# ---- coolgirl_cfg_ctrl ----
File: src/rtl/coolgirl_cfg_ctrl.sv
// coolgirl_cfg_ctrl: menu-facing $5000-$5FFF config register file with keyed flash-write unlock,
// lockout until reset, and a registered status readback at reg 7.
module coolgirl_cfg_ctrl #(
    parameter int          UNLOCK_TIMEOUT = 64,
    parameter logic [7:0]  KEY1           = 8'hA5,
    parameter logic [7:0]  KEY2           = 8'h5A
) (
    input  logic        m2,
    input  logic        rst_n,
    input  logic        romsel,
    input  logic [14:0] cpu_addr_in,
    input  logic [7:0]  cpu_data_in,
    input  logic        wr_stb,
    input  logic        rd_stb,
    output logic [12:0] cpu_base,
    output logic [6:0]  prg_mask,
    output logic [4:0]  chr_mask,
    output logic [1:0]  sram_page,
    output logic [4:0]  mapper_sel,
    output logic        four_screen,
    output logic        sram_enabled,
    output logic        map_rom_on_6000,
    output logic        chr_write_enabled,
    output logic        prg_write_enabled,
    output logic [7:0]  cpu_data_out,
    output logic        cpu_data_out_en
);
    typedef enum logic [1:0] {S_IDLE = 2'b00, S_ARMED = 2'b01, S_UNLOCKED = 2'b10} state_t;
    localparam logic [7:0] TIMEOUT = 8'(UNLOCK_TIMEOUT);
    state_t      r_state, w_state_nx;
    logic [7:0]  r_cnt, w_cnt_nx;
    logic        r_prg_we, w_prg_we_nx;
    logic        r_lockout;
    logic [12:0] r_cpu_base;
    logic [6:0]  r_prg_mask;
    logic [4:0]  r_chr_mask, r_mapper_sel;
    logic [1:0]  r_sram_page;
    logic        r_four_screen, r_sram_en, r_map6000, r_chr_we;
    logic [7:0]  r_dout;
    logic        r_dout_en;
    logic        w_sel, w_hit, w_key, w_lock_set, w_rd;
    logic [2:0]  w_reg;
    assign w_sel      = romsel & (cpu_addr_in[14:12] == 3'b101);
    assign w_reg      = cpu_addr_in[2:0];
    assign w_hit      = wr_stb & w_sel & ~r_lockout;
    assign w_key      = w_hit & (w_reg == 3'd6);
    assign w_lock_set = w_hit & (w_reg == 3'd5) & cpu_data_in[7];
    assign w_rd       = rd_stb & ~wr_stb & w_sel & (w_reg == 3'd7);
    always_comb begin
        w_state_nx  = r_state;
        w_cnt_nx    = r_cnt;
        w_prg_we_nx = r_prg_we;
        case (r_state)
            S_IDLE: if (w_key) begin
                if (cpu_data_in == KEY1) begin
                    w_state_nx = S_ARMED;
                    w_cnt_nx   = TIMEOUT;
                end else if (cpu_data_in == 8'h00) w_prg_we_nx = 1'b0;
            end
            S_ARMED: if (w_key) begin
                if (cpu_data_in == KEY2) begin
                    w_state_nx  = S_UNLOCKED;
                    w_prg_we_nx = 1'b1;
                end else if (cpu_data_in == KEY1) w_cnt_nx = TIMEOUT;
                else w_state_nx = S_IDLE;
            end else begin
                // Counter expiring to zero drops the window on this edge.
                w_cnt_nx   = r_cnt - 8'd1;
                w_state_nx = (r_cnt <= 8'd1) ? S_IDLE : S_ARMED;
            end
            S_UNLOCKED: if (w_key) begin
                if (cpu_data_in == 8'h00) begin
                    w_state_nx  = S_IDLE;
                    w_prg_we_nx = 1'b0;
                end else if (cpu_data_in == KEY1) begin
                    w_state_nx = S_ARMED;
                    w_cnt_nx   = TIMEOUT;
                end
            end
            default: w_state_nx = S_IDLE;
        endcase
        if (w_lock_set) begin
            w_state_nx  = S_IDLE;
            w_cnt_nx    = 8'd0;
            w_prg_we_nx = 1'b0;
        end
    end
    always_ff @(posedge m2 or negedge rst_n) begin
        if (!rst_n) begin
            r_state  <= S_IDLE;
            r_cnt    <= 8'd0;
            r_prg_we <= 1'b0;
        end else begin
            r_state  <= w_state_nx;
            r_cnt    <= w_cnt_nx;
            r_prg_we <= w_prg_we_nx;
        end
    end
    always_ff @(posedge m2 or negedge rst_n) begin
        if (!rst_n) begin
            r_cpu_base    <= '0;
            r_prg_mask    <= '0;
            r_chr_mask    <= '0;
            r_mapper_sel  <= '0;
            r_sram_page   <= '0;
            r_four_screen <= 1'b0;
            r_sram_en     <= 1'b0;
            r_map6000     <= 1'b0;
            r_chr_we      <= 1'b0;
            r_lockout     <= 1'b0;
        end else if (w_hit) begin
            case (w_reg)
                3'd0: r_cpu_base[12:5] <= cpu_data_in;
                3'd1: r_cpu_base[4:0]  <= cpu_data_in[4:0];
                3'd2: r_prg_mask       <= cpu_data_in[6:0];
                3'd3: begin
                    r_chr_mask    <= cpu_data_in[4:0];
                    r_four_screen <= cpu_data_in[7];
                end
                3'd4: begin
                    r_mapper_sel <= cpu_data_in[4:0];
                    r_sram_page  <= cpu_data_in[7:6];
                end
                3'd5: begin
                    r_sram_en <= cpu_data_in[0];
                    r_map6000 <= cpu_data_in[1];
                    r_chr_we  <= cpu_data_in[2];
                    r_lockout <= cpu_data_in[7];
                end
                default: ;
            endcase
        end
    end
    always_ff @(posedge m2 or negedge rst_n) begin
        if (!rst_n) begin
            r_dout    <= 8'h00;
            r_dout_en <= 1'b0;
        end else begin
            r_dout    <= w_rd ? {r_lockout, r_prg_we, r_state, 4'b0000} : r_dout;
            r_dout_en <= w_rd;
        end
    end
    assign cpu_base          = r_cpu_base;
    assign prg_mask          = r_prg_mask;
    assign chr_mask          = r_chr_mask;
    assign sram_page         = r_sram_page;
    assign mapper_sel        = r_mapper_sel;
    assign four_screen       = r_four_screen;
    assign sram_enabled      = r_sram_en;
    assign map_rom_on_6000   = r_map6000;
    assign chr_write_enabled = r_chr_we;
    assign prg_write_enabled = r_prg_we;
    assign cpu_data_out      = r_dout;
    assign cpu_data_out_en   = r_dout_en;
endmodule

File: config.mk
export PLATFORM = sky130hd
export DESIGN_NAME = coolgirl_cfg_ctrl
export DESIGN_NICKNAME = d
export VERILOG_FILES = /design/src/rtl/coolgirl_cfg_ctrl.sv
export SDC_FILE = /design/constraint.sdc
export NUM_CORES = 1
export LEC_CHECK = 0
export CAP_MARGIN = 20
export CORE_MARGIN = 2
export CORE_UTILIZATION = 47
export CTS_CLUSTER_DIAMETER = 30
export DETAILED_ROUTE_END_ITERATION = 10
export PLACE_DENSITY = 0.87
export SYNTH_ARGS = -nofsm -noshare
export SYNTH_HDL_FRONTEND = slang
export SYNTH_SLANG_ARGS = --single-unit
File: constraint.sdc
create_clock -name m2 -period 2.4 [get_ports m2]
set_clock_uncertainty 0.2 [all_clocks]
set_input_delay 0.48 -clock m2 [delete_from_list [all_inputs] [get_ports m2]]
set_output_delay 0.48 -clock m2 [all_outputs]
set_load 0.02 [all_outputs]
# ---- id_ex_forward_stage ----
===== config.mk =====
export PLATFORM = sky130hd
export DESIGN_NAME = id_ex_forward_stage
export DESIGN_NICKNAME = d
export VERILOG_FILES = /design/src/rtl/ve370_pipe_pkg.sv /design/src/rtl/id_ex_forward_stage_forward_sel.sv /design/src/rtl/id_ex_forward_stage.sv
export SDC_FILE = /design/constraint.sdc
export NUM_CORES = 1
export LEC_CHECK = 0
export ABC_CLOCK_PERIOD_IN_PS = 1600
export CORE_MARGIN = 2
export CORE_UTILIZATION = 32
export CTS_BUF_LIST = sky130_fd_sc_hd__clkbuf_2 sky130_fd_sc_hd__clkbuf_4 sky130_fd_sc_hd__clkbuf_8
export DETAILED_ROUTE_END_ITERATION = 8
export GPL_TIMING_DRIVEN = 0
export PLACE_DENSITY = 0.79
export SYNTH_ARGS = -nofsm -noshare
export SYNTH_HDL_FRONTEND = slang
export SYNTH_SLANG_ARGS = --single-unit

===== constraint.sdc =====
create_clock -name clk -period 1.6 [get_ports clk]
set_clock_uncertainty 0.2 [all_clocks]
set_input_delay 0.16 -clock clk [delete_from_list [all_inputs] [get_ports clk]]
set_output_delay 0.16 -clock clk [all_outputs]
set_load 0.05 [all_outputs]

===== src/rtl/ve370_pipe_pkg.sv =====
// Shared constants for the ve370 5-stage pipeline.
// Latency: n/a (constants only).
// Backpressure: n/a.
package ve370_pipe_pkg;

  // Default datapath and field widths for the MIPS core
  localparam int WIDTH_DEF  = 32;
  localparam int CTRL_W_DEF = 8;
  localparam int REG_W_DEF  = 5;

  // Operand-mux select encoding; 2'b11 is never generated
  localparam logic [1:0] FWD_REG = 2'b00;  // register-file value
  localparam logic [1:0] FWD_WB  = 2'b01;  // MEM/WB writeback value
  localparam logic [1:0] FWD_MEM = 2'b10;  // EX/MEM ALU result

  // $zero is hardwired, so it is never a forwarding or hazard source
  localparam logic [4:0] REG_ZERO = 5'd0;

endpackage


===== src/rtl/id_ex_forward_stage_forward_sel.sv =====
// Forwarding select for one EX operand: picks RF, MEM/WB or EX/MEM value.
// Latency: purely combinational.
// Backpressure: none; always produces a select.
module forward_sel
  import ve370_pipe_pkg::*;
#(
  parameter int REG_W = REG_W_DEF
) (
  input  logic             src_valid,
  input  logic [REG_W-1:0] src_reg,
  input  logic             exmem_reg_write,
  input  logic [REG_W-1:0] exmem_rd,
  input  logic             memwb_reg_write,
  input  logic [REG_W-1:0] memwb_rd,
  output logic [1:0]       sel
);

  logic exmem_hit;
  logic memwb_hit;

  // A producer matches only if it writes a nonzero register equal to the source
  assign exmem_hit = exmem_reg_write && (exmem_rd != REG_W'(REG_ZERO)) && (exmem_rd == src_reg);
  assign memwb_hit = memwb_reg_write && (memwb_rd != REG_W'(REG_ZERO)) && (memwb_rd == src_reg);

  // EX/MEM holds the newer value, so it beats MEM/WB; bubbles never forward
  always_comb begin
    sel = FWD_REG;
    if (src_valid) begin
      if (exmem_hit) begin
        sel = FWD_MEM;
      end else if (memwb_hit) begin
        sel = FWD_WB;
      end
    end
  end

endmodule


===== src/rtl/id_ex_forward_stage.sv =====
// ID/EX pipeline register with operand forwarding selects and load-use stall.
// Latency: 1 cycle from id_* to ex_*; selects and stall are combinational.
// Backpressure: raises stall for one cycle on load-use; PC and IF/ID hold.
module id_ex_forward_stage
  import ve370_pipe_pkg::*;
#(
  parameter int WIDTH  = WIDTH_DEF,
  parameter int CTRL_W = CTRL_W_DEF,
  parameter int REG_W  = REG_W_DEF
) (
  input  logic              clk,
  input  logic              rst_n,
  input  logic              flush,
  input  logic              id_valid,
  input  logic [REG_W-1:0]  id_rs,
  input  logic [REG_W-1:0]  id_rt,
  input  logic [REG_W-1:0]  id_rd,
  input  logic [WIDTH-1:0]  id_rs_data,
  input  logic [WIDTH-1:0]  id_rt_data,
  input  logic [WIDTH-1:0]  id_imm,
  input  logic              id_reg_write,
  input  logic              id_mem_read,
  input  logic [CTRL_W-1:0] id_ctrl,
  input  logic              exmem_reg_write,
  input  logic [REG_W-1:0]  exmem_rd,
  input  logic              memwb_reg_write,
  input  logic [REG_W-1:0]  memwb_rd,
  output logic              ex_valid,
  output logic [REG_W-1:0]  ex_rs,
  output logic [REG_W-1:0]  ex_rt,
  output logic [REG_W-1:0]  ex_rd,
  output logic [WIDTH-1:0]  ex_rs_data,
  output logic [WIDTH-1:0]  ex_rt_data,
  output logic [WIDTH-1:0]  ex_imm,
  output logic              ex_reg_write,
  output logic              ex_mem_read,
  output logic [CTRL_W-1:0] ex_ctrl,
  output logic [1:0]        fwd_a_sel,
  output logic [1:0]        fwd_b_sel,
  output logic              stall
);

  logic hazard;
  logic bubble;

  // A load in EX whose destination is read by the instruction in ID
  assign hazard = ex_valid && ex_mem_read && id_valid
                  && (ex_rd != REG_W'(REG_ZERO))
                  && ((ex_rd == id_rs) || (ex_rd == id_rt));

  // A squashed ID instruction needs no stall; it is discarded anyway
  assign stall  = hazard && !flush;

  // Anything not a live, unstalled instruction enters EX as a bubble
  assign bubble = flush || stall || !id_valid;

  // Capture ID; bubbles clear only the fields that can cause effects downstream
  always_ff @(posedge clk or negedge rst_n) begin
    if (!rst_n) begin
      ex_valid     <= 1'b0;
      ex_rs        <= '0;
      ex_rt        <= '0;
      ex_rd        <= '0;
      ex_rs_data   <= '0;
      ex_rt_data   <= '0;
      ex_imm       <= '0;
      ex_reg_write <= 1'b0;
      ex_mem_read  <= 1'b0;
      ex_ctrl      <= '0;
    end else begin
      ex_rs      <= id_rs;
      ex_rt      <= id_rt;
      ex_rd      <= id_rd;
      ex_rs_data <= id_rs_data;
      ex_rt_data <= id_rt_data;
      ex_imm     <= id_imm;
      if (bubble) begin
        ex_valid     <= 1'b0;
        ex_reg_write <= 1'b0;
        ex_mem_read  <= 1'b0;
        ex_ctrl      <= '0;
      end else begin
        ex_valid     <= 1'b1;
        ex_reg_write <= id_reg_write;
        ex_mem_read  <= id_mem_read;
        ex_ctrl      <= id_ctrl;
      end
    end
  end

  forward_sel #(.REG_W(REG_W)) u_fwd_a (
    .src_valid       (ex_valid),
    .src_reg         (ex_rs),
    .exmem_reg_write (exmem_reg_write),
    .exmem_rd        (exmem_rd),
    .memwb_reg_write (memwb_reg_write),
    .memwb_rd        (memwb_rd),
    .sel             (fwd_a_sel)
  );

  forward_sel #(.REG_W(REG_W)) u_fwd_b (
    .src_valid       (ex_valid),
    .src_reg         (ex_rt),
    .exmem_reg_write (exmem_reg_write),
    .exmem_rd        (exmem_rd),
    .memwb_reg_write (memwb_reg_write),
    .memwb_rd        (memwb_rd),
    .sel             (fwd_b_sel)
  );

endmodule


id_ex_forward_stage/class_map.png
Fill, decap, tap and diode cells in grey.
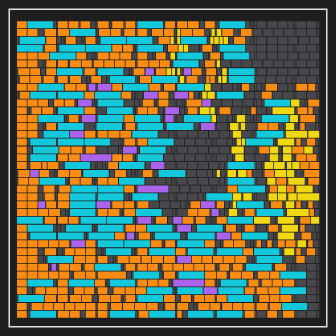
- clock drivers and dummy loads: purple (cells 32)
- remaining buffers and delay cells: orange (cells 374)
- remaining logic cells: yellow (cells 76)
- registers: cyan (cells 122)
Core Box Area: 10,900 um2
post-layout utilization of the core: 74.7%
Layout Cell Area excl Fill: 8130 um2
register fraction of the total cell area: 37.8%

==> impl_results.rst, id_ex_forward_stage <==
Physical design figures
=======================

.. list-table::
   :header-rows: 1

   * - Metric
     - Value
   * - Setup ws final
     - -0.629 ns
   * - Count of inserted tapcells
     - 140
   * - Routed via count
     - 3,281
   * - Met3 track demand over resource in global routing
     - 11.1%
   * - Number of design-rule violations left by the first detailed-router iteration
     - 143
   * - Cell count listed in synth_stat.txt
     - 201
   * - Non-filler cells, final
     - 747
   * - Worst-case hold slack
     - -0.00356 ns
   * - Unrepaired setup endpoints after global routing
     - yes
   * - CP Buf/Inv Count
     - 2
   * - Comb area share
     - 8.00%
   * - Terminus of the critical flop-to-flop path
     - ex_ctrl[4]
   * - Clock tree from TritonCTS
     - yes
   * - Total Routing Usage GR
     - 25.5%
   * - Router iterations before antenna repair
     - 4
   * - Endpoints failing setup
     - 5
   * - Logic area
     - 651 um2
   * - Outcome
     - finished with violations
   * - Met3 layer wire length in the routed design
     - 1.46 mm
   * - Top cells by area in the synthesized netlist
     - dfrtp_1, xnor2_1, xor2_1, a21oi_1, nand2_1
   * - Leakage dissipation
     - 3.45 nW
   * - Count of cells along the worst register-to-register path
     - 5
   * - Routed length per placed instance
     - 20.1 um
   * - Resized Gates After CTS
     - 431
   * - Yosys stat area
     - 3580 um2
   * - Hold violation count in the final report
     - 4
   * - Violated checks
     - negative hold slack, negative setup slack
   * - Placer's final routability congestion estimate
     - 0.757
   * - Total of plain and repair buffers excluding clock buffers
     - 374
   * - Min-Delay Path Class
     - in -> async
   * - Count of inserted antenna diode cells
     - 3
   * - Crit-path leading delay family
     - simple AND/OR/NAND/NOR gates
   * - Top_reg_cell synth
     - dfrtp_1
   * - Biggest cell category by area in the final layout
     - buffers
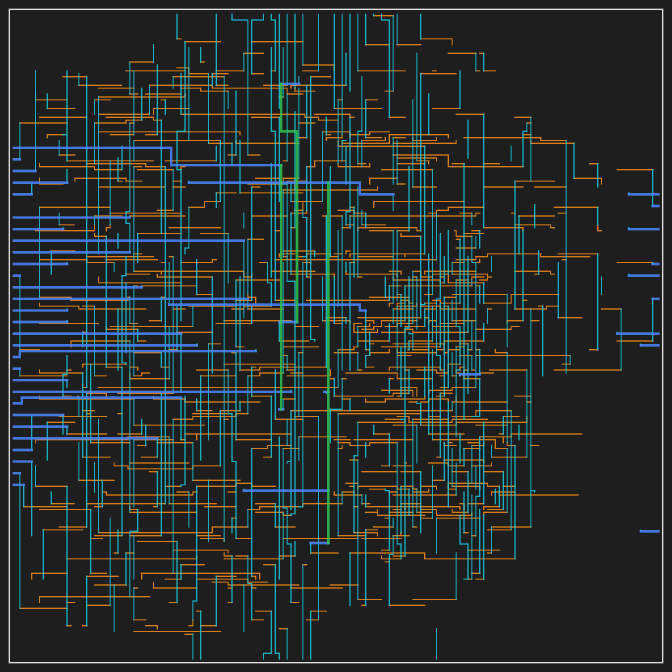
coolgirl_cfg_ctrl/layers.png
- M2: cyan (wire length 2,780 um)
- M3: blue (wire length 420 um)
- M4: green (wire length 100 um)
- M1: orange (wire length 2,280 um)
Post-Route WL: 5.58 mm
Total Routing Usage GR: 20.1%
routed length per placed instance: 15.5 um

==> impl_results.rst, coolgirl_cfg_ctrl <==
Physical design figures
=======================

.. list-table::
   :header-rows: 1

   * - Metric
     - Value
   * - Arrival time of the worst setup path
     - 2.20 ns
   * - Non-filler cells, final
     - 360
   * - Fillers
     - 393
   * - Resized Gates After CTS
     - 0
   * - Placer's final routability congestion estimate
     - 0.874
   * - Most common cell after layout, fill and taps aside
     - clkdlybuf4s50_1
   * - List of cells traversed by the critical path
     - clkdlybuf4s50_1 -> or4_4 -> or2_2 -> o211ai_1 -> nand3b_1 -> o32ai_1
   * - Outcome
     - finished, final reports clean
   * - Non-clock inverter count in the final layout
     - 4
   * - PwrDens
     - 535 nW/um2
   * - Cell count listed in synth_stat.txt
     - 196
   * - Worst max-slew margin expressed relative to the limit
     - 55.4%
   * - Router iterations before antenna repair
     - 4
   * - Share of final-layout standard cells stronger than drive strength 1
     - 31.0%
   * - Commonest non-fill, non-tap cells in the layout
     - clkdlybuf4s50_1, dfrtp_1, mux2_2
   * - Clock root buffer
     - clkbuf_8
   * - Synth logic family
     - multiplexers
   * - Layout non-clock buf frac
     - 23.8%
   * - Post-synthesis cell count
     - 196
   * - Sequential logic power
     - 978 uW

# ---- cascade_updown_timer ----
cascade_updown_timer/layers.png
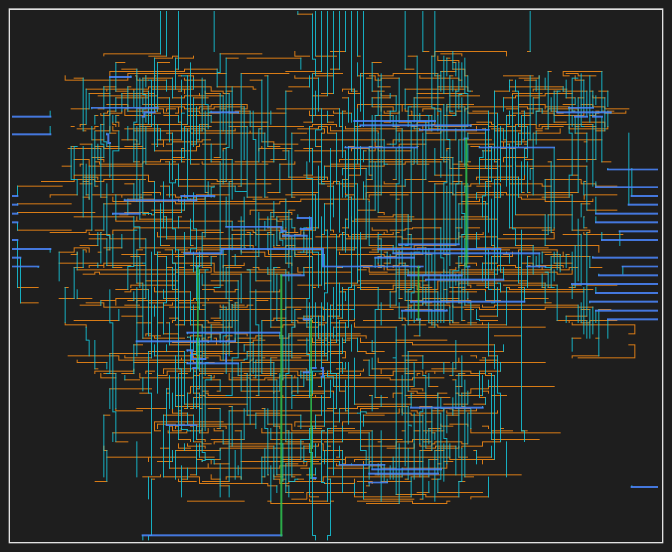

**src/rtl/cascade_updown_timer.sv**
```systemverilog
// -----------------------------------------------------------------------------
// cascade_updown_timer
//
// Purpose:
//   Prescaled up/down counter built from DIGITS cascaded 4-bit digits, each
//   counting modulo RADIX. A prescaler turns DIV_COUNT enabled clk cycles into
//   one count tick. The counter either wraps at its limits (SATURATE=0) or
//   holds there (SATURATE=1). A synchronous preset load has priority over
//   counting.
//
// Optional feature:
//   Define UDT_ALARM_EN to build a sticky alarm flag that compares the next
//   count against alarm_val. Without the macro alarm_o is tied to 0 and
//   alarm_val is ignored.
//
// Parameters:
//   DIV_COUNT  clk cycles per count tick (>= 2)
//   DIV_BITS   prescaler width, 2**DIV_BITS >= DIV_COUNT
//   DIGITS     number of cascaded digits (1..8)
//   RADIX      per-digit modulus (2..16)
//   SATURATE   0 = wrap at limits, 1 = hold at limits
//
// Ports:
//   clk        in   system clock, rising edge
//   rst        in   asynchronous active-low reset
//   en         in   count enable (prescaler advances while high)
//   up         in   direction, 1 = up, 0 = down
//   load_n     in   synchronous active-low preset load
//   load_val   in   preset value, digit 0 in bits [3:0]
//   alarm_val  in   alarm compare value, same packing
//   count_o    out  registered count, digit 0 in bits [3:0]
//   tick_o     out  one-cycle pulse in the cycle count_o shows a ticked value
//   tc_o       out  one-cycle terminal-count pulse on wrap
//   limit_o    out  combinational: at the limit for the current direction
//   alarm_o    out  sticky alarm flag (0 unless UDT_ALARM_EN)
// -----------------------------------------------------------------------------
module cascade_updown_timer #(
    parameter int DIV_COUNT = 50000,
    parameter int DIV_BITS  = 26,
    parameter int DIGITS    = 5,
    parameter int RADIX     = 10,
    parameter int SATURATE  = 0
) (
    input  logic                clk,
    input  logic                rst,
    input  logic                en,
    input  logic                up,
    input  logic                load_n,
    input  logic [DIGITS*4-1:0] load_val,
    input  logic [DIGITS*4-1:0] alarm_val,
    output logic [DIGITS*4-1:0] count_o,
    output logic                tick_o,
    output logic                tc_o,
    output logic                limit_o,
    output logic                alarm_o
);

    localparam int                  W           = DIGITS * 4;
    localparam logic [DIV_BITS-1:0] LP_DIV_LAST = DIV_BITS'(DIV_COUNT - 1);
    localparam logic [3:0]          LP_MAX      = 4'(RADIX - 1);
    // Five bits so that RADIX=16 can be represented for the load clamp.
    localparam logic [4:0]          LP_RADIX    = 5'(RADIX);
    localparam logic                LP_SAT      = (SATURATE != 0);

    logic [DIV_BITS-1:0] r_presc;
    logic [W-1:0]        r_count;
    logic                r_tick;
    logic                r_tc;

    logic [DIV_BITS-1:0] w_presc_next;
    logic [W-1:0]        w_step;
    logic [W-1:0]        w_load_clamped;
    logic [W-1:0]        w_count_next;
    logic                w_all_max;
    logic                w_all_zero;
    logic                w_limit;
    logic                w_tick;
    logic                w_hold;

    // Ripple carry/borrow through the digits: digit k moves only when every
    // lower digit sits at the value that rolls over in the current direction.
    always_comb begin : digit_chain
        logic       w_chain;
        logic [3:0] w_digit;
        w_step         = r_count;
        w_load_clamped = '0;
        w_all_max      = 1'b1;
        w_all_zero     = 1'b1;
        w_chain        = 1'b1;
        w_digit        = 4'd0;
        for (int k = 0; k < DIGITS; k++) begin
            w_digit    = r_count[k*4 +: 4];
            w_all_max  = w_all_max  & (w_digit == LP_MAX);
            w_all_zero = w_all_zero & (w_digit == 4'd0);
            if (w_chain) begin
                if (up) begin
                    w_step[k*4 +: 4] = (w_digit == LP_MAX) ? 4'd0 : w_digit + 4'd1;
                end else begin
                    w_step[k*4 +: 4] = (w_digit == 4'd0) ? LP_MAX : w_digit - 4'd1;
                end
            end
            w_chain = w_chain & (up ? (w_digit == LP_MAX) : (w_digit == 4'd0));
            w_load_clamped[k*4 +: 4] = ({1'b0, load_val[k*4 +: 4]} >= LP_RADIX)
                                       ? LP_MAX : load_val[k*4 +: 4];
        end
    end

    assign w_limit = up ? w_all_max : w_all_zero;
    assign w_tick  = en & (r_presc == LP_DIV_LAST);
    // In saturating mode a tick at the limit is swallowed (tick_o still pulses).
    assign w_hold  = LP_SAT & w_limit;

    always_comb begin
        w_count_next = r_count;
        if (!load_n) begin
            w_count_next = w_load_clamped;
        end else if (w_tick && !w_hold) begin
            w_count_next = w_step;
        end
    end

    always_comb begin
        w_presc_next = r_presc;
        if (!load_n) begin
            w_presc_next = '0;
        end else if (en) begin
            w_presc_next = (r_presc == LP_DIV_LAST) ? '0 : r_presc + 1'b1;
        end
    end

    always_ff @(posedge clk or negedge rst) begin
        if (!rst) begin
            r_presc <= '0;
            r_count <= '0;
            r_tick  <= 1'b0;
            r_tc    <= 1'b0;
        end else begin
            r_presc <= w_presc_next;
            r_count <= w_count_next;
            r_tick  <= load_n & w_tick;
            // A wrap happens exactly when a tick arrives while at the limit.
            r_tc    <= load_n & w_tick & w_limit & ~LP_SAT;
        end
    end

    assign count_o = r_count;
    assign tick_o  = r_tick;
    assign tc_o    = r_tc;
    assign limit_o = w_limit;

`ifdef UDT_ALARM_EN
    logic r_alarm;

    always_ff @(posedge clk or negedge rst) begin
        if (!rst) begin
            r_alarm <= 1'b0;
        end else if (!load_n) begin
            r_alarm <= 1'b0;
        end else if (w_count_next == alarm_val) begin
            r_alarm <= 1'b1;
        end
    end

    assign alarm_o = r_alarm;
`else
    // alarm_val has no function in this build; the reduction only keeps the
    // input visibly consumed and is removed by synthesis.
    logic w_unused_alarm_val;
    assign w_unused_alarm_val = ^alarm_val;
    assign alarm_o            = 1'b0;
`endif

endmodule

```
**config.mk**
```make
export PLATFORM = sky130hd
export DESIGN_NAME = cascade_updown_timer
export DESIGN_NICKNAME = d
export VERILOG_FILES = /design/src/rtl/cascade_updown_timer.sv
export SDC_FILE = /design/constraint.sdc
export NUM_CORES = 1
export LEC_CHECK = 0
export CORE_ASPECT_RATIO = 0.8
export CORE_MARGIN = 4
export CORE_UTILIZATION = 53
export DETAILED_ROUTE_END_ITERATION = 8
export PLACE_DENSITY = 0.81
export SYNTH_ARGS = -nofsm -noshare
export SYNTH_HDL_FRONTEND = slang
export SYNTH_SLANG_ARGS = --single-unit
```
**constraint.sdc**
```tcl
create_clock -name clk -period 2.4 [get_ports clk]
set_input_delay 0.48 -clock clk [delete_from_list [all_inputs] [get_ports clk]]
set_output_delay 0.48 -clock clk [all_outputs]
set_load 0.02 [all_outputs]
```
# ---- stn_capture ----
$ cat config.mk
export PLATFORM = sky130hd
export DESIGN_NAME = stn_capture
export DESIGN_NICKNAME = d
export VERILOG_FILES = /design/src/rtl/stn2tft_pkg.sv /design/src/rtl/stn_sync3.sv /design/src/rtl/stn_capture.sv
export SDC_FILE = /design/constraint.sdc
export NUM_CORES = 1
export LEC_CHECK = 0
export CELL_PAD_IN_SITES_DETAIL_PLACEMENT = 0
export CELL_PAD_IN_SITES_GLOBAL_PLACEMENT = 2
export CORE_MARGIN = 4
export CORE_UTILIZATION = 35
export CTS_BUF_LIST = sky130_fd_sc_hd__clkbuf_16
export CTS_CLUSTER_SIZE = 28
export DETAILED_ROUTE_END_ITERATION = 8
export DONT_BUFFER_PORTS = 1
export PLACE_DENSITY = 0.72
export SKIP_LAST_GASP = 1
export SYNTH_ARGS = -nofsm -noshare
export SYNTH_HDL_FRONTEND = slang
export SYNTH_SLANG_ARGS = --single-unit
$ cat constraint.sdc
create_clock -name clk -period 4.1 [get_ports clk]
set_input_delay 0.82 -clock clk [delete_from_list [all_inputs] [get_ports clk]]
set_output_delay 0.82 -clock clk [all_outputs]
set_load 0.05 [all_outputs]
$ cat src/rtl/stn2tft_pkg.sv
// Shared geometry defaults and small helpers for the STN-to-TFT converter core.
// Bit positions describe how the STN pins are bundled through the synchronizer.
package stn2tft_pkg;

    localparam int H_BYTES_DEF = 40;
    localparam int V_LINES_DEF = 240;

    localparam int BUS_W     = 7;
    localparam int FRAME_BIT = 6;
    localparam int LINE_BIT  = 5;
    localparam int SHIFT_BIT = 4;

    function automatic logic [7:0] pack_byte(input logic [3:0] hi, input logic [3:0] lo);
        return {hi, lo};
    endfunction

endpackage

$ cat src/rtl/stn_sync3.sv
// N-bit three-flop synchronizer; exposes the last two stages for edge decode.
module stn_sync3 #(
    parameter int N = 7
) (
    input  logic         clk,
    input  logic         rst,
    input  logic [N-1:0] d,
    output logic [N-1:0] s2,
    output logic [N-1:0] s3
);

    logic [N-1:0] s1_r;

    // Three-stage shift of the asynchronous bus into the clk domain.
    always_ff @(posedge clk) begin
        if (rst) begin
            s1_r <= '0;
            s2   <= '0;
            s3   <= '0;
        end else begin
            s1_r <= d;
            s2   <= s1_r;
            s3   <= s2;
        end
    end

endmodule

$ cat src/rtl/stn_capture.sv
// STN panel bus capture: synchronizes the panel pins, packs nibble pairs into
// bytes and emits x/y addressed writes plus frame/line markers and error flags.
module stn_capture
    import stn2tft_pkg::*;
#(
    parameter int H_BYTES = H_BYTES_DEF,
    parameter int V_LINES = V_LINES_DEF,
    parameter int XW      = 6,
    parameter int YW      = 8
) (
    input  logic          clk,
    input  logic          rst,
    input  logic          stn_fpframe,
    input  logic          stn_fpline,
    input  logic          stn_fpshift,
    input  logic [3:0]    stn_fpdat,
    output logic          wr_en,
    output logic [XW-1:0] wr_x,
    output logic [YW-1:0] wr_y,
    output logic [7:0]    wr_data,
    output logic          frame_start,
    output logic          line_done,
    output logic          err_h,
    output logic          err_v
);

    // Counters carry one spare bit so they can saturate at the limit itself.
    localparam logic [XW:0] X_LIM = (XW+1)'(H_BYTES);
    localparam logic [YW:0] Y_LIM = (YW+1)'(V_LINES);
    localparam logic [XW:0] X_ONE = {{XW{1'b0}}, 1'b1};
    localparam logic [YW:0] Y_ONE = {{YW{1'b0}}, 1'b1};

    logic [BUS_W-1:0] pins_s, s2_s, s3_s;
    logic             shift_fall_s, line_rise_s, frame_rise_s;
    logic [3:0]       dat_s;

    logic [XW:0]   x_r, x_nxt_s;
    logic [YW:0]   y_r, y_nxt_s;
    logic          phase_r, phase_nxt_s;
    logic [3:0]    hi_r, hi_nxt_s;
    logic          err_h_nxt_s, err_v_nxt_s;
    logic          wr_en_s, frame_start_s, line_done_s;
    logic [XW-1:0] wr_x_s;
    logic [YW-1:0] wr_y_s;
    logic [7:0]    wr_data_s;

    assign pins_s = {stn_fpframe, stn_fpline, stn_fpshift, stn_fpdat};

    stn_sync3 #(.N(BUS_W)) u_sync (
        .clk (clk),
        .rst (rst),
        .d   (pins_s),
        .s2  (s2_s),
        .s3  (s3_s)
    );

    assign shift_fall_s = s3_s[SHIFT_BIT] & ~s2_s[SHIFT_BIT];
    assign line_rise_s  = s2_s[LINE_BIT]  & ~s3_s[LINE_BIT];
    assign frame_rise_s = s2_s[FRAME_BIT] & ~s3_s[FRAME_BIT];
    assign dat_s        = s2_s[3:0];

    // Event decode: frame beats everything; a shift is folded in before a line end.
    always_comb begin
        x_nxt_s       = x_r;
        y_nxt_s       = y_r;
        phase_nxt_s   = phase_r;
        hi_nxt_s      = hi_r;
        err_h_nxt_s   = err_h;
        err_v_nxt_s   = err_v;
        wr_en_s       = 1'b0;
        wr_x_s        = x_r[XW-1:0];
        wr_y_s        = y_r[YW-1:0];
        wr_data_s     = 8'h00;
        frame_start_s = 1'b0;
        line_done_s   = 1'b0;
        if (frame_rise_s) begin
            frame_start_s = 1'b1;
            x_nxt_s       = '0;
            y_nxt_s       = '0;
            phase_nxt_s   = 1'b0;
        end else begin
            if (shift_fall_s) begin
                if (!phase_r) begin
                    hi_nxt_s    = dat_s;
                    phase_nxt_s = 1'b1;
                end else begin
                    if ((x_r < X_LIM) && (y_r < Y_LIM)) begin
                        wr_en_s   = 1'b1;
                        wr_data_s = pack_byte(hi_r, dat_s);
                        x_nxt_s   = x_r + X_ONE;
                    end else begin
                        err_h_nxt_s = err_h | (x_r >= X_LIM);
                        err_v_nxt_s = err_v | (y_r >= Y_LIM);
                    end
                    phase_nxt_s = 1'b0;
                end
            end else begin
                hi_nxt_s = hi_r;
            end
            if (line_rise_s) begin
                if (phase_nxt_s) begin
                    if ((x_nxt_s < X_LIM) && (y_r < Y_LIM)) begin
                        wr_en_s   = 1'b1;
                        wr_x_s    = x_nxt_s[XW-1:0];
                        wr_data_s = pack_byte(hi_nxt_s, 4'h0);
                    end else begin
                        err_h_nxt_s = err_h_nxt_s | (x_nxt_s >= X_LIM);
                        err_v_nxt_s = err_v_nxt_s | (y_r >= Y_LIM);
                    end
                end else begin
                    wr_data_s = wr_data_s;
                end
                line_done_s = 1'b1;
                x_nxt_s     = '0;
                phase_nxt_s = 1'b0;
                y_nxt_s     = (y_r < Y_LIM) ? (y_r + Y_ONE) : y_r;
            end else begin
                line_done_s = 1'b0;
            end
        end
    end

    // State and registered outputs.
    always_ff @(posedge clk) begin
        if (rst) begin
            x_r         <= '0;
            y_r         <= '0;
            phase_r     <= 1'b0;
            hi_r        <= 4'h0;
            wr_en       <= 1'b0;
            wr_x        <= '0;
            wr_y        <= '0;
            wr_data     <= 8'h00;
            frame_start <= 1'b0;
            line_done   <= 1'b0;
            err_h       <= 1'b0;
            err_v       <= 1'b0;
        end else begin
            x_r         <= x_nxt_s;
            y_r         <= y_nxt_s;
            phase_r     <= phase_nxt_s;
            hi_r        <= hi_nxt_s;
            wr_en       <= wr_en_s;
            wr_x        <= wr_x_s;
            wr_y        <= wr_y_s;
            wr_data     <= wr_data_s;
            frame_start <= frame_start_s;
            line_done   <= line_done_s;
            err_h       <= err_h_nxt_s;
            err_v       <= err_v_nxt_s;
        end
    end

endmodule

# ---- i2c_cmd_sequencer ----
**config.mk**
```make
export PLATFORM = sky130hd
export DESIGN_NAME = i2c_cmd_sequencer
export DESIGN_NICKNAME = d
export VERILOG_FILES = /design/src/rtl/i2c_seq_pkg.sv /design/src/rtl/wb_master_port.sv /design/src/rtl/i2c_cmd_sequencer.sv
export SDC_FILE = /design/constraint.sdc
export NUM_CORES = 1
export LEC_CHECK = 0
export ABC_AREA = 1
export CAP_MARGIN = 20
export CORE_MARGIN = 2
export CORE_UTILIZATION = 35
export CTS_CLUSTER_DIAMETER = 60
export DETAILED_ROUTE_END_ITERATION = 8
export PLACE_DENSITY = 0.59
export SYNTH_ARGS = -nofsm -noshare
export SYNTH_HDL_FRONTEND = slang
export SYNTH_SLANG_ARGS = --single-unit
```
**constraint.sdc**
```tcl
create_clock -name clk_i -period 2.2 [get_ports clk_i]
set_input_delay 0.66 -clock clk_i [delete_from_list [all_inputs] [get_ports clk_i]]
set_output_delay 0.66 -clock clk_i [all_outputs]
set_load 0.01 [all_outputs]
```
**src/rtl/i2c_seq_pkg.sv**
```systemverilog
// i2c_seq_pkg: IICMB register map, command opcodes, response bits and sequencer state types.
package i2c_seq_pkg;

    localparam logic [1:0] ADR_CSR  = 2'd0;
    localparam logic [1:0] ADR_DPR  = 2'd1;
    localparam logic [1:0] ADR_CMDR = 2'd2;
    localparam logic [1:0] ADR_FSMR = 2'd3;

    localparam logic [7:0] CMD_SET_BUS  = 8'h06;
    localparam logic [7:0] CMD_START    = 8'h04;
    localparam logic [7:0] CMD_WRITE    = 8'h01;
    localparam logic [7:0] CMD_READ_ACK = 8'h02;
    localparam logic [7:0] CMD_READ_NAK = 8'h03;
    localparam logic [7:0] CMD_STOP     = 8'h05;

    localparam int RSP_DON = 7;
    localparam int RSP_NAK = 6;
    localparam int RSP_AL  = 5;
    localparam int RSP_ERR = 4;

    localparam logic [7:0] CSR_DISABLE   = 8'h00;
    localparam logic [7:0] CSR_ENABLE_IE = 8'hC0;

    typedef enum logic [3:0] {
        CFG_OFF, CFG_ON, IDLE, SET_BUS, START, ADDR, WDATA, RDATA, RD_DPR, STOP, DONE
    } state_t;

    // Sub-steps of one command: optional DPR write, CMDR write, IRQ wait, response read.
    typedef enum logic [2:0] {
        PH_DPR, PH_DPR_W, PH_CMD, PH_CMD_W, PH_IRQ, PH_RSP, PH_RSP_W
    } phase_t;

    typedef enum logic [1:0] {
        ST_OK = 2'b00, ST_NAK = 2'b01, ST_AL = 2'b10, ST_ERR = 2'b11
    } status_t;

endpackage

```
**src/rtl/wb_master_port.sv**
```systemverilog
// wb_master_port: single-transaction Wishbone master; holds registered cycle signals until ack.
module wb_master_port (
    input  logic       clk_i,
    input  logic       rst_i,
    input  logic       start_i,
    input  logic       we_i,
    input  logic [1:0] adr_i,
    input  logic [7:0] wdata_i,
    output logic       done_o,
    output logic [7:0] rdata_o,
    output logic       cyc_o,
    output logic       stb_o,
    output logic       we_o,
    output logic [1:0] adr_o,
    output logic [7:0] dat_o,
    input  logic [7:0] dat_i,
    input  logic       ack_i
);

    logic       cyc_q, cyc_d;
    logic       we_q, we_d;
    logic [1:0] adr_q, adr_d;
    logic [7:0] dat_q, dat_d;

    always_comb begin
        cyc_d = cyc_q;
        we_d  = we_q;
        adr_d = adr_q;
        dat_d = dat_q;
        if (cyc_q && ack_i) begin
            cyc_d = 1'b0;
            we_d  = 1'b0;
            adr_d = 2'd0;
            dat_d = 8'h00;
        end else if (!cyc_q && start_i) begin
            cyc_d = 1'b1;
            we_d  = we_i;
            adr_d = adr_i;
            dat_d = we_i ? wdata_i : 8'h00;
        end
    end

    always_ff @(posedge clk_i or negedge rst_i) begin
        if (!rst_i) begin
            cyc_q <= 1'b0;
            we_q  <= 1'b0;
            adr_q <= 2'd0;
            dat_q <= 8'h00;
        end else begin
            cyc_q <= cyc_d;
            we_q  <= we_d;
            adr_q <= adr_d;
            dat_q <= dat_d;
        end
    end

    // Completion is the ack cycle itself so the caller samples read data on the ack edge.
    assign done_o  = cyc_q & ack_i;
    assign rdata_o = dat_i;
    assign cyc_o   = cyc_q;
    assign stb_o   = cyc_q;
    assign we_o    = we_q;
    assign adr_o   = adr_q;
    assign dat_o   = dat_q;

endmodule

```
**src/rtl/i2c_cmd_sequencer.sv**
```systemverilog
// i2c_cmd_sequencer: turns one transfer request into the IICMB command sequence
// (Set Bus, Start, address, data, Stop) and reports read bytes and final status.
module i2c_cmd_sequencer
    import i2c_seq_pkg::*;
#(
    parameter int LEN_W          = 4,
    parameter int TIMEOUT_CYCLES = 65535
) (
    input  logic             clk_i,
    input  logic             rst_i,
    output logic             cyc_o,
    output logic             stb_o,
    output logic             we_o,
    output logic [1:0]       adr_o,
    output logic [7:0]       dat_o,
    input  logic [7:0]       dat_i,
    input  logic             ack_i,
    input  logic             irq_i,
    input  logic             req_valid_i,
    output logic             req_ready_o,
    input  logic             req_rnw_i,
    input  logic [6:0]       req_addr_i,
    input  logic [3:0]       req_bus_i,
    input  logic [LEN_W-1:0] req_len_i,
    input  logic [7:0]       wr_data_i,
    input  logic             wr_valid_i,
    output logic             wr_ready_o,
    output logic [7:0]       rd_data_o,
    output logic             rd_valid_o,
    output logic             done_o,
    output logic [1:0]       status_o,
    output logic             busy_o
);

    localparam int TMO_W = $clog2(TIMEOUT_CYCLES + 1);
    localparam logic [TMO_W-1:0] TMO_MAX = TMO_W'(TIMEOUT_CYCLES);
    localparam logic [LEN_W-1:0] ONE = LEN_W'(1);

    state_t           state_q, state_d;
    phase_t           phase_q, phase_d;
    status_t          status_q, status_d;
    logic             rnw_q, rnw_d;
    logic [6:0]       addr_q, addr_d;
    logic [3:0]       bus_q, bus_d;
    logic [LEN_W-1:0] cnt_q, cnt_d;
    logic [TMO_W-1:0] tmo_q, tmo_d;
    logic             tmo_hit_q, tmo_hit_d;
    logic [7:0]       rd_data_q, rd_data_d;
    logic             rd_valid_q, rd_valid_d;
    logic             req_ready_q, req_ready_d;
    logic             wr_ready_q, wr_ready_d;
    logic             done_q, done_d;
    logic             busy_q, busy_d;

    logic       wb_start, wb_we, wb_done;
    logic [1:0] wb_adr;
    logic [7:0] wb_wdata, wb_rdata, dpr_val, cmd_val;

    wb_master_port u_wb (
        .clk_i   (clk_i),
        .rst_i   (rst_i),
        .start_i (wb_start),
        .we_i    (wb_we),
        .adr_i   (wb_adr),
        .wdata_i (wb_wdata),
        .done_o  (wb_done),
        .rdata_o (wb_rdata),
        .cyc_o   (cyc_o),
        .stb_o   (stb_o),
        .we_o    (we_o),
        .adr_o   (adr_o),
        .dat_o   (dat_o),
        .dat_i   (dat_i),
        .ack_i   (ack_i)
    );

    always_comb begin
        dpr_val  = state_q == SET_BUS ? {4'h0, bus_q} : state_q == ADDR ? {addr_q, rnw_q} : wr_data_i;
        cmd_val  = state_q == CFG_OFF ? CSR_DISABLE :
                   state_q == CFG_ON  ? CSR_ENABLE_IE :
                   state_q == SET_BUS ? CMD_SET_BUS :
                   state_q == START   ? CMD_START :
                   state_q == STOP    ? CMD_STOP :
                   state_q == RDATA   ? (cnt_q == ONE ? CMD_READ_NAK : CMD_READ_ACK) : CMD_WRITE;
        wb_we    = phase_q != PH_RSP;
        wb_adr   = phase_q == PH_DPR ? ADR_DPR :
                   (state_q == CFG_OFF || state_q == CFG_ON) ? ADR_CSR :
                   state_q == RD_DPR ? ADR_DPR : ADR_CMDR;
        wb_wdata = phase_q == PH_DPR ? dpr_val : cmd_val;
        wb_start = state_q != IDLE && state_q != DONE &&
                   (phase_q == PH_DPR ? (state_q != WDATA || (wr_valid_i && wr_ready_q)) :
                    (phase_q == PH_CMD || phase_q == PH_RSP));
    end

    always_comb begin
        state_d    = state_q;
        phase_d    = phase_q;
        status_d   = status_q;
        rnw_d      = rnw_q;
        addr_d     = addr_q;
        bus_d      = bus_q;
        cnt_d      = cnt_q;
        tmo_d      = tmo_q;
        tmo_hit_d  = tmo_hit_q;
        rd_data_d  = rd_data_q;
        rd_valid_d = 1'b0;
        if (state_q == IDLE) begin
            if (req_valid_i && req_ready_q) begin
                rnw_d    = req_rnw_i;
                addr_d   = req_addr_i;
                bus_d    = req_bus_i;
                cnt_d    = req_len_i;
                status_d = ST_OK;
                state_d  = SET_BUS;
                phase_d  = PH_DPR;
            end
        end else if (state_q == DONE) begin
            state_d   = tmo_hit_q ? CFG_OFF : IDLE;
            phase_d   = PH_CMD;
            tmo_hit_d = 1'b0;
        end else begin
            case (phase_q)
                PH_DPR, PH_CMD, PH_RSP: begin
                    if (wb_start)
                        phase_d = phase_q == PH_DPR ? PH_DPR_W : phase_q == PH_CMD ? PH_CMD_W : PH_RSP_W;
                end
                PH_DPR_W: if (wb_done) phase_d = PH_CMD;
                PH_CMD_W: begin
                    if (wb_done) begin
                        state_d = state_q == CFG_OFF ? CFG_ON : state_q == CFG_ON ? IDLE : state_q;
                        phase_d = state_q == CFG_OFF ? PH_CMD : PH_IRQ;
                        tmo_d   = '0;
                    end
                end
                PH_IRQ: begin
                    if (irq_i) begin
                        phase_d = PH_RSP;
                    end else if (tmo_q == TMO_MAX) begin
                        state_d   = DONE;
                        status_d  = ST_ERR;
                        tmo_hit_d = 1'b1;
                    end else begin
                        tmo_d = tmo_q + 1'b1;
                    end
                end
                PH_RSP_W: begin
                    if (!wb_done) begin
                    end else if (state_q == RD_DPR) begin
                        rd_valid_d = 1'b1;
                        rd_data_d  = wb_rdata;
                        cnt_d      = cnt_q - ONE;
                        state_d    = cnt_q == ONE ? STOP : RDATA;
                        phase_d    = PH_CMD;
                    end else if (state_q == STOP) begin
                        state_d  = DONE;
                        status_d = wb_rdata[RSP_ERR] ? ST_ERR : wb_rdata[RSP_AL] ? ST_AL : status_q;
                    end else if (wb_rdata[RSP_ERR]) begin
                        state_d  = STOP;
                        phase_d  = PH_CMD;
                        status_d = ST_ERR;
                    end else if (wb_rdata[RSP_AL]) begin
                        state_d  = DONE;
                        status_d = ST_AL;
                    end else if (wb_rdata[RSP_NAK]) begin
                        state_d  = STOP;
                        phase_d  = PH_CMD;
                        status_d = ST_NAK;
                    end else begin
                        case (state_q)
                            SET_BUS: begin
                                state_d = START;
                                phase_d = PH_CMD;
                            end
                            START: begin
                                state_d = ADDR;
                                phase_d = PH_DPR;
                            end
                            ADDR: begin
                                state_d = cnt_q == '0 ? STOP : rnw_q ? RDATA : WDATA;
                                phase_d = (cnt_q != '0 && !rnw_q) ? PH_DPR : PH_CMD;
                            end
                            WDATA: begin
                                cnt_d   = cnt_q - ONE;
                                state_d = cnt_q == ONE ? STOP : WDATA;
                                phase_d = cnt_q == ONE ? PH_CMD : PH_DPR;
                            end
                            default: begin
                                state_d = RD_DPR;
                                phase_d = PH_RSP;
                            end
                        endcase
                    end
                end
                default: ;
            endcase
        end
        req_ready_d = state_d == IDLE;
        wr_ready_d  = state_d == WDATA && phase_d == PH_DPR;
        done_d      = state_d == DONE;
        busy_d      = state_d != IDLE;
    end

    always_ff @(posedge clk_i or negedge rst_i) begin
        if (!rst_i) begin
            state_q     <= CFG_OFF;
            phase_q     <= PH_CMD;
            status_q    <= ST_OK;
            rnw_q       <= 1'b0;
            addr_q      <= 7'd0;
            bus_q       <= 4'd0;
            cnt_q       <= '0;
            tmo_q       <= '0;
            tmo_hit_q   <= 1'b0;
            rd_data_q   <= 8'h00;
            rd_valid_q  <= 1'b0;
            req_ready_q <= 1'b0;
            wr_ready_q  <= 1'b0;
            done_q      <= 1'b0;
            busy_q      <= 1'b1;
        end else begin
            state_q     <= state_d;
            phase_q     <= phase_d;
            status_q    <= status_d;
            rnw_q       <= rnw_d;
            addr_q      <= addr_d;
            bus_q       <= bus_d;
            cnt_q       <= cnt_d;
            tmo_q       <= tmo_d;
            tmo_hit_q   <= tmo_hit_d;
            rd_data_q   <= rd_data_d;
            rd_valid_q  <= rd_valid_d;
            req_ready_q <= req_ready_d;
            wr_ready_q  <= wr_ready_d;
            done_q      <= done_d;
            busy_q      <= busy_d;
        end
    end

    assign req_ready_o = req_ready_q;
    assign wr_ready_o  = wr_ready_q;
    assign rd_data_o   = rd_data_q;
    assign rd_valid_o  = rd_valid_q;
    assign done_o      = done_q;
    assign status_o    = status_q;
    assign busy_o      = busy_q;

endmodule

```
# ---- event_record_reader ----
## config.mk

```make
export PLATFORM = sky130hd
export DESIGN_NAME = event_record_reader
export DESIGN_NICKNAME = d
export VERILOG_FILES = /design/src/rtl/event_record_reader.sv
export SDC_FILE = /design/constraint.sdc
export NUM_CORES = 1
export LEC_CHECK = 0
export ABC_AREA = 1
export CAP_MARGIN = 30
export CORE_MARGIN = 8
export CORE_UTILIZATION = 40
export DETAILED_ROUTE_END_ITERATION = 12
export GPL_TIMING_DRIVEN = 0
export PLACE_DENSITY_LB_ADDON = 0.2
export REMOVE_ABC_BUFFERS = 1
export SLEW_MARGIN = 40
export SYNTH_ARGS = -nofsm -noshare
export SYNTH_HDL_FRONTEND = slang
export SYNTH_SLANG_ARGS = --single-unit
```

## constraint.sdc

```tcl
create_clock -name clk -period 11 [get_ports clk]
set_clock_uncertainty 0.1 [all_clocks]
set_input_delay 2.2 -clock clk [delete_from_list [all_inputs] [get_ports clk]]
set_output_delay 2.2 -clock clk [all_outputs]
set_load 0.05 [all_outputs]
```

## src/rtl/event_record_reader.sv

```systemverilog
// Captures 47-bit tagger records into a FIFO and serializes each one as three 16-bit words
// over a valid/ack handshake. Overflowed records are counted and marked on the next accepted one.
module event_record_reader #(
   parameter int unsigned DEPTH = 16,
   parameter int unsigned LW    = $clog2(DEPTH) + 1
) (
   input  logic          clk,
   input  logic          reset_n,
   input  logic [46:0]   data_in,
   input  logic          ready_in,
   output logic [15:0]   out_word,
   output logic          out_valid,
   input  logic          out_ack,
   input  logic          clear_status,
   output logic          overflow,
   output logic [15:0]   drop_count,
   output logic [LW-1:0] fifo_level
);

   localparam int unsigned AW = $clog2(DEPTH);

   typedef enum logic [1:0] {StIdle, StW0, StW1, StW2} state_e;

   state_e          state_q, state_d;
   logic [47:0]     mem [DEPTH];
   logic [AW-1:0]   wptr_q, rptr_q;
   logic [LW-1:0]   level_q, level_d;
   logic [47:0]     entry_q, entry_d;
   logic [15:0]     word_q, word_d;
   logic            valid_q, valid_d;
   logic            lost_q, lost_d;
   logic            overflow_q, overflow_d;
   logic [15:0]     drop_q, drop_d;
   logic            full, empty, push, drop, pop;

   // Full check uses the pre-edge level, so a same-edge pop cannot rescue a record.
   assign full  = (level_q == LW'(DEPTH));
   assign empty = (level_q == '0);
   assign push  = ready_in & ~full;
   assign drop  = ready_in & full;

   always_comb begin
      state_d = state_q;
      pop     = 1'b0;
      unique case (state_q)
         StIdle: begin
            if (!empty) begin
               pop     = 1'b1;
               state_d = StW0;
            end
         end
         StW0: if (out_ack) state_d = StW1;
         StW1: if (out_ack) state_d = StW2;
         StW2: begin
            if (out_ack) begin
               if (!empty) begin
                  pop     = 1'b1;
                  state_d = StW0;
               end else begin
                  state_d = StIdle;
               end
            end
         end
         default: state_d = StIdle;
      endcase
   end

   always_comb begin
      entry_d = entry_q;
      if (pop) entry_d = mem[rptr_q];
      word_d  = 16'h0000;
      unique case (state_d)
         StW0:    word_d = entry_d[15:0];
         StW1:    word_d = entry_d[31:16];
         StW2:    word_d = entry_d[47:32];
         default: word_d = 16'h0000;
      endcase
      valid_d = (state_d != StIdle);
   end

   always_comb begin
      level_d = level_q;
      unique case ({push, pop})
         2'b10:   level_d = level_q + LW'(1);
         2'b01:   level_d = level_q - LW'(1);
         default: level_d = level_q;
      endcase

      lost_d = lost_q;
      if (push)      lost_d = 1'b0;
      else if (drop) lost_d = 1'b1;

      // A drop coinciding with a clear wins over the clear.
      overflow_d = overflow_q;
      drop_d     = drop_q;
      if (drop) begin
         overflow_d = 1'b1;
         if (clear_status)          drop_d = 16'd1;
         else if (drop_q != 16'hFFFF) drop_d = drop_q + 16'd1;
      end else if (clear_status) begin
         overflow_d = 1'b0;
         drop_d     = 16'd0;
      end
   end

   always_ff @(posedge clk) begin
      if (push) mem[wptr_q] <= {lost_q, data_in};
   end

   always_ff @(posedge clk or negedge reset_n) begin
      if (!reset_n) begin
         state_q    <= StIdle;
         wptr_q     <= '0;
         rptr_q     <= '0;
         level_q    <= '0;
         entry_q    <= '0;
         word_q     <= '0;
         valid_q    <= 1'b0;
         lost_q     <= 1'b0;
         overflow_q <= 1'b0;
         drop_q     <= '0;
      end else begin
         state_q    <= state_d;
         if (push) wptr_q <= wptr_q + AW'(1);
         if (pop)  rptr_q <= rptr_q + AW'(1);
         level_q    <= level_d;
         entry_q    <= entry_d;
         word_q     <= word_d;
         valid_q    <= valid_d;
         lost_q     <= lost_d;
         overflow_q <= overflow_d;
         drop_q     <= drop_d;
      end
   end

   assign out_word   = word_q;
   assign out_valid  = valid_q;
   assign overflow   = overflow_q;
   assign drop_count = drop_q;
   assign fifo_level = level_q;

endmodule

```

event_record_reader/layers.png
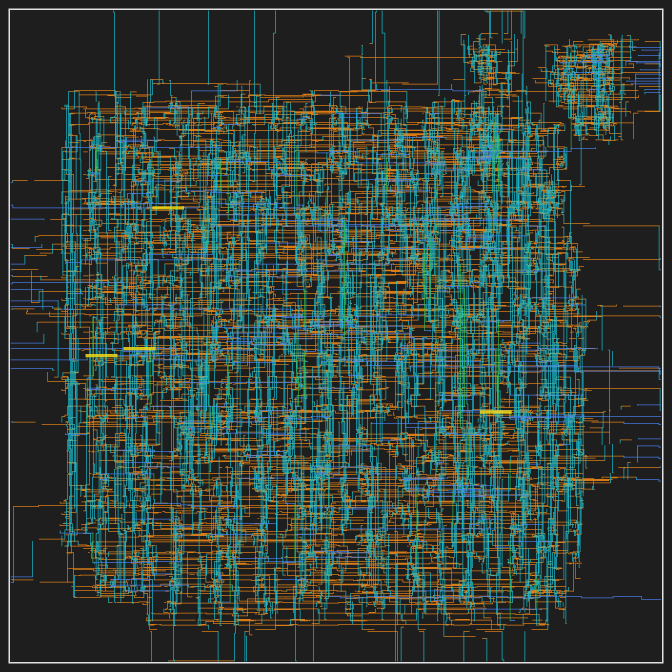
- M1: orange (wire length 41.4 mm)
- M3: blue (wire length 5,850 um)
- M5: yellow (wire length 55.2 um)
- M2: cyan (wire length 46.7 mm)
- M4: green (wire length 2,200 um)
Total Routing Usage GR: 19.1%
routed length per placed instance: 21.7 um

==> impl_results.rst, event_record_reader <==
Physical design figures
=======================

.. list-table::
   :header-rows: 1

   * - Metric
     - Value
   * - List of cells traversed by the critical path
     - clkdlybuf4s50_1 -> nand2_1 -> inv_1 -> nor2_1 -> nor2_1 -> nand2_2 -> inv_8 -> ha_1 -> xor2_1 -> ha_1 -> a21o_1 -> nand2_1 -> nand2_1 -> a21oi_1 -> xor2_1 -> nand2_1 -> nand2_1
   * - Simple-gate area share of the yosys netlist
     - 23.2%
   * - Clock Path Buffers
     - 3
   * - Post-synth ARST share
     - 11.3%
   * - Sequential logic power
     - 4.25 mW
   * - Layout non-clock buf frac
     - 7.43%
   * - Routed metal-1 wire length
     - 41.4 mm
   * - Number of primary I/O pins
     - 91
   * - Non-clock inverter count in the final layout
     - 78
   * - Critical path class
     - in -> reg
   * - PwrDens
     - 272 nW/um2
   * - Slew at the pin with the worst max-slew slack
     - 0.659 ns
   * - Antenna violations before repair
     - 7
   * - Area after detailed placement
     - 39,500 um2
   * - FF+latch count, synth
     - 866
   * - Top reg by flops
     - mem
   * - Worst slack at placement
     - 6.03 ns
   * - Number of cells on the worst hold path
     - 2
   * - # Post-CTS Setup Buffers
     - 0
   * - Fin crit period
     - 4.31 ns
   * - End point of the worst hold path
     - overflow
   * - Ranking of synthesized cells by instance count
     - nand2_1, edfxtp_1, nand3_1
   * - Crit path capture type
     - flip-flop
   * - Total of plain and repair buffers excluding clock buffers
     - 190
   * - Worst max-slew margin expressed relative to the limit
     - 56.1%
   * - Top_reg_cell synth
     - edfxtp_1
   * - Chip area
     - 99,100 um2
   * - Outcome
     - finished, final reports clean
   * - Registers with the highest flip-flop counts
     - mem: 768 flops, entry_q: 48 flops
   * - Layout Cell Area excl Fill
     - 42,400 um2
   * - Horizontal die size
     - 315 um
   * - Die height
     - 315 um
   * - Post-Route WL
     - 96.2 mm
   * - Number of nets in the layout
     - 3,260
   * - Number of design-rule violations left by the first detailed-router iteration
     - 1,976
   * - Endpoints failing setup
     - 0
   * - Core Box Area
     - 88,500 um2
   * - Share of final-layout standard cells stronger than drive strength 1
     - 8.92%
   * - Layout clock buffers
     - 122
   * - Clock share of power
     - 26.1%
   * - Routed via count
     - 23,500
   * - Area occupied by registers
     - 25,500 um2
   * - OpenROAD warning count
     - 42
   * - Ys Warns
     - 0
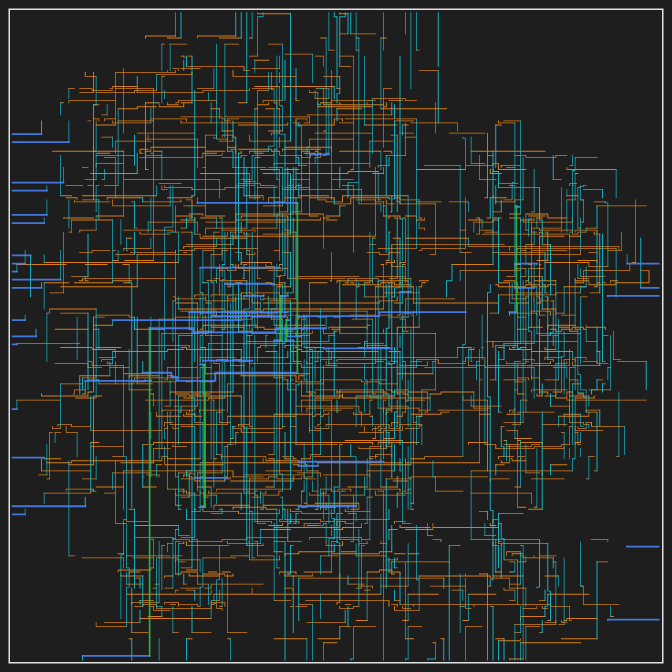
i2c_cmd_sequencer/layers.png
- M1: orange (wire length 4,960 um)
- M4: green (wire length 136 um)
- M2: cyan (wire length 5,340 um)
- M3: blue (wire length 392 um)

==> impl_results.rst, i2c_cmd_sequencer <==
Physical design figures
=======================

.. list-table::
   :header-rows: 1

   * - Metric
     - Value
   * - Outcome
     - finished, final reports clean
   * - Core Box Area
     - 10,800 um2
   * - Mapped Area
     - 3900 um2
   * - Sinks on Clock Net
     - 67
   * - Cell Type Count
     - 39
   * - Net Switching
     - 2.41 mW
   * - Top_reg_cell synth
     - dfrtp_1
   * - Number of buffers inserted during clock tree synthesis
     - 9
   * - # Post-CTS Setup Buffers
     - 0
   * - Endpoints failing setup
     - 0
   * - Gr ovfl total
     - 0
   * - OpenROAD warning count
     - 28
   * - Average cell area after synthesis
     - 7.06 um2
   * - Logic area
     - 1960 um2
   * - Count of inserted tapcells
     - 140
   * - Area occupied by registers
     - 1680 um2
   * - Area fraction in mux cells
     - 0.513%
   * - Maximum net fanout on the critical path
     - 5
   * - Number of global-route vias before repair
     - 3,849
   * - Synth Seq Share
     - 43.0%
   * - Crit-path leading delay family
     - buffers and inverters
   * - Met3 layer wire length in the routed design
     - 391 um
   * - Horizontal die size
     - 110 um
   * - Setup ws final
     - 0.115 ns
   * - Router iterations before antenna repair
     - 5
   * - Worst-case hold slack
     - 0.317 ns
   * - Source of the critical timing path
     - u_wb.cyc_o
   * - Clk Latency, worst-skew pair
     - 0.34 ns
   * - Layout Cell Area excl Fill
     - 5170 um2
   * - FF+latch count, synth
     - 67
   * - Portion of the clock cycle consumed by the worst path in the final layout
     - 94.8%
   * - Fillers
     - 1,120
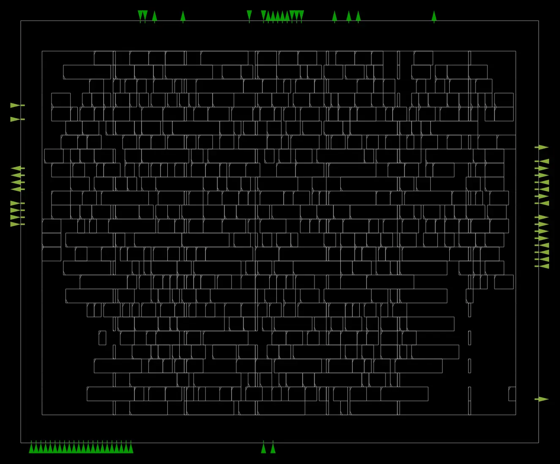
cascade_updown_timer/placed.png
count of inserted tapcells: 84
post-layout utilization of the core: 71.0%
number of placement rows: 26
Core Box Area: 6510 um2
non-filler cells, final: 584

Notes on cascade_updown_timer/layers.png above:
- M3: blue (wire length 566 um)
- M2: cyan (wire length 4,350 um)
- M4: green (wire length 108 um)
- M1: orange (wire length 4,520 um)

==> impl_results.rst, cascade_updown_timer <==
Physical design figures
=======================

.. list-table::
   :header-rows: 1

   * - Metric
     - Value
   * - Crit-path leading delay family
     - simple AND/OR/NAND/NOR gates
   * - Clock-pin slew of the registers on the worst-case setup and hold paths
     - 0.09 ns
   * - Post-DRT Antenna Nets
     - 0
   * - Aoi share
     - 16.4%
   * - Fillers
     - 506
   * - Global Route met1 Usage
     - 35.0%
   * - Endpoints failing setup
     - 0
   * - Share of the synthesized netlist area taken by xor and xnor gates
     - 7.23%
   * - Total power draw
     - 2.37 mW
   * - Via density per instance
     - 6.03
   * - Logic area
     - 2290 um2
   * - Portion of the clock cycle consumed by the worst path in the final layout
     - 96.8%
   * - Total number of sequential cells
     - 48
   * - Group drawing the most power
     - sequential cells
   * - Maximum achievable frequency
     - 430 MHz
   * - Total Routing Usage GR
     - 23.9%
   * - Area after detailed placement
     - 4460 um2
   * - Outcome
     - finished, final reports clean
   * - Synth logic family
     - simple AND/OR/NAND/NOR gates
   * - Number of logic gates
     - 337
   * - CP Launch Type
     - flip-flop
   * - Flop2flop setup slack
     - 0.12 ns
   * - Remaining routing DRC violations
     - 0
   * - Placer's final routability congestion estimate
     - 0.890
   * - Worst slack at placement
     - -0.532 ns
   * - Cell count listed in synth_stat.txt
     - 427
   * - Number of nets in the layout
     - 545
   * - Share of final-layout standard cells stronger than drive strength 1
     - 19.0%
   * - # Post-CTS Setup Buffers
     - 0
   * - Synth Seq Share
     - 33.0%
   * - List of cells traversed by the critical path
     - or4_4 -> nor2_4 -> nand4_1 -> a21oi_2 -> buf_4
   * - Area share of the largest cell type after synthesis
     - 33.0%
   * - Fin crit period
     - 2.32 ns
   * - GR Util met2
     - 36.9%
   * - Clock Path Buffers
     - 2
   * - Port buffer count
     - 47
   * - Cell Type Count
     - 73
   * - Simple-gate area share of the yosys netlist
     - 31.7%
   * - Top cells by area in the synthesized netlist
     - dfrtp_1, nor2_1, xnor2_1, nand2_1, xor2_1
   * - Number of design-rule violations left by the first detailed-router iteration
     - 212
   * - Area occupied by registers
     - 1200 um2
   * - Detailed placer's ending HPWL
     - 6.86 mm
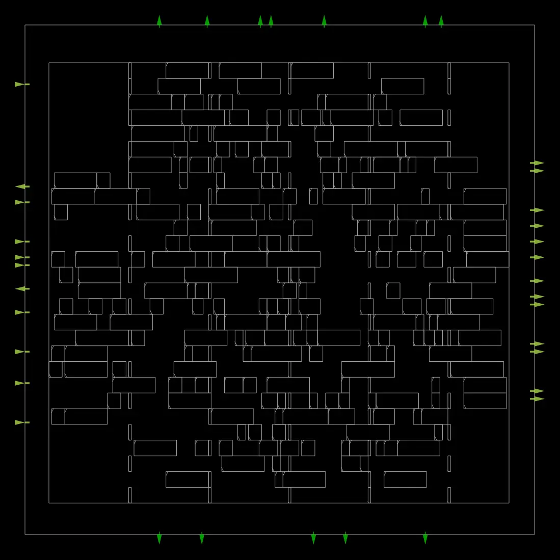
stn_capture/placed.png
Core Box Area: 6060 um2
post-layout utilization of the core: 42.2%

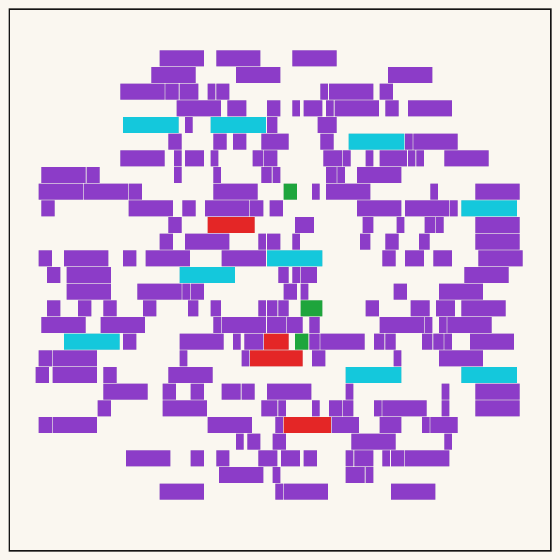
stn_capture/sizing.png
- x6 and larger: cyan (cells 9; share 4.0%; most used clkbuf_16)
- x3 and x4: red (cells 4; share 1.8%)
- x1 and smaller: purple (cells 210; share 93%; most used dfxtp_1)
- x2: green (cells 3; share 1.3%; most used or2_2)

==> impl_results.rst, stn_capture <==
Physical design figures
=======================

.. list-table::
   :header-rows: 1

   * - Metric
     - Value
   * - Clock root buffer
     - clkbuf_16
   * - Count of inserted tapcells
     - 75
   * - Fillers
     - 633
   * - Number of buffers inserted during clock tree synthesis
     - 9
   * - Router iterations before antenna repair
     - 4
   * - Via density per instance
     - 4.68
   * - Total power draw
     - 1.29 mW
   * - Total number of sequential cells
     - 65
   * - Post-synthesis cell count
     - 220
   * - Source of the worst hold timing path
     - u_sync.s1_r[4]
   * - Worst IR drop on VDD
     - 0.353 mV
   * - Maximum net fanout on the critical path
     - 9
   * - Chip area
     - 7770 um2
   * - Number of global-route vias before repair
     - 1,360
   * - Portion of the clock cycle consumed by the worst path in the final layout
     - 46.2%
   * - Registers with the highest flip-flop counts
     - y_r: 9 flops, wr_data: 8 flops, wr_y: 8 flops
   * - Layout Cell Area excl Fill
     - 2550 um2
   * - Outcome
     - finished, final reports clean
   * - H-tree depth
     - 3
   * - Data required, critical path
     - 4.36 ns
   * - Most frequent cell after synthesis
     - dfxtp_1
   * - Antenna violations before repair
     - 0
   * - Post-DRT Antenna Nets
     - 0
   * - Simple-gate area share of the yosys netlist
     - 25.6%
   * - Met3 layer wire length in the routed design
     - 304 um
   * - Pin count of the biggest net entering global routing
     - 42
   * - Setup crit end
     - wr_data[4]
   * - Placer's final routability congestion estimate
     - 0.745
   * - Tally of max-capacitance violations
     - 0
   * - FF+latch count, synth
     - 65
   * - Number of nets in the layout
     - 236
   * - Flop2flop setup slack
     - 2.21 ns
   * - Mapped Area
     - 2250 um2
   * - Fin crit period
     - 1.89 ns
   * - Gr ovfl total
     - 0
   * - Horizontal die size
     - 88.1 um
   * - CP Buf/Inv Count
     - 0
   * - Clock share of power
     - 48.0%
   * - Internal portion of total power
     - 1.04 mW
   * - Worst-case hold slack
     - 0.433 ns
   * - Crit-path leading delay family
     - AND-OR/OR-AND gates

==> screenshots <==
Cells coloured by class.
Fill, decap, tap and diode cells in grey.
panel A
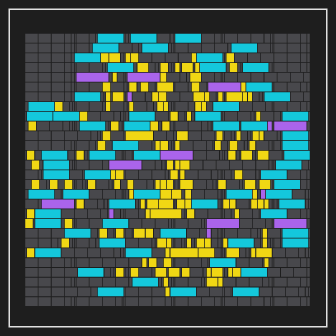
panel B
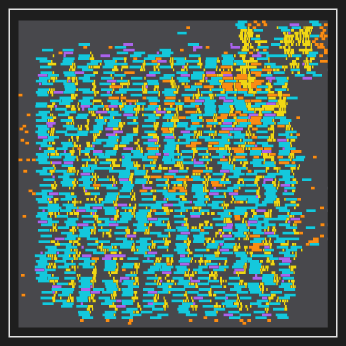
panel C
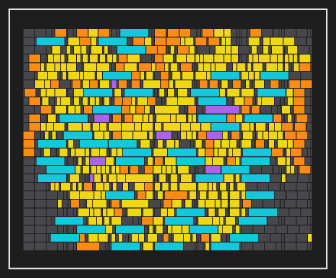
panel D
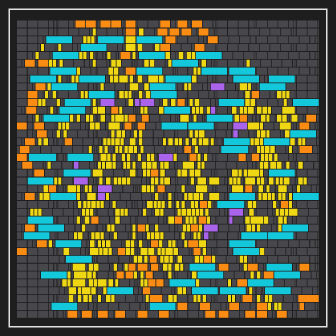
The one with the fewest sequential cells is panel C.
Panel A is stn_capture.
Panel C is cascade_updown_timer.
Panel D is i2c_cmd_sequencer.
Panel B is event_record_reader.



==> screenshots <==
Drive-strength map.
picture 1
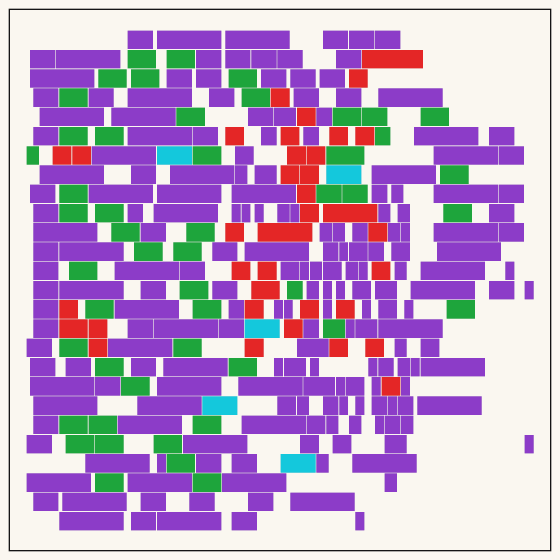
picture 2
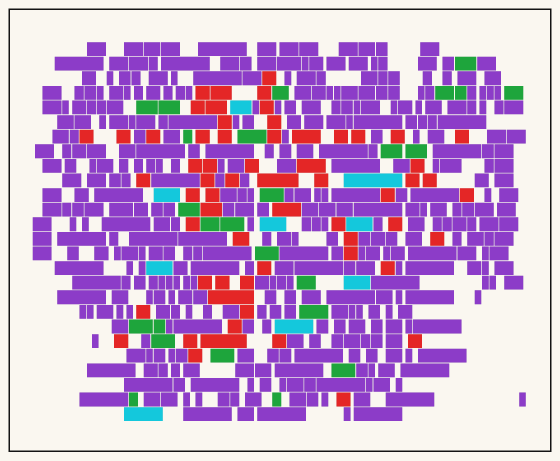
picture 3
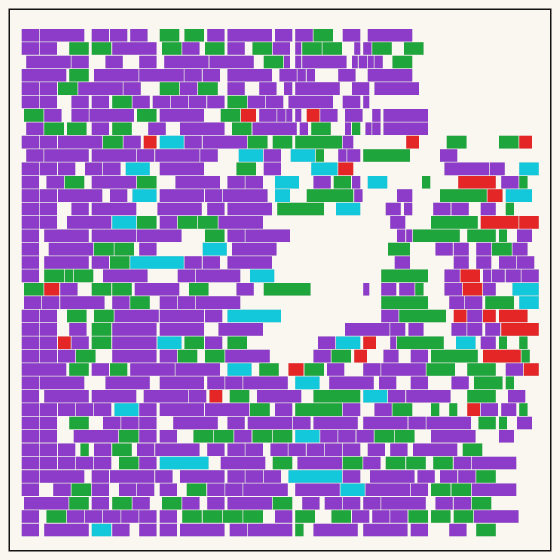
picture 4
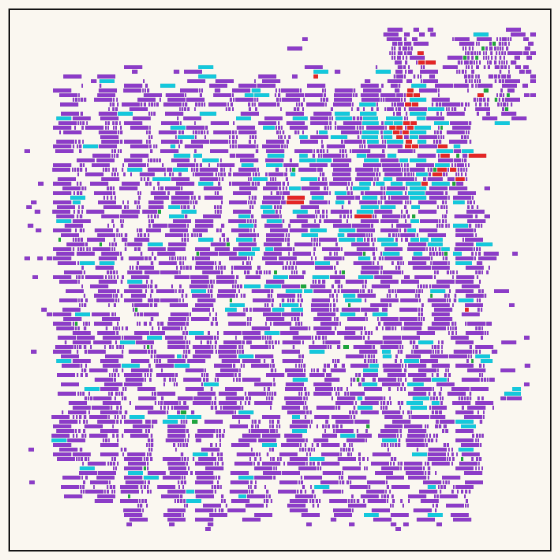
picture 5
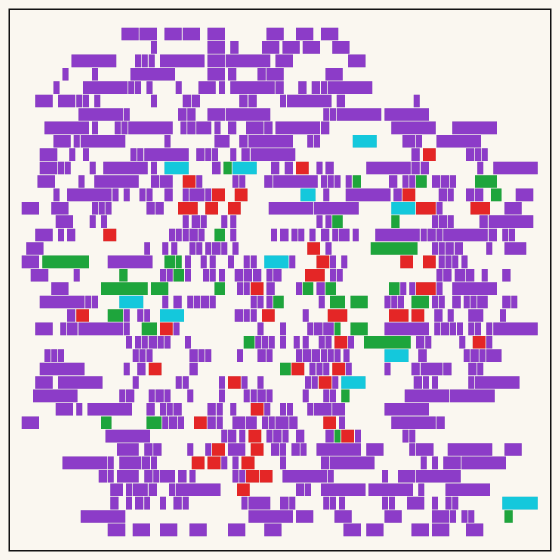
- most cells: picture 4
picture 2 -> cascade_updown_timer
picture 3 -> id_ex_forward_stage
picture 4 -> event_record_reader
picture 5 -> i2c_cmd_sequencer
picture 1 -> coolgirl_cfg_ctrl

Key to picture 5:
- x2: green (cells 36; share 5.4%; most used nor2_2)
- x1 and smaller: purple (cells 571; share 86%; most used nand2_1)
- x6 and larger: cyan (cells 11; share 1.7%; most used clkbuf_8)
- x3 and x4: red (cells 45; share 6.8%; most used buf_4)


==> layout pictures side by side <==
Wires at chosen ports, followed through buffers.
(a)
Bar = 20 um.
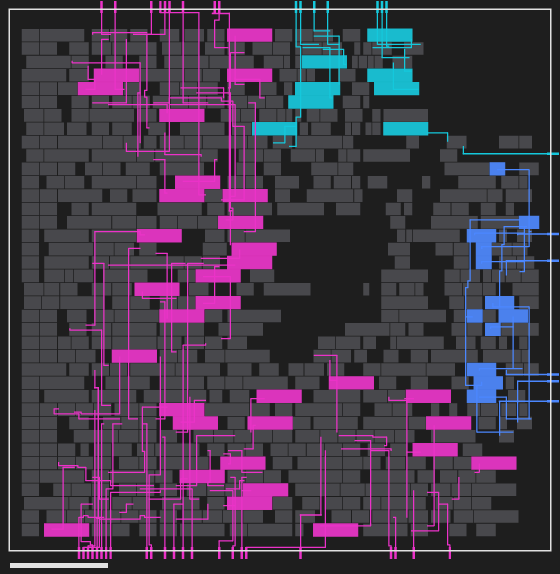
(b)
Bar = 100 um.
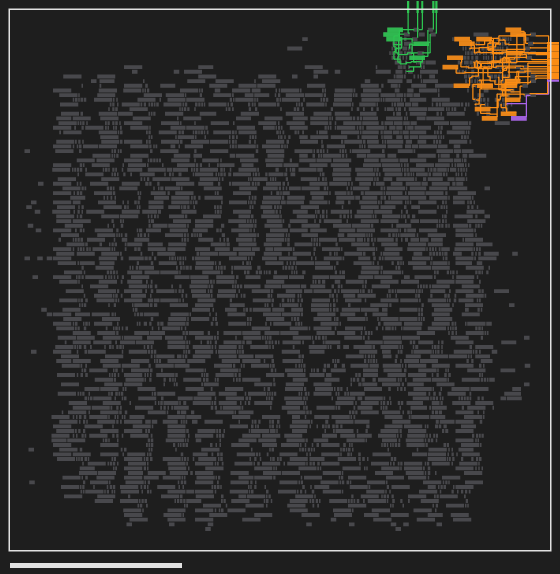
(c)
Bar = 20 um.
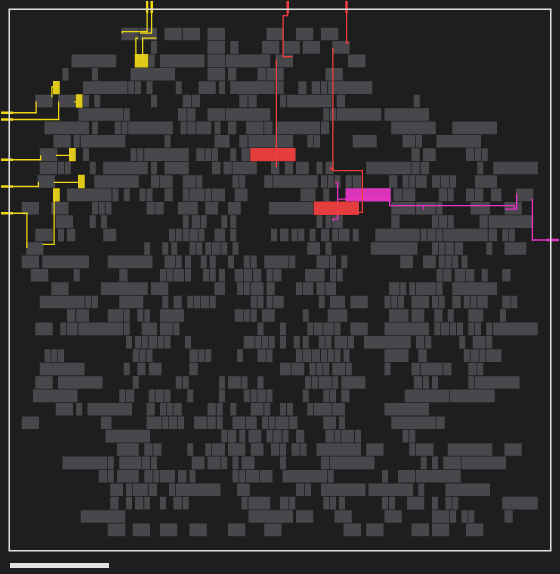
(d)
Bar = 20 um.
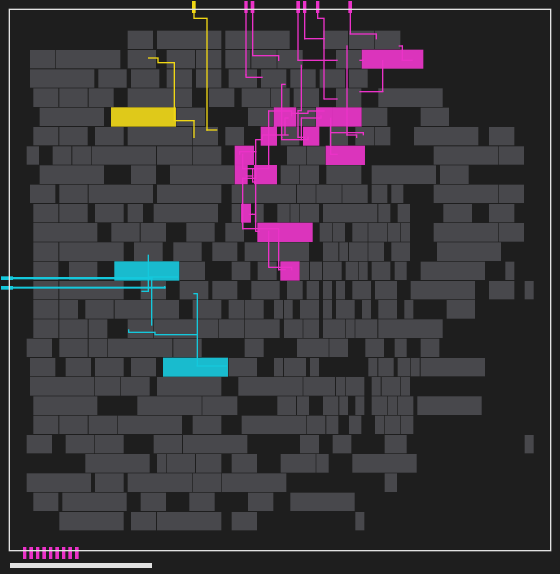
(e)
Bar = 20 um.
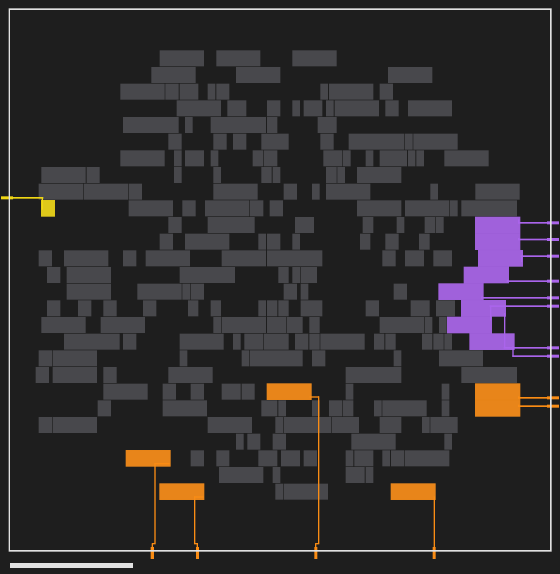
(f)
Bar = 20 um.
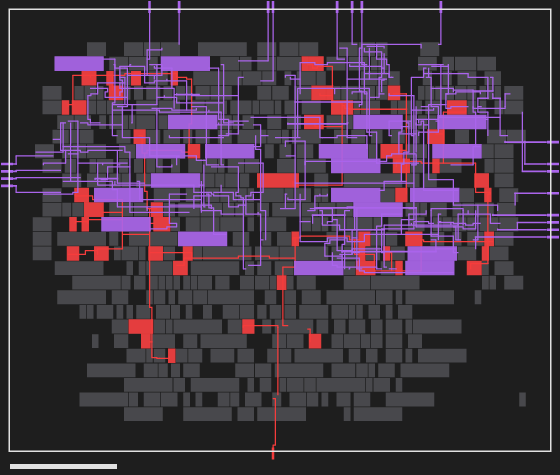
Of these, smallest die: (d)
Of these, largest die: (b)
(e) comes from stn_capture.
(a) comes from id_ex_forward_stage.
(f) comes from cascade_updown_timer.
(b) comes from event_record_reader.
(c) comes from i2c_cmd_sequencer.
(d) comes from coolgirl_cfg_ctrl.

Key to (e):
- wr_x: orange (bits 6; direction output; edge 4 bottom, 2 right; end cells 6; buffers 0; wire 71.5 um)
- stn_fpframe: yellow (bits 1; direction input; edge left; end cells 1; buffers 0; wire 6.70 um)
- wr_data: purple (bits 8; direction output; edge right; end cells 8; buffers 0; wire 65.0 um)

No activity file was given, so power comes from the tool's default toggle rates.
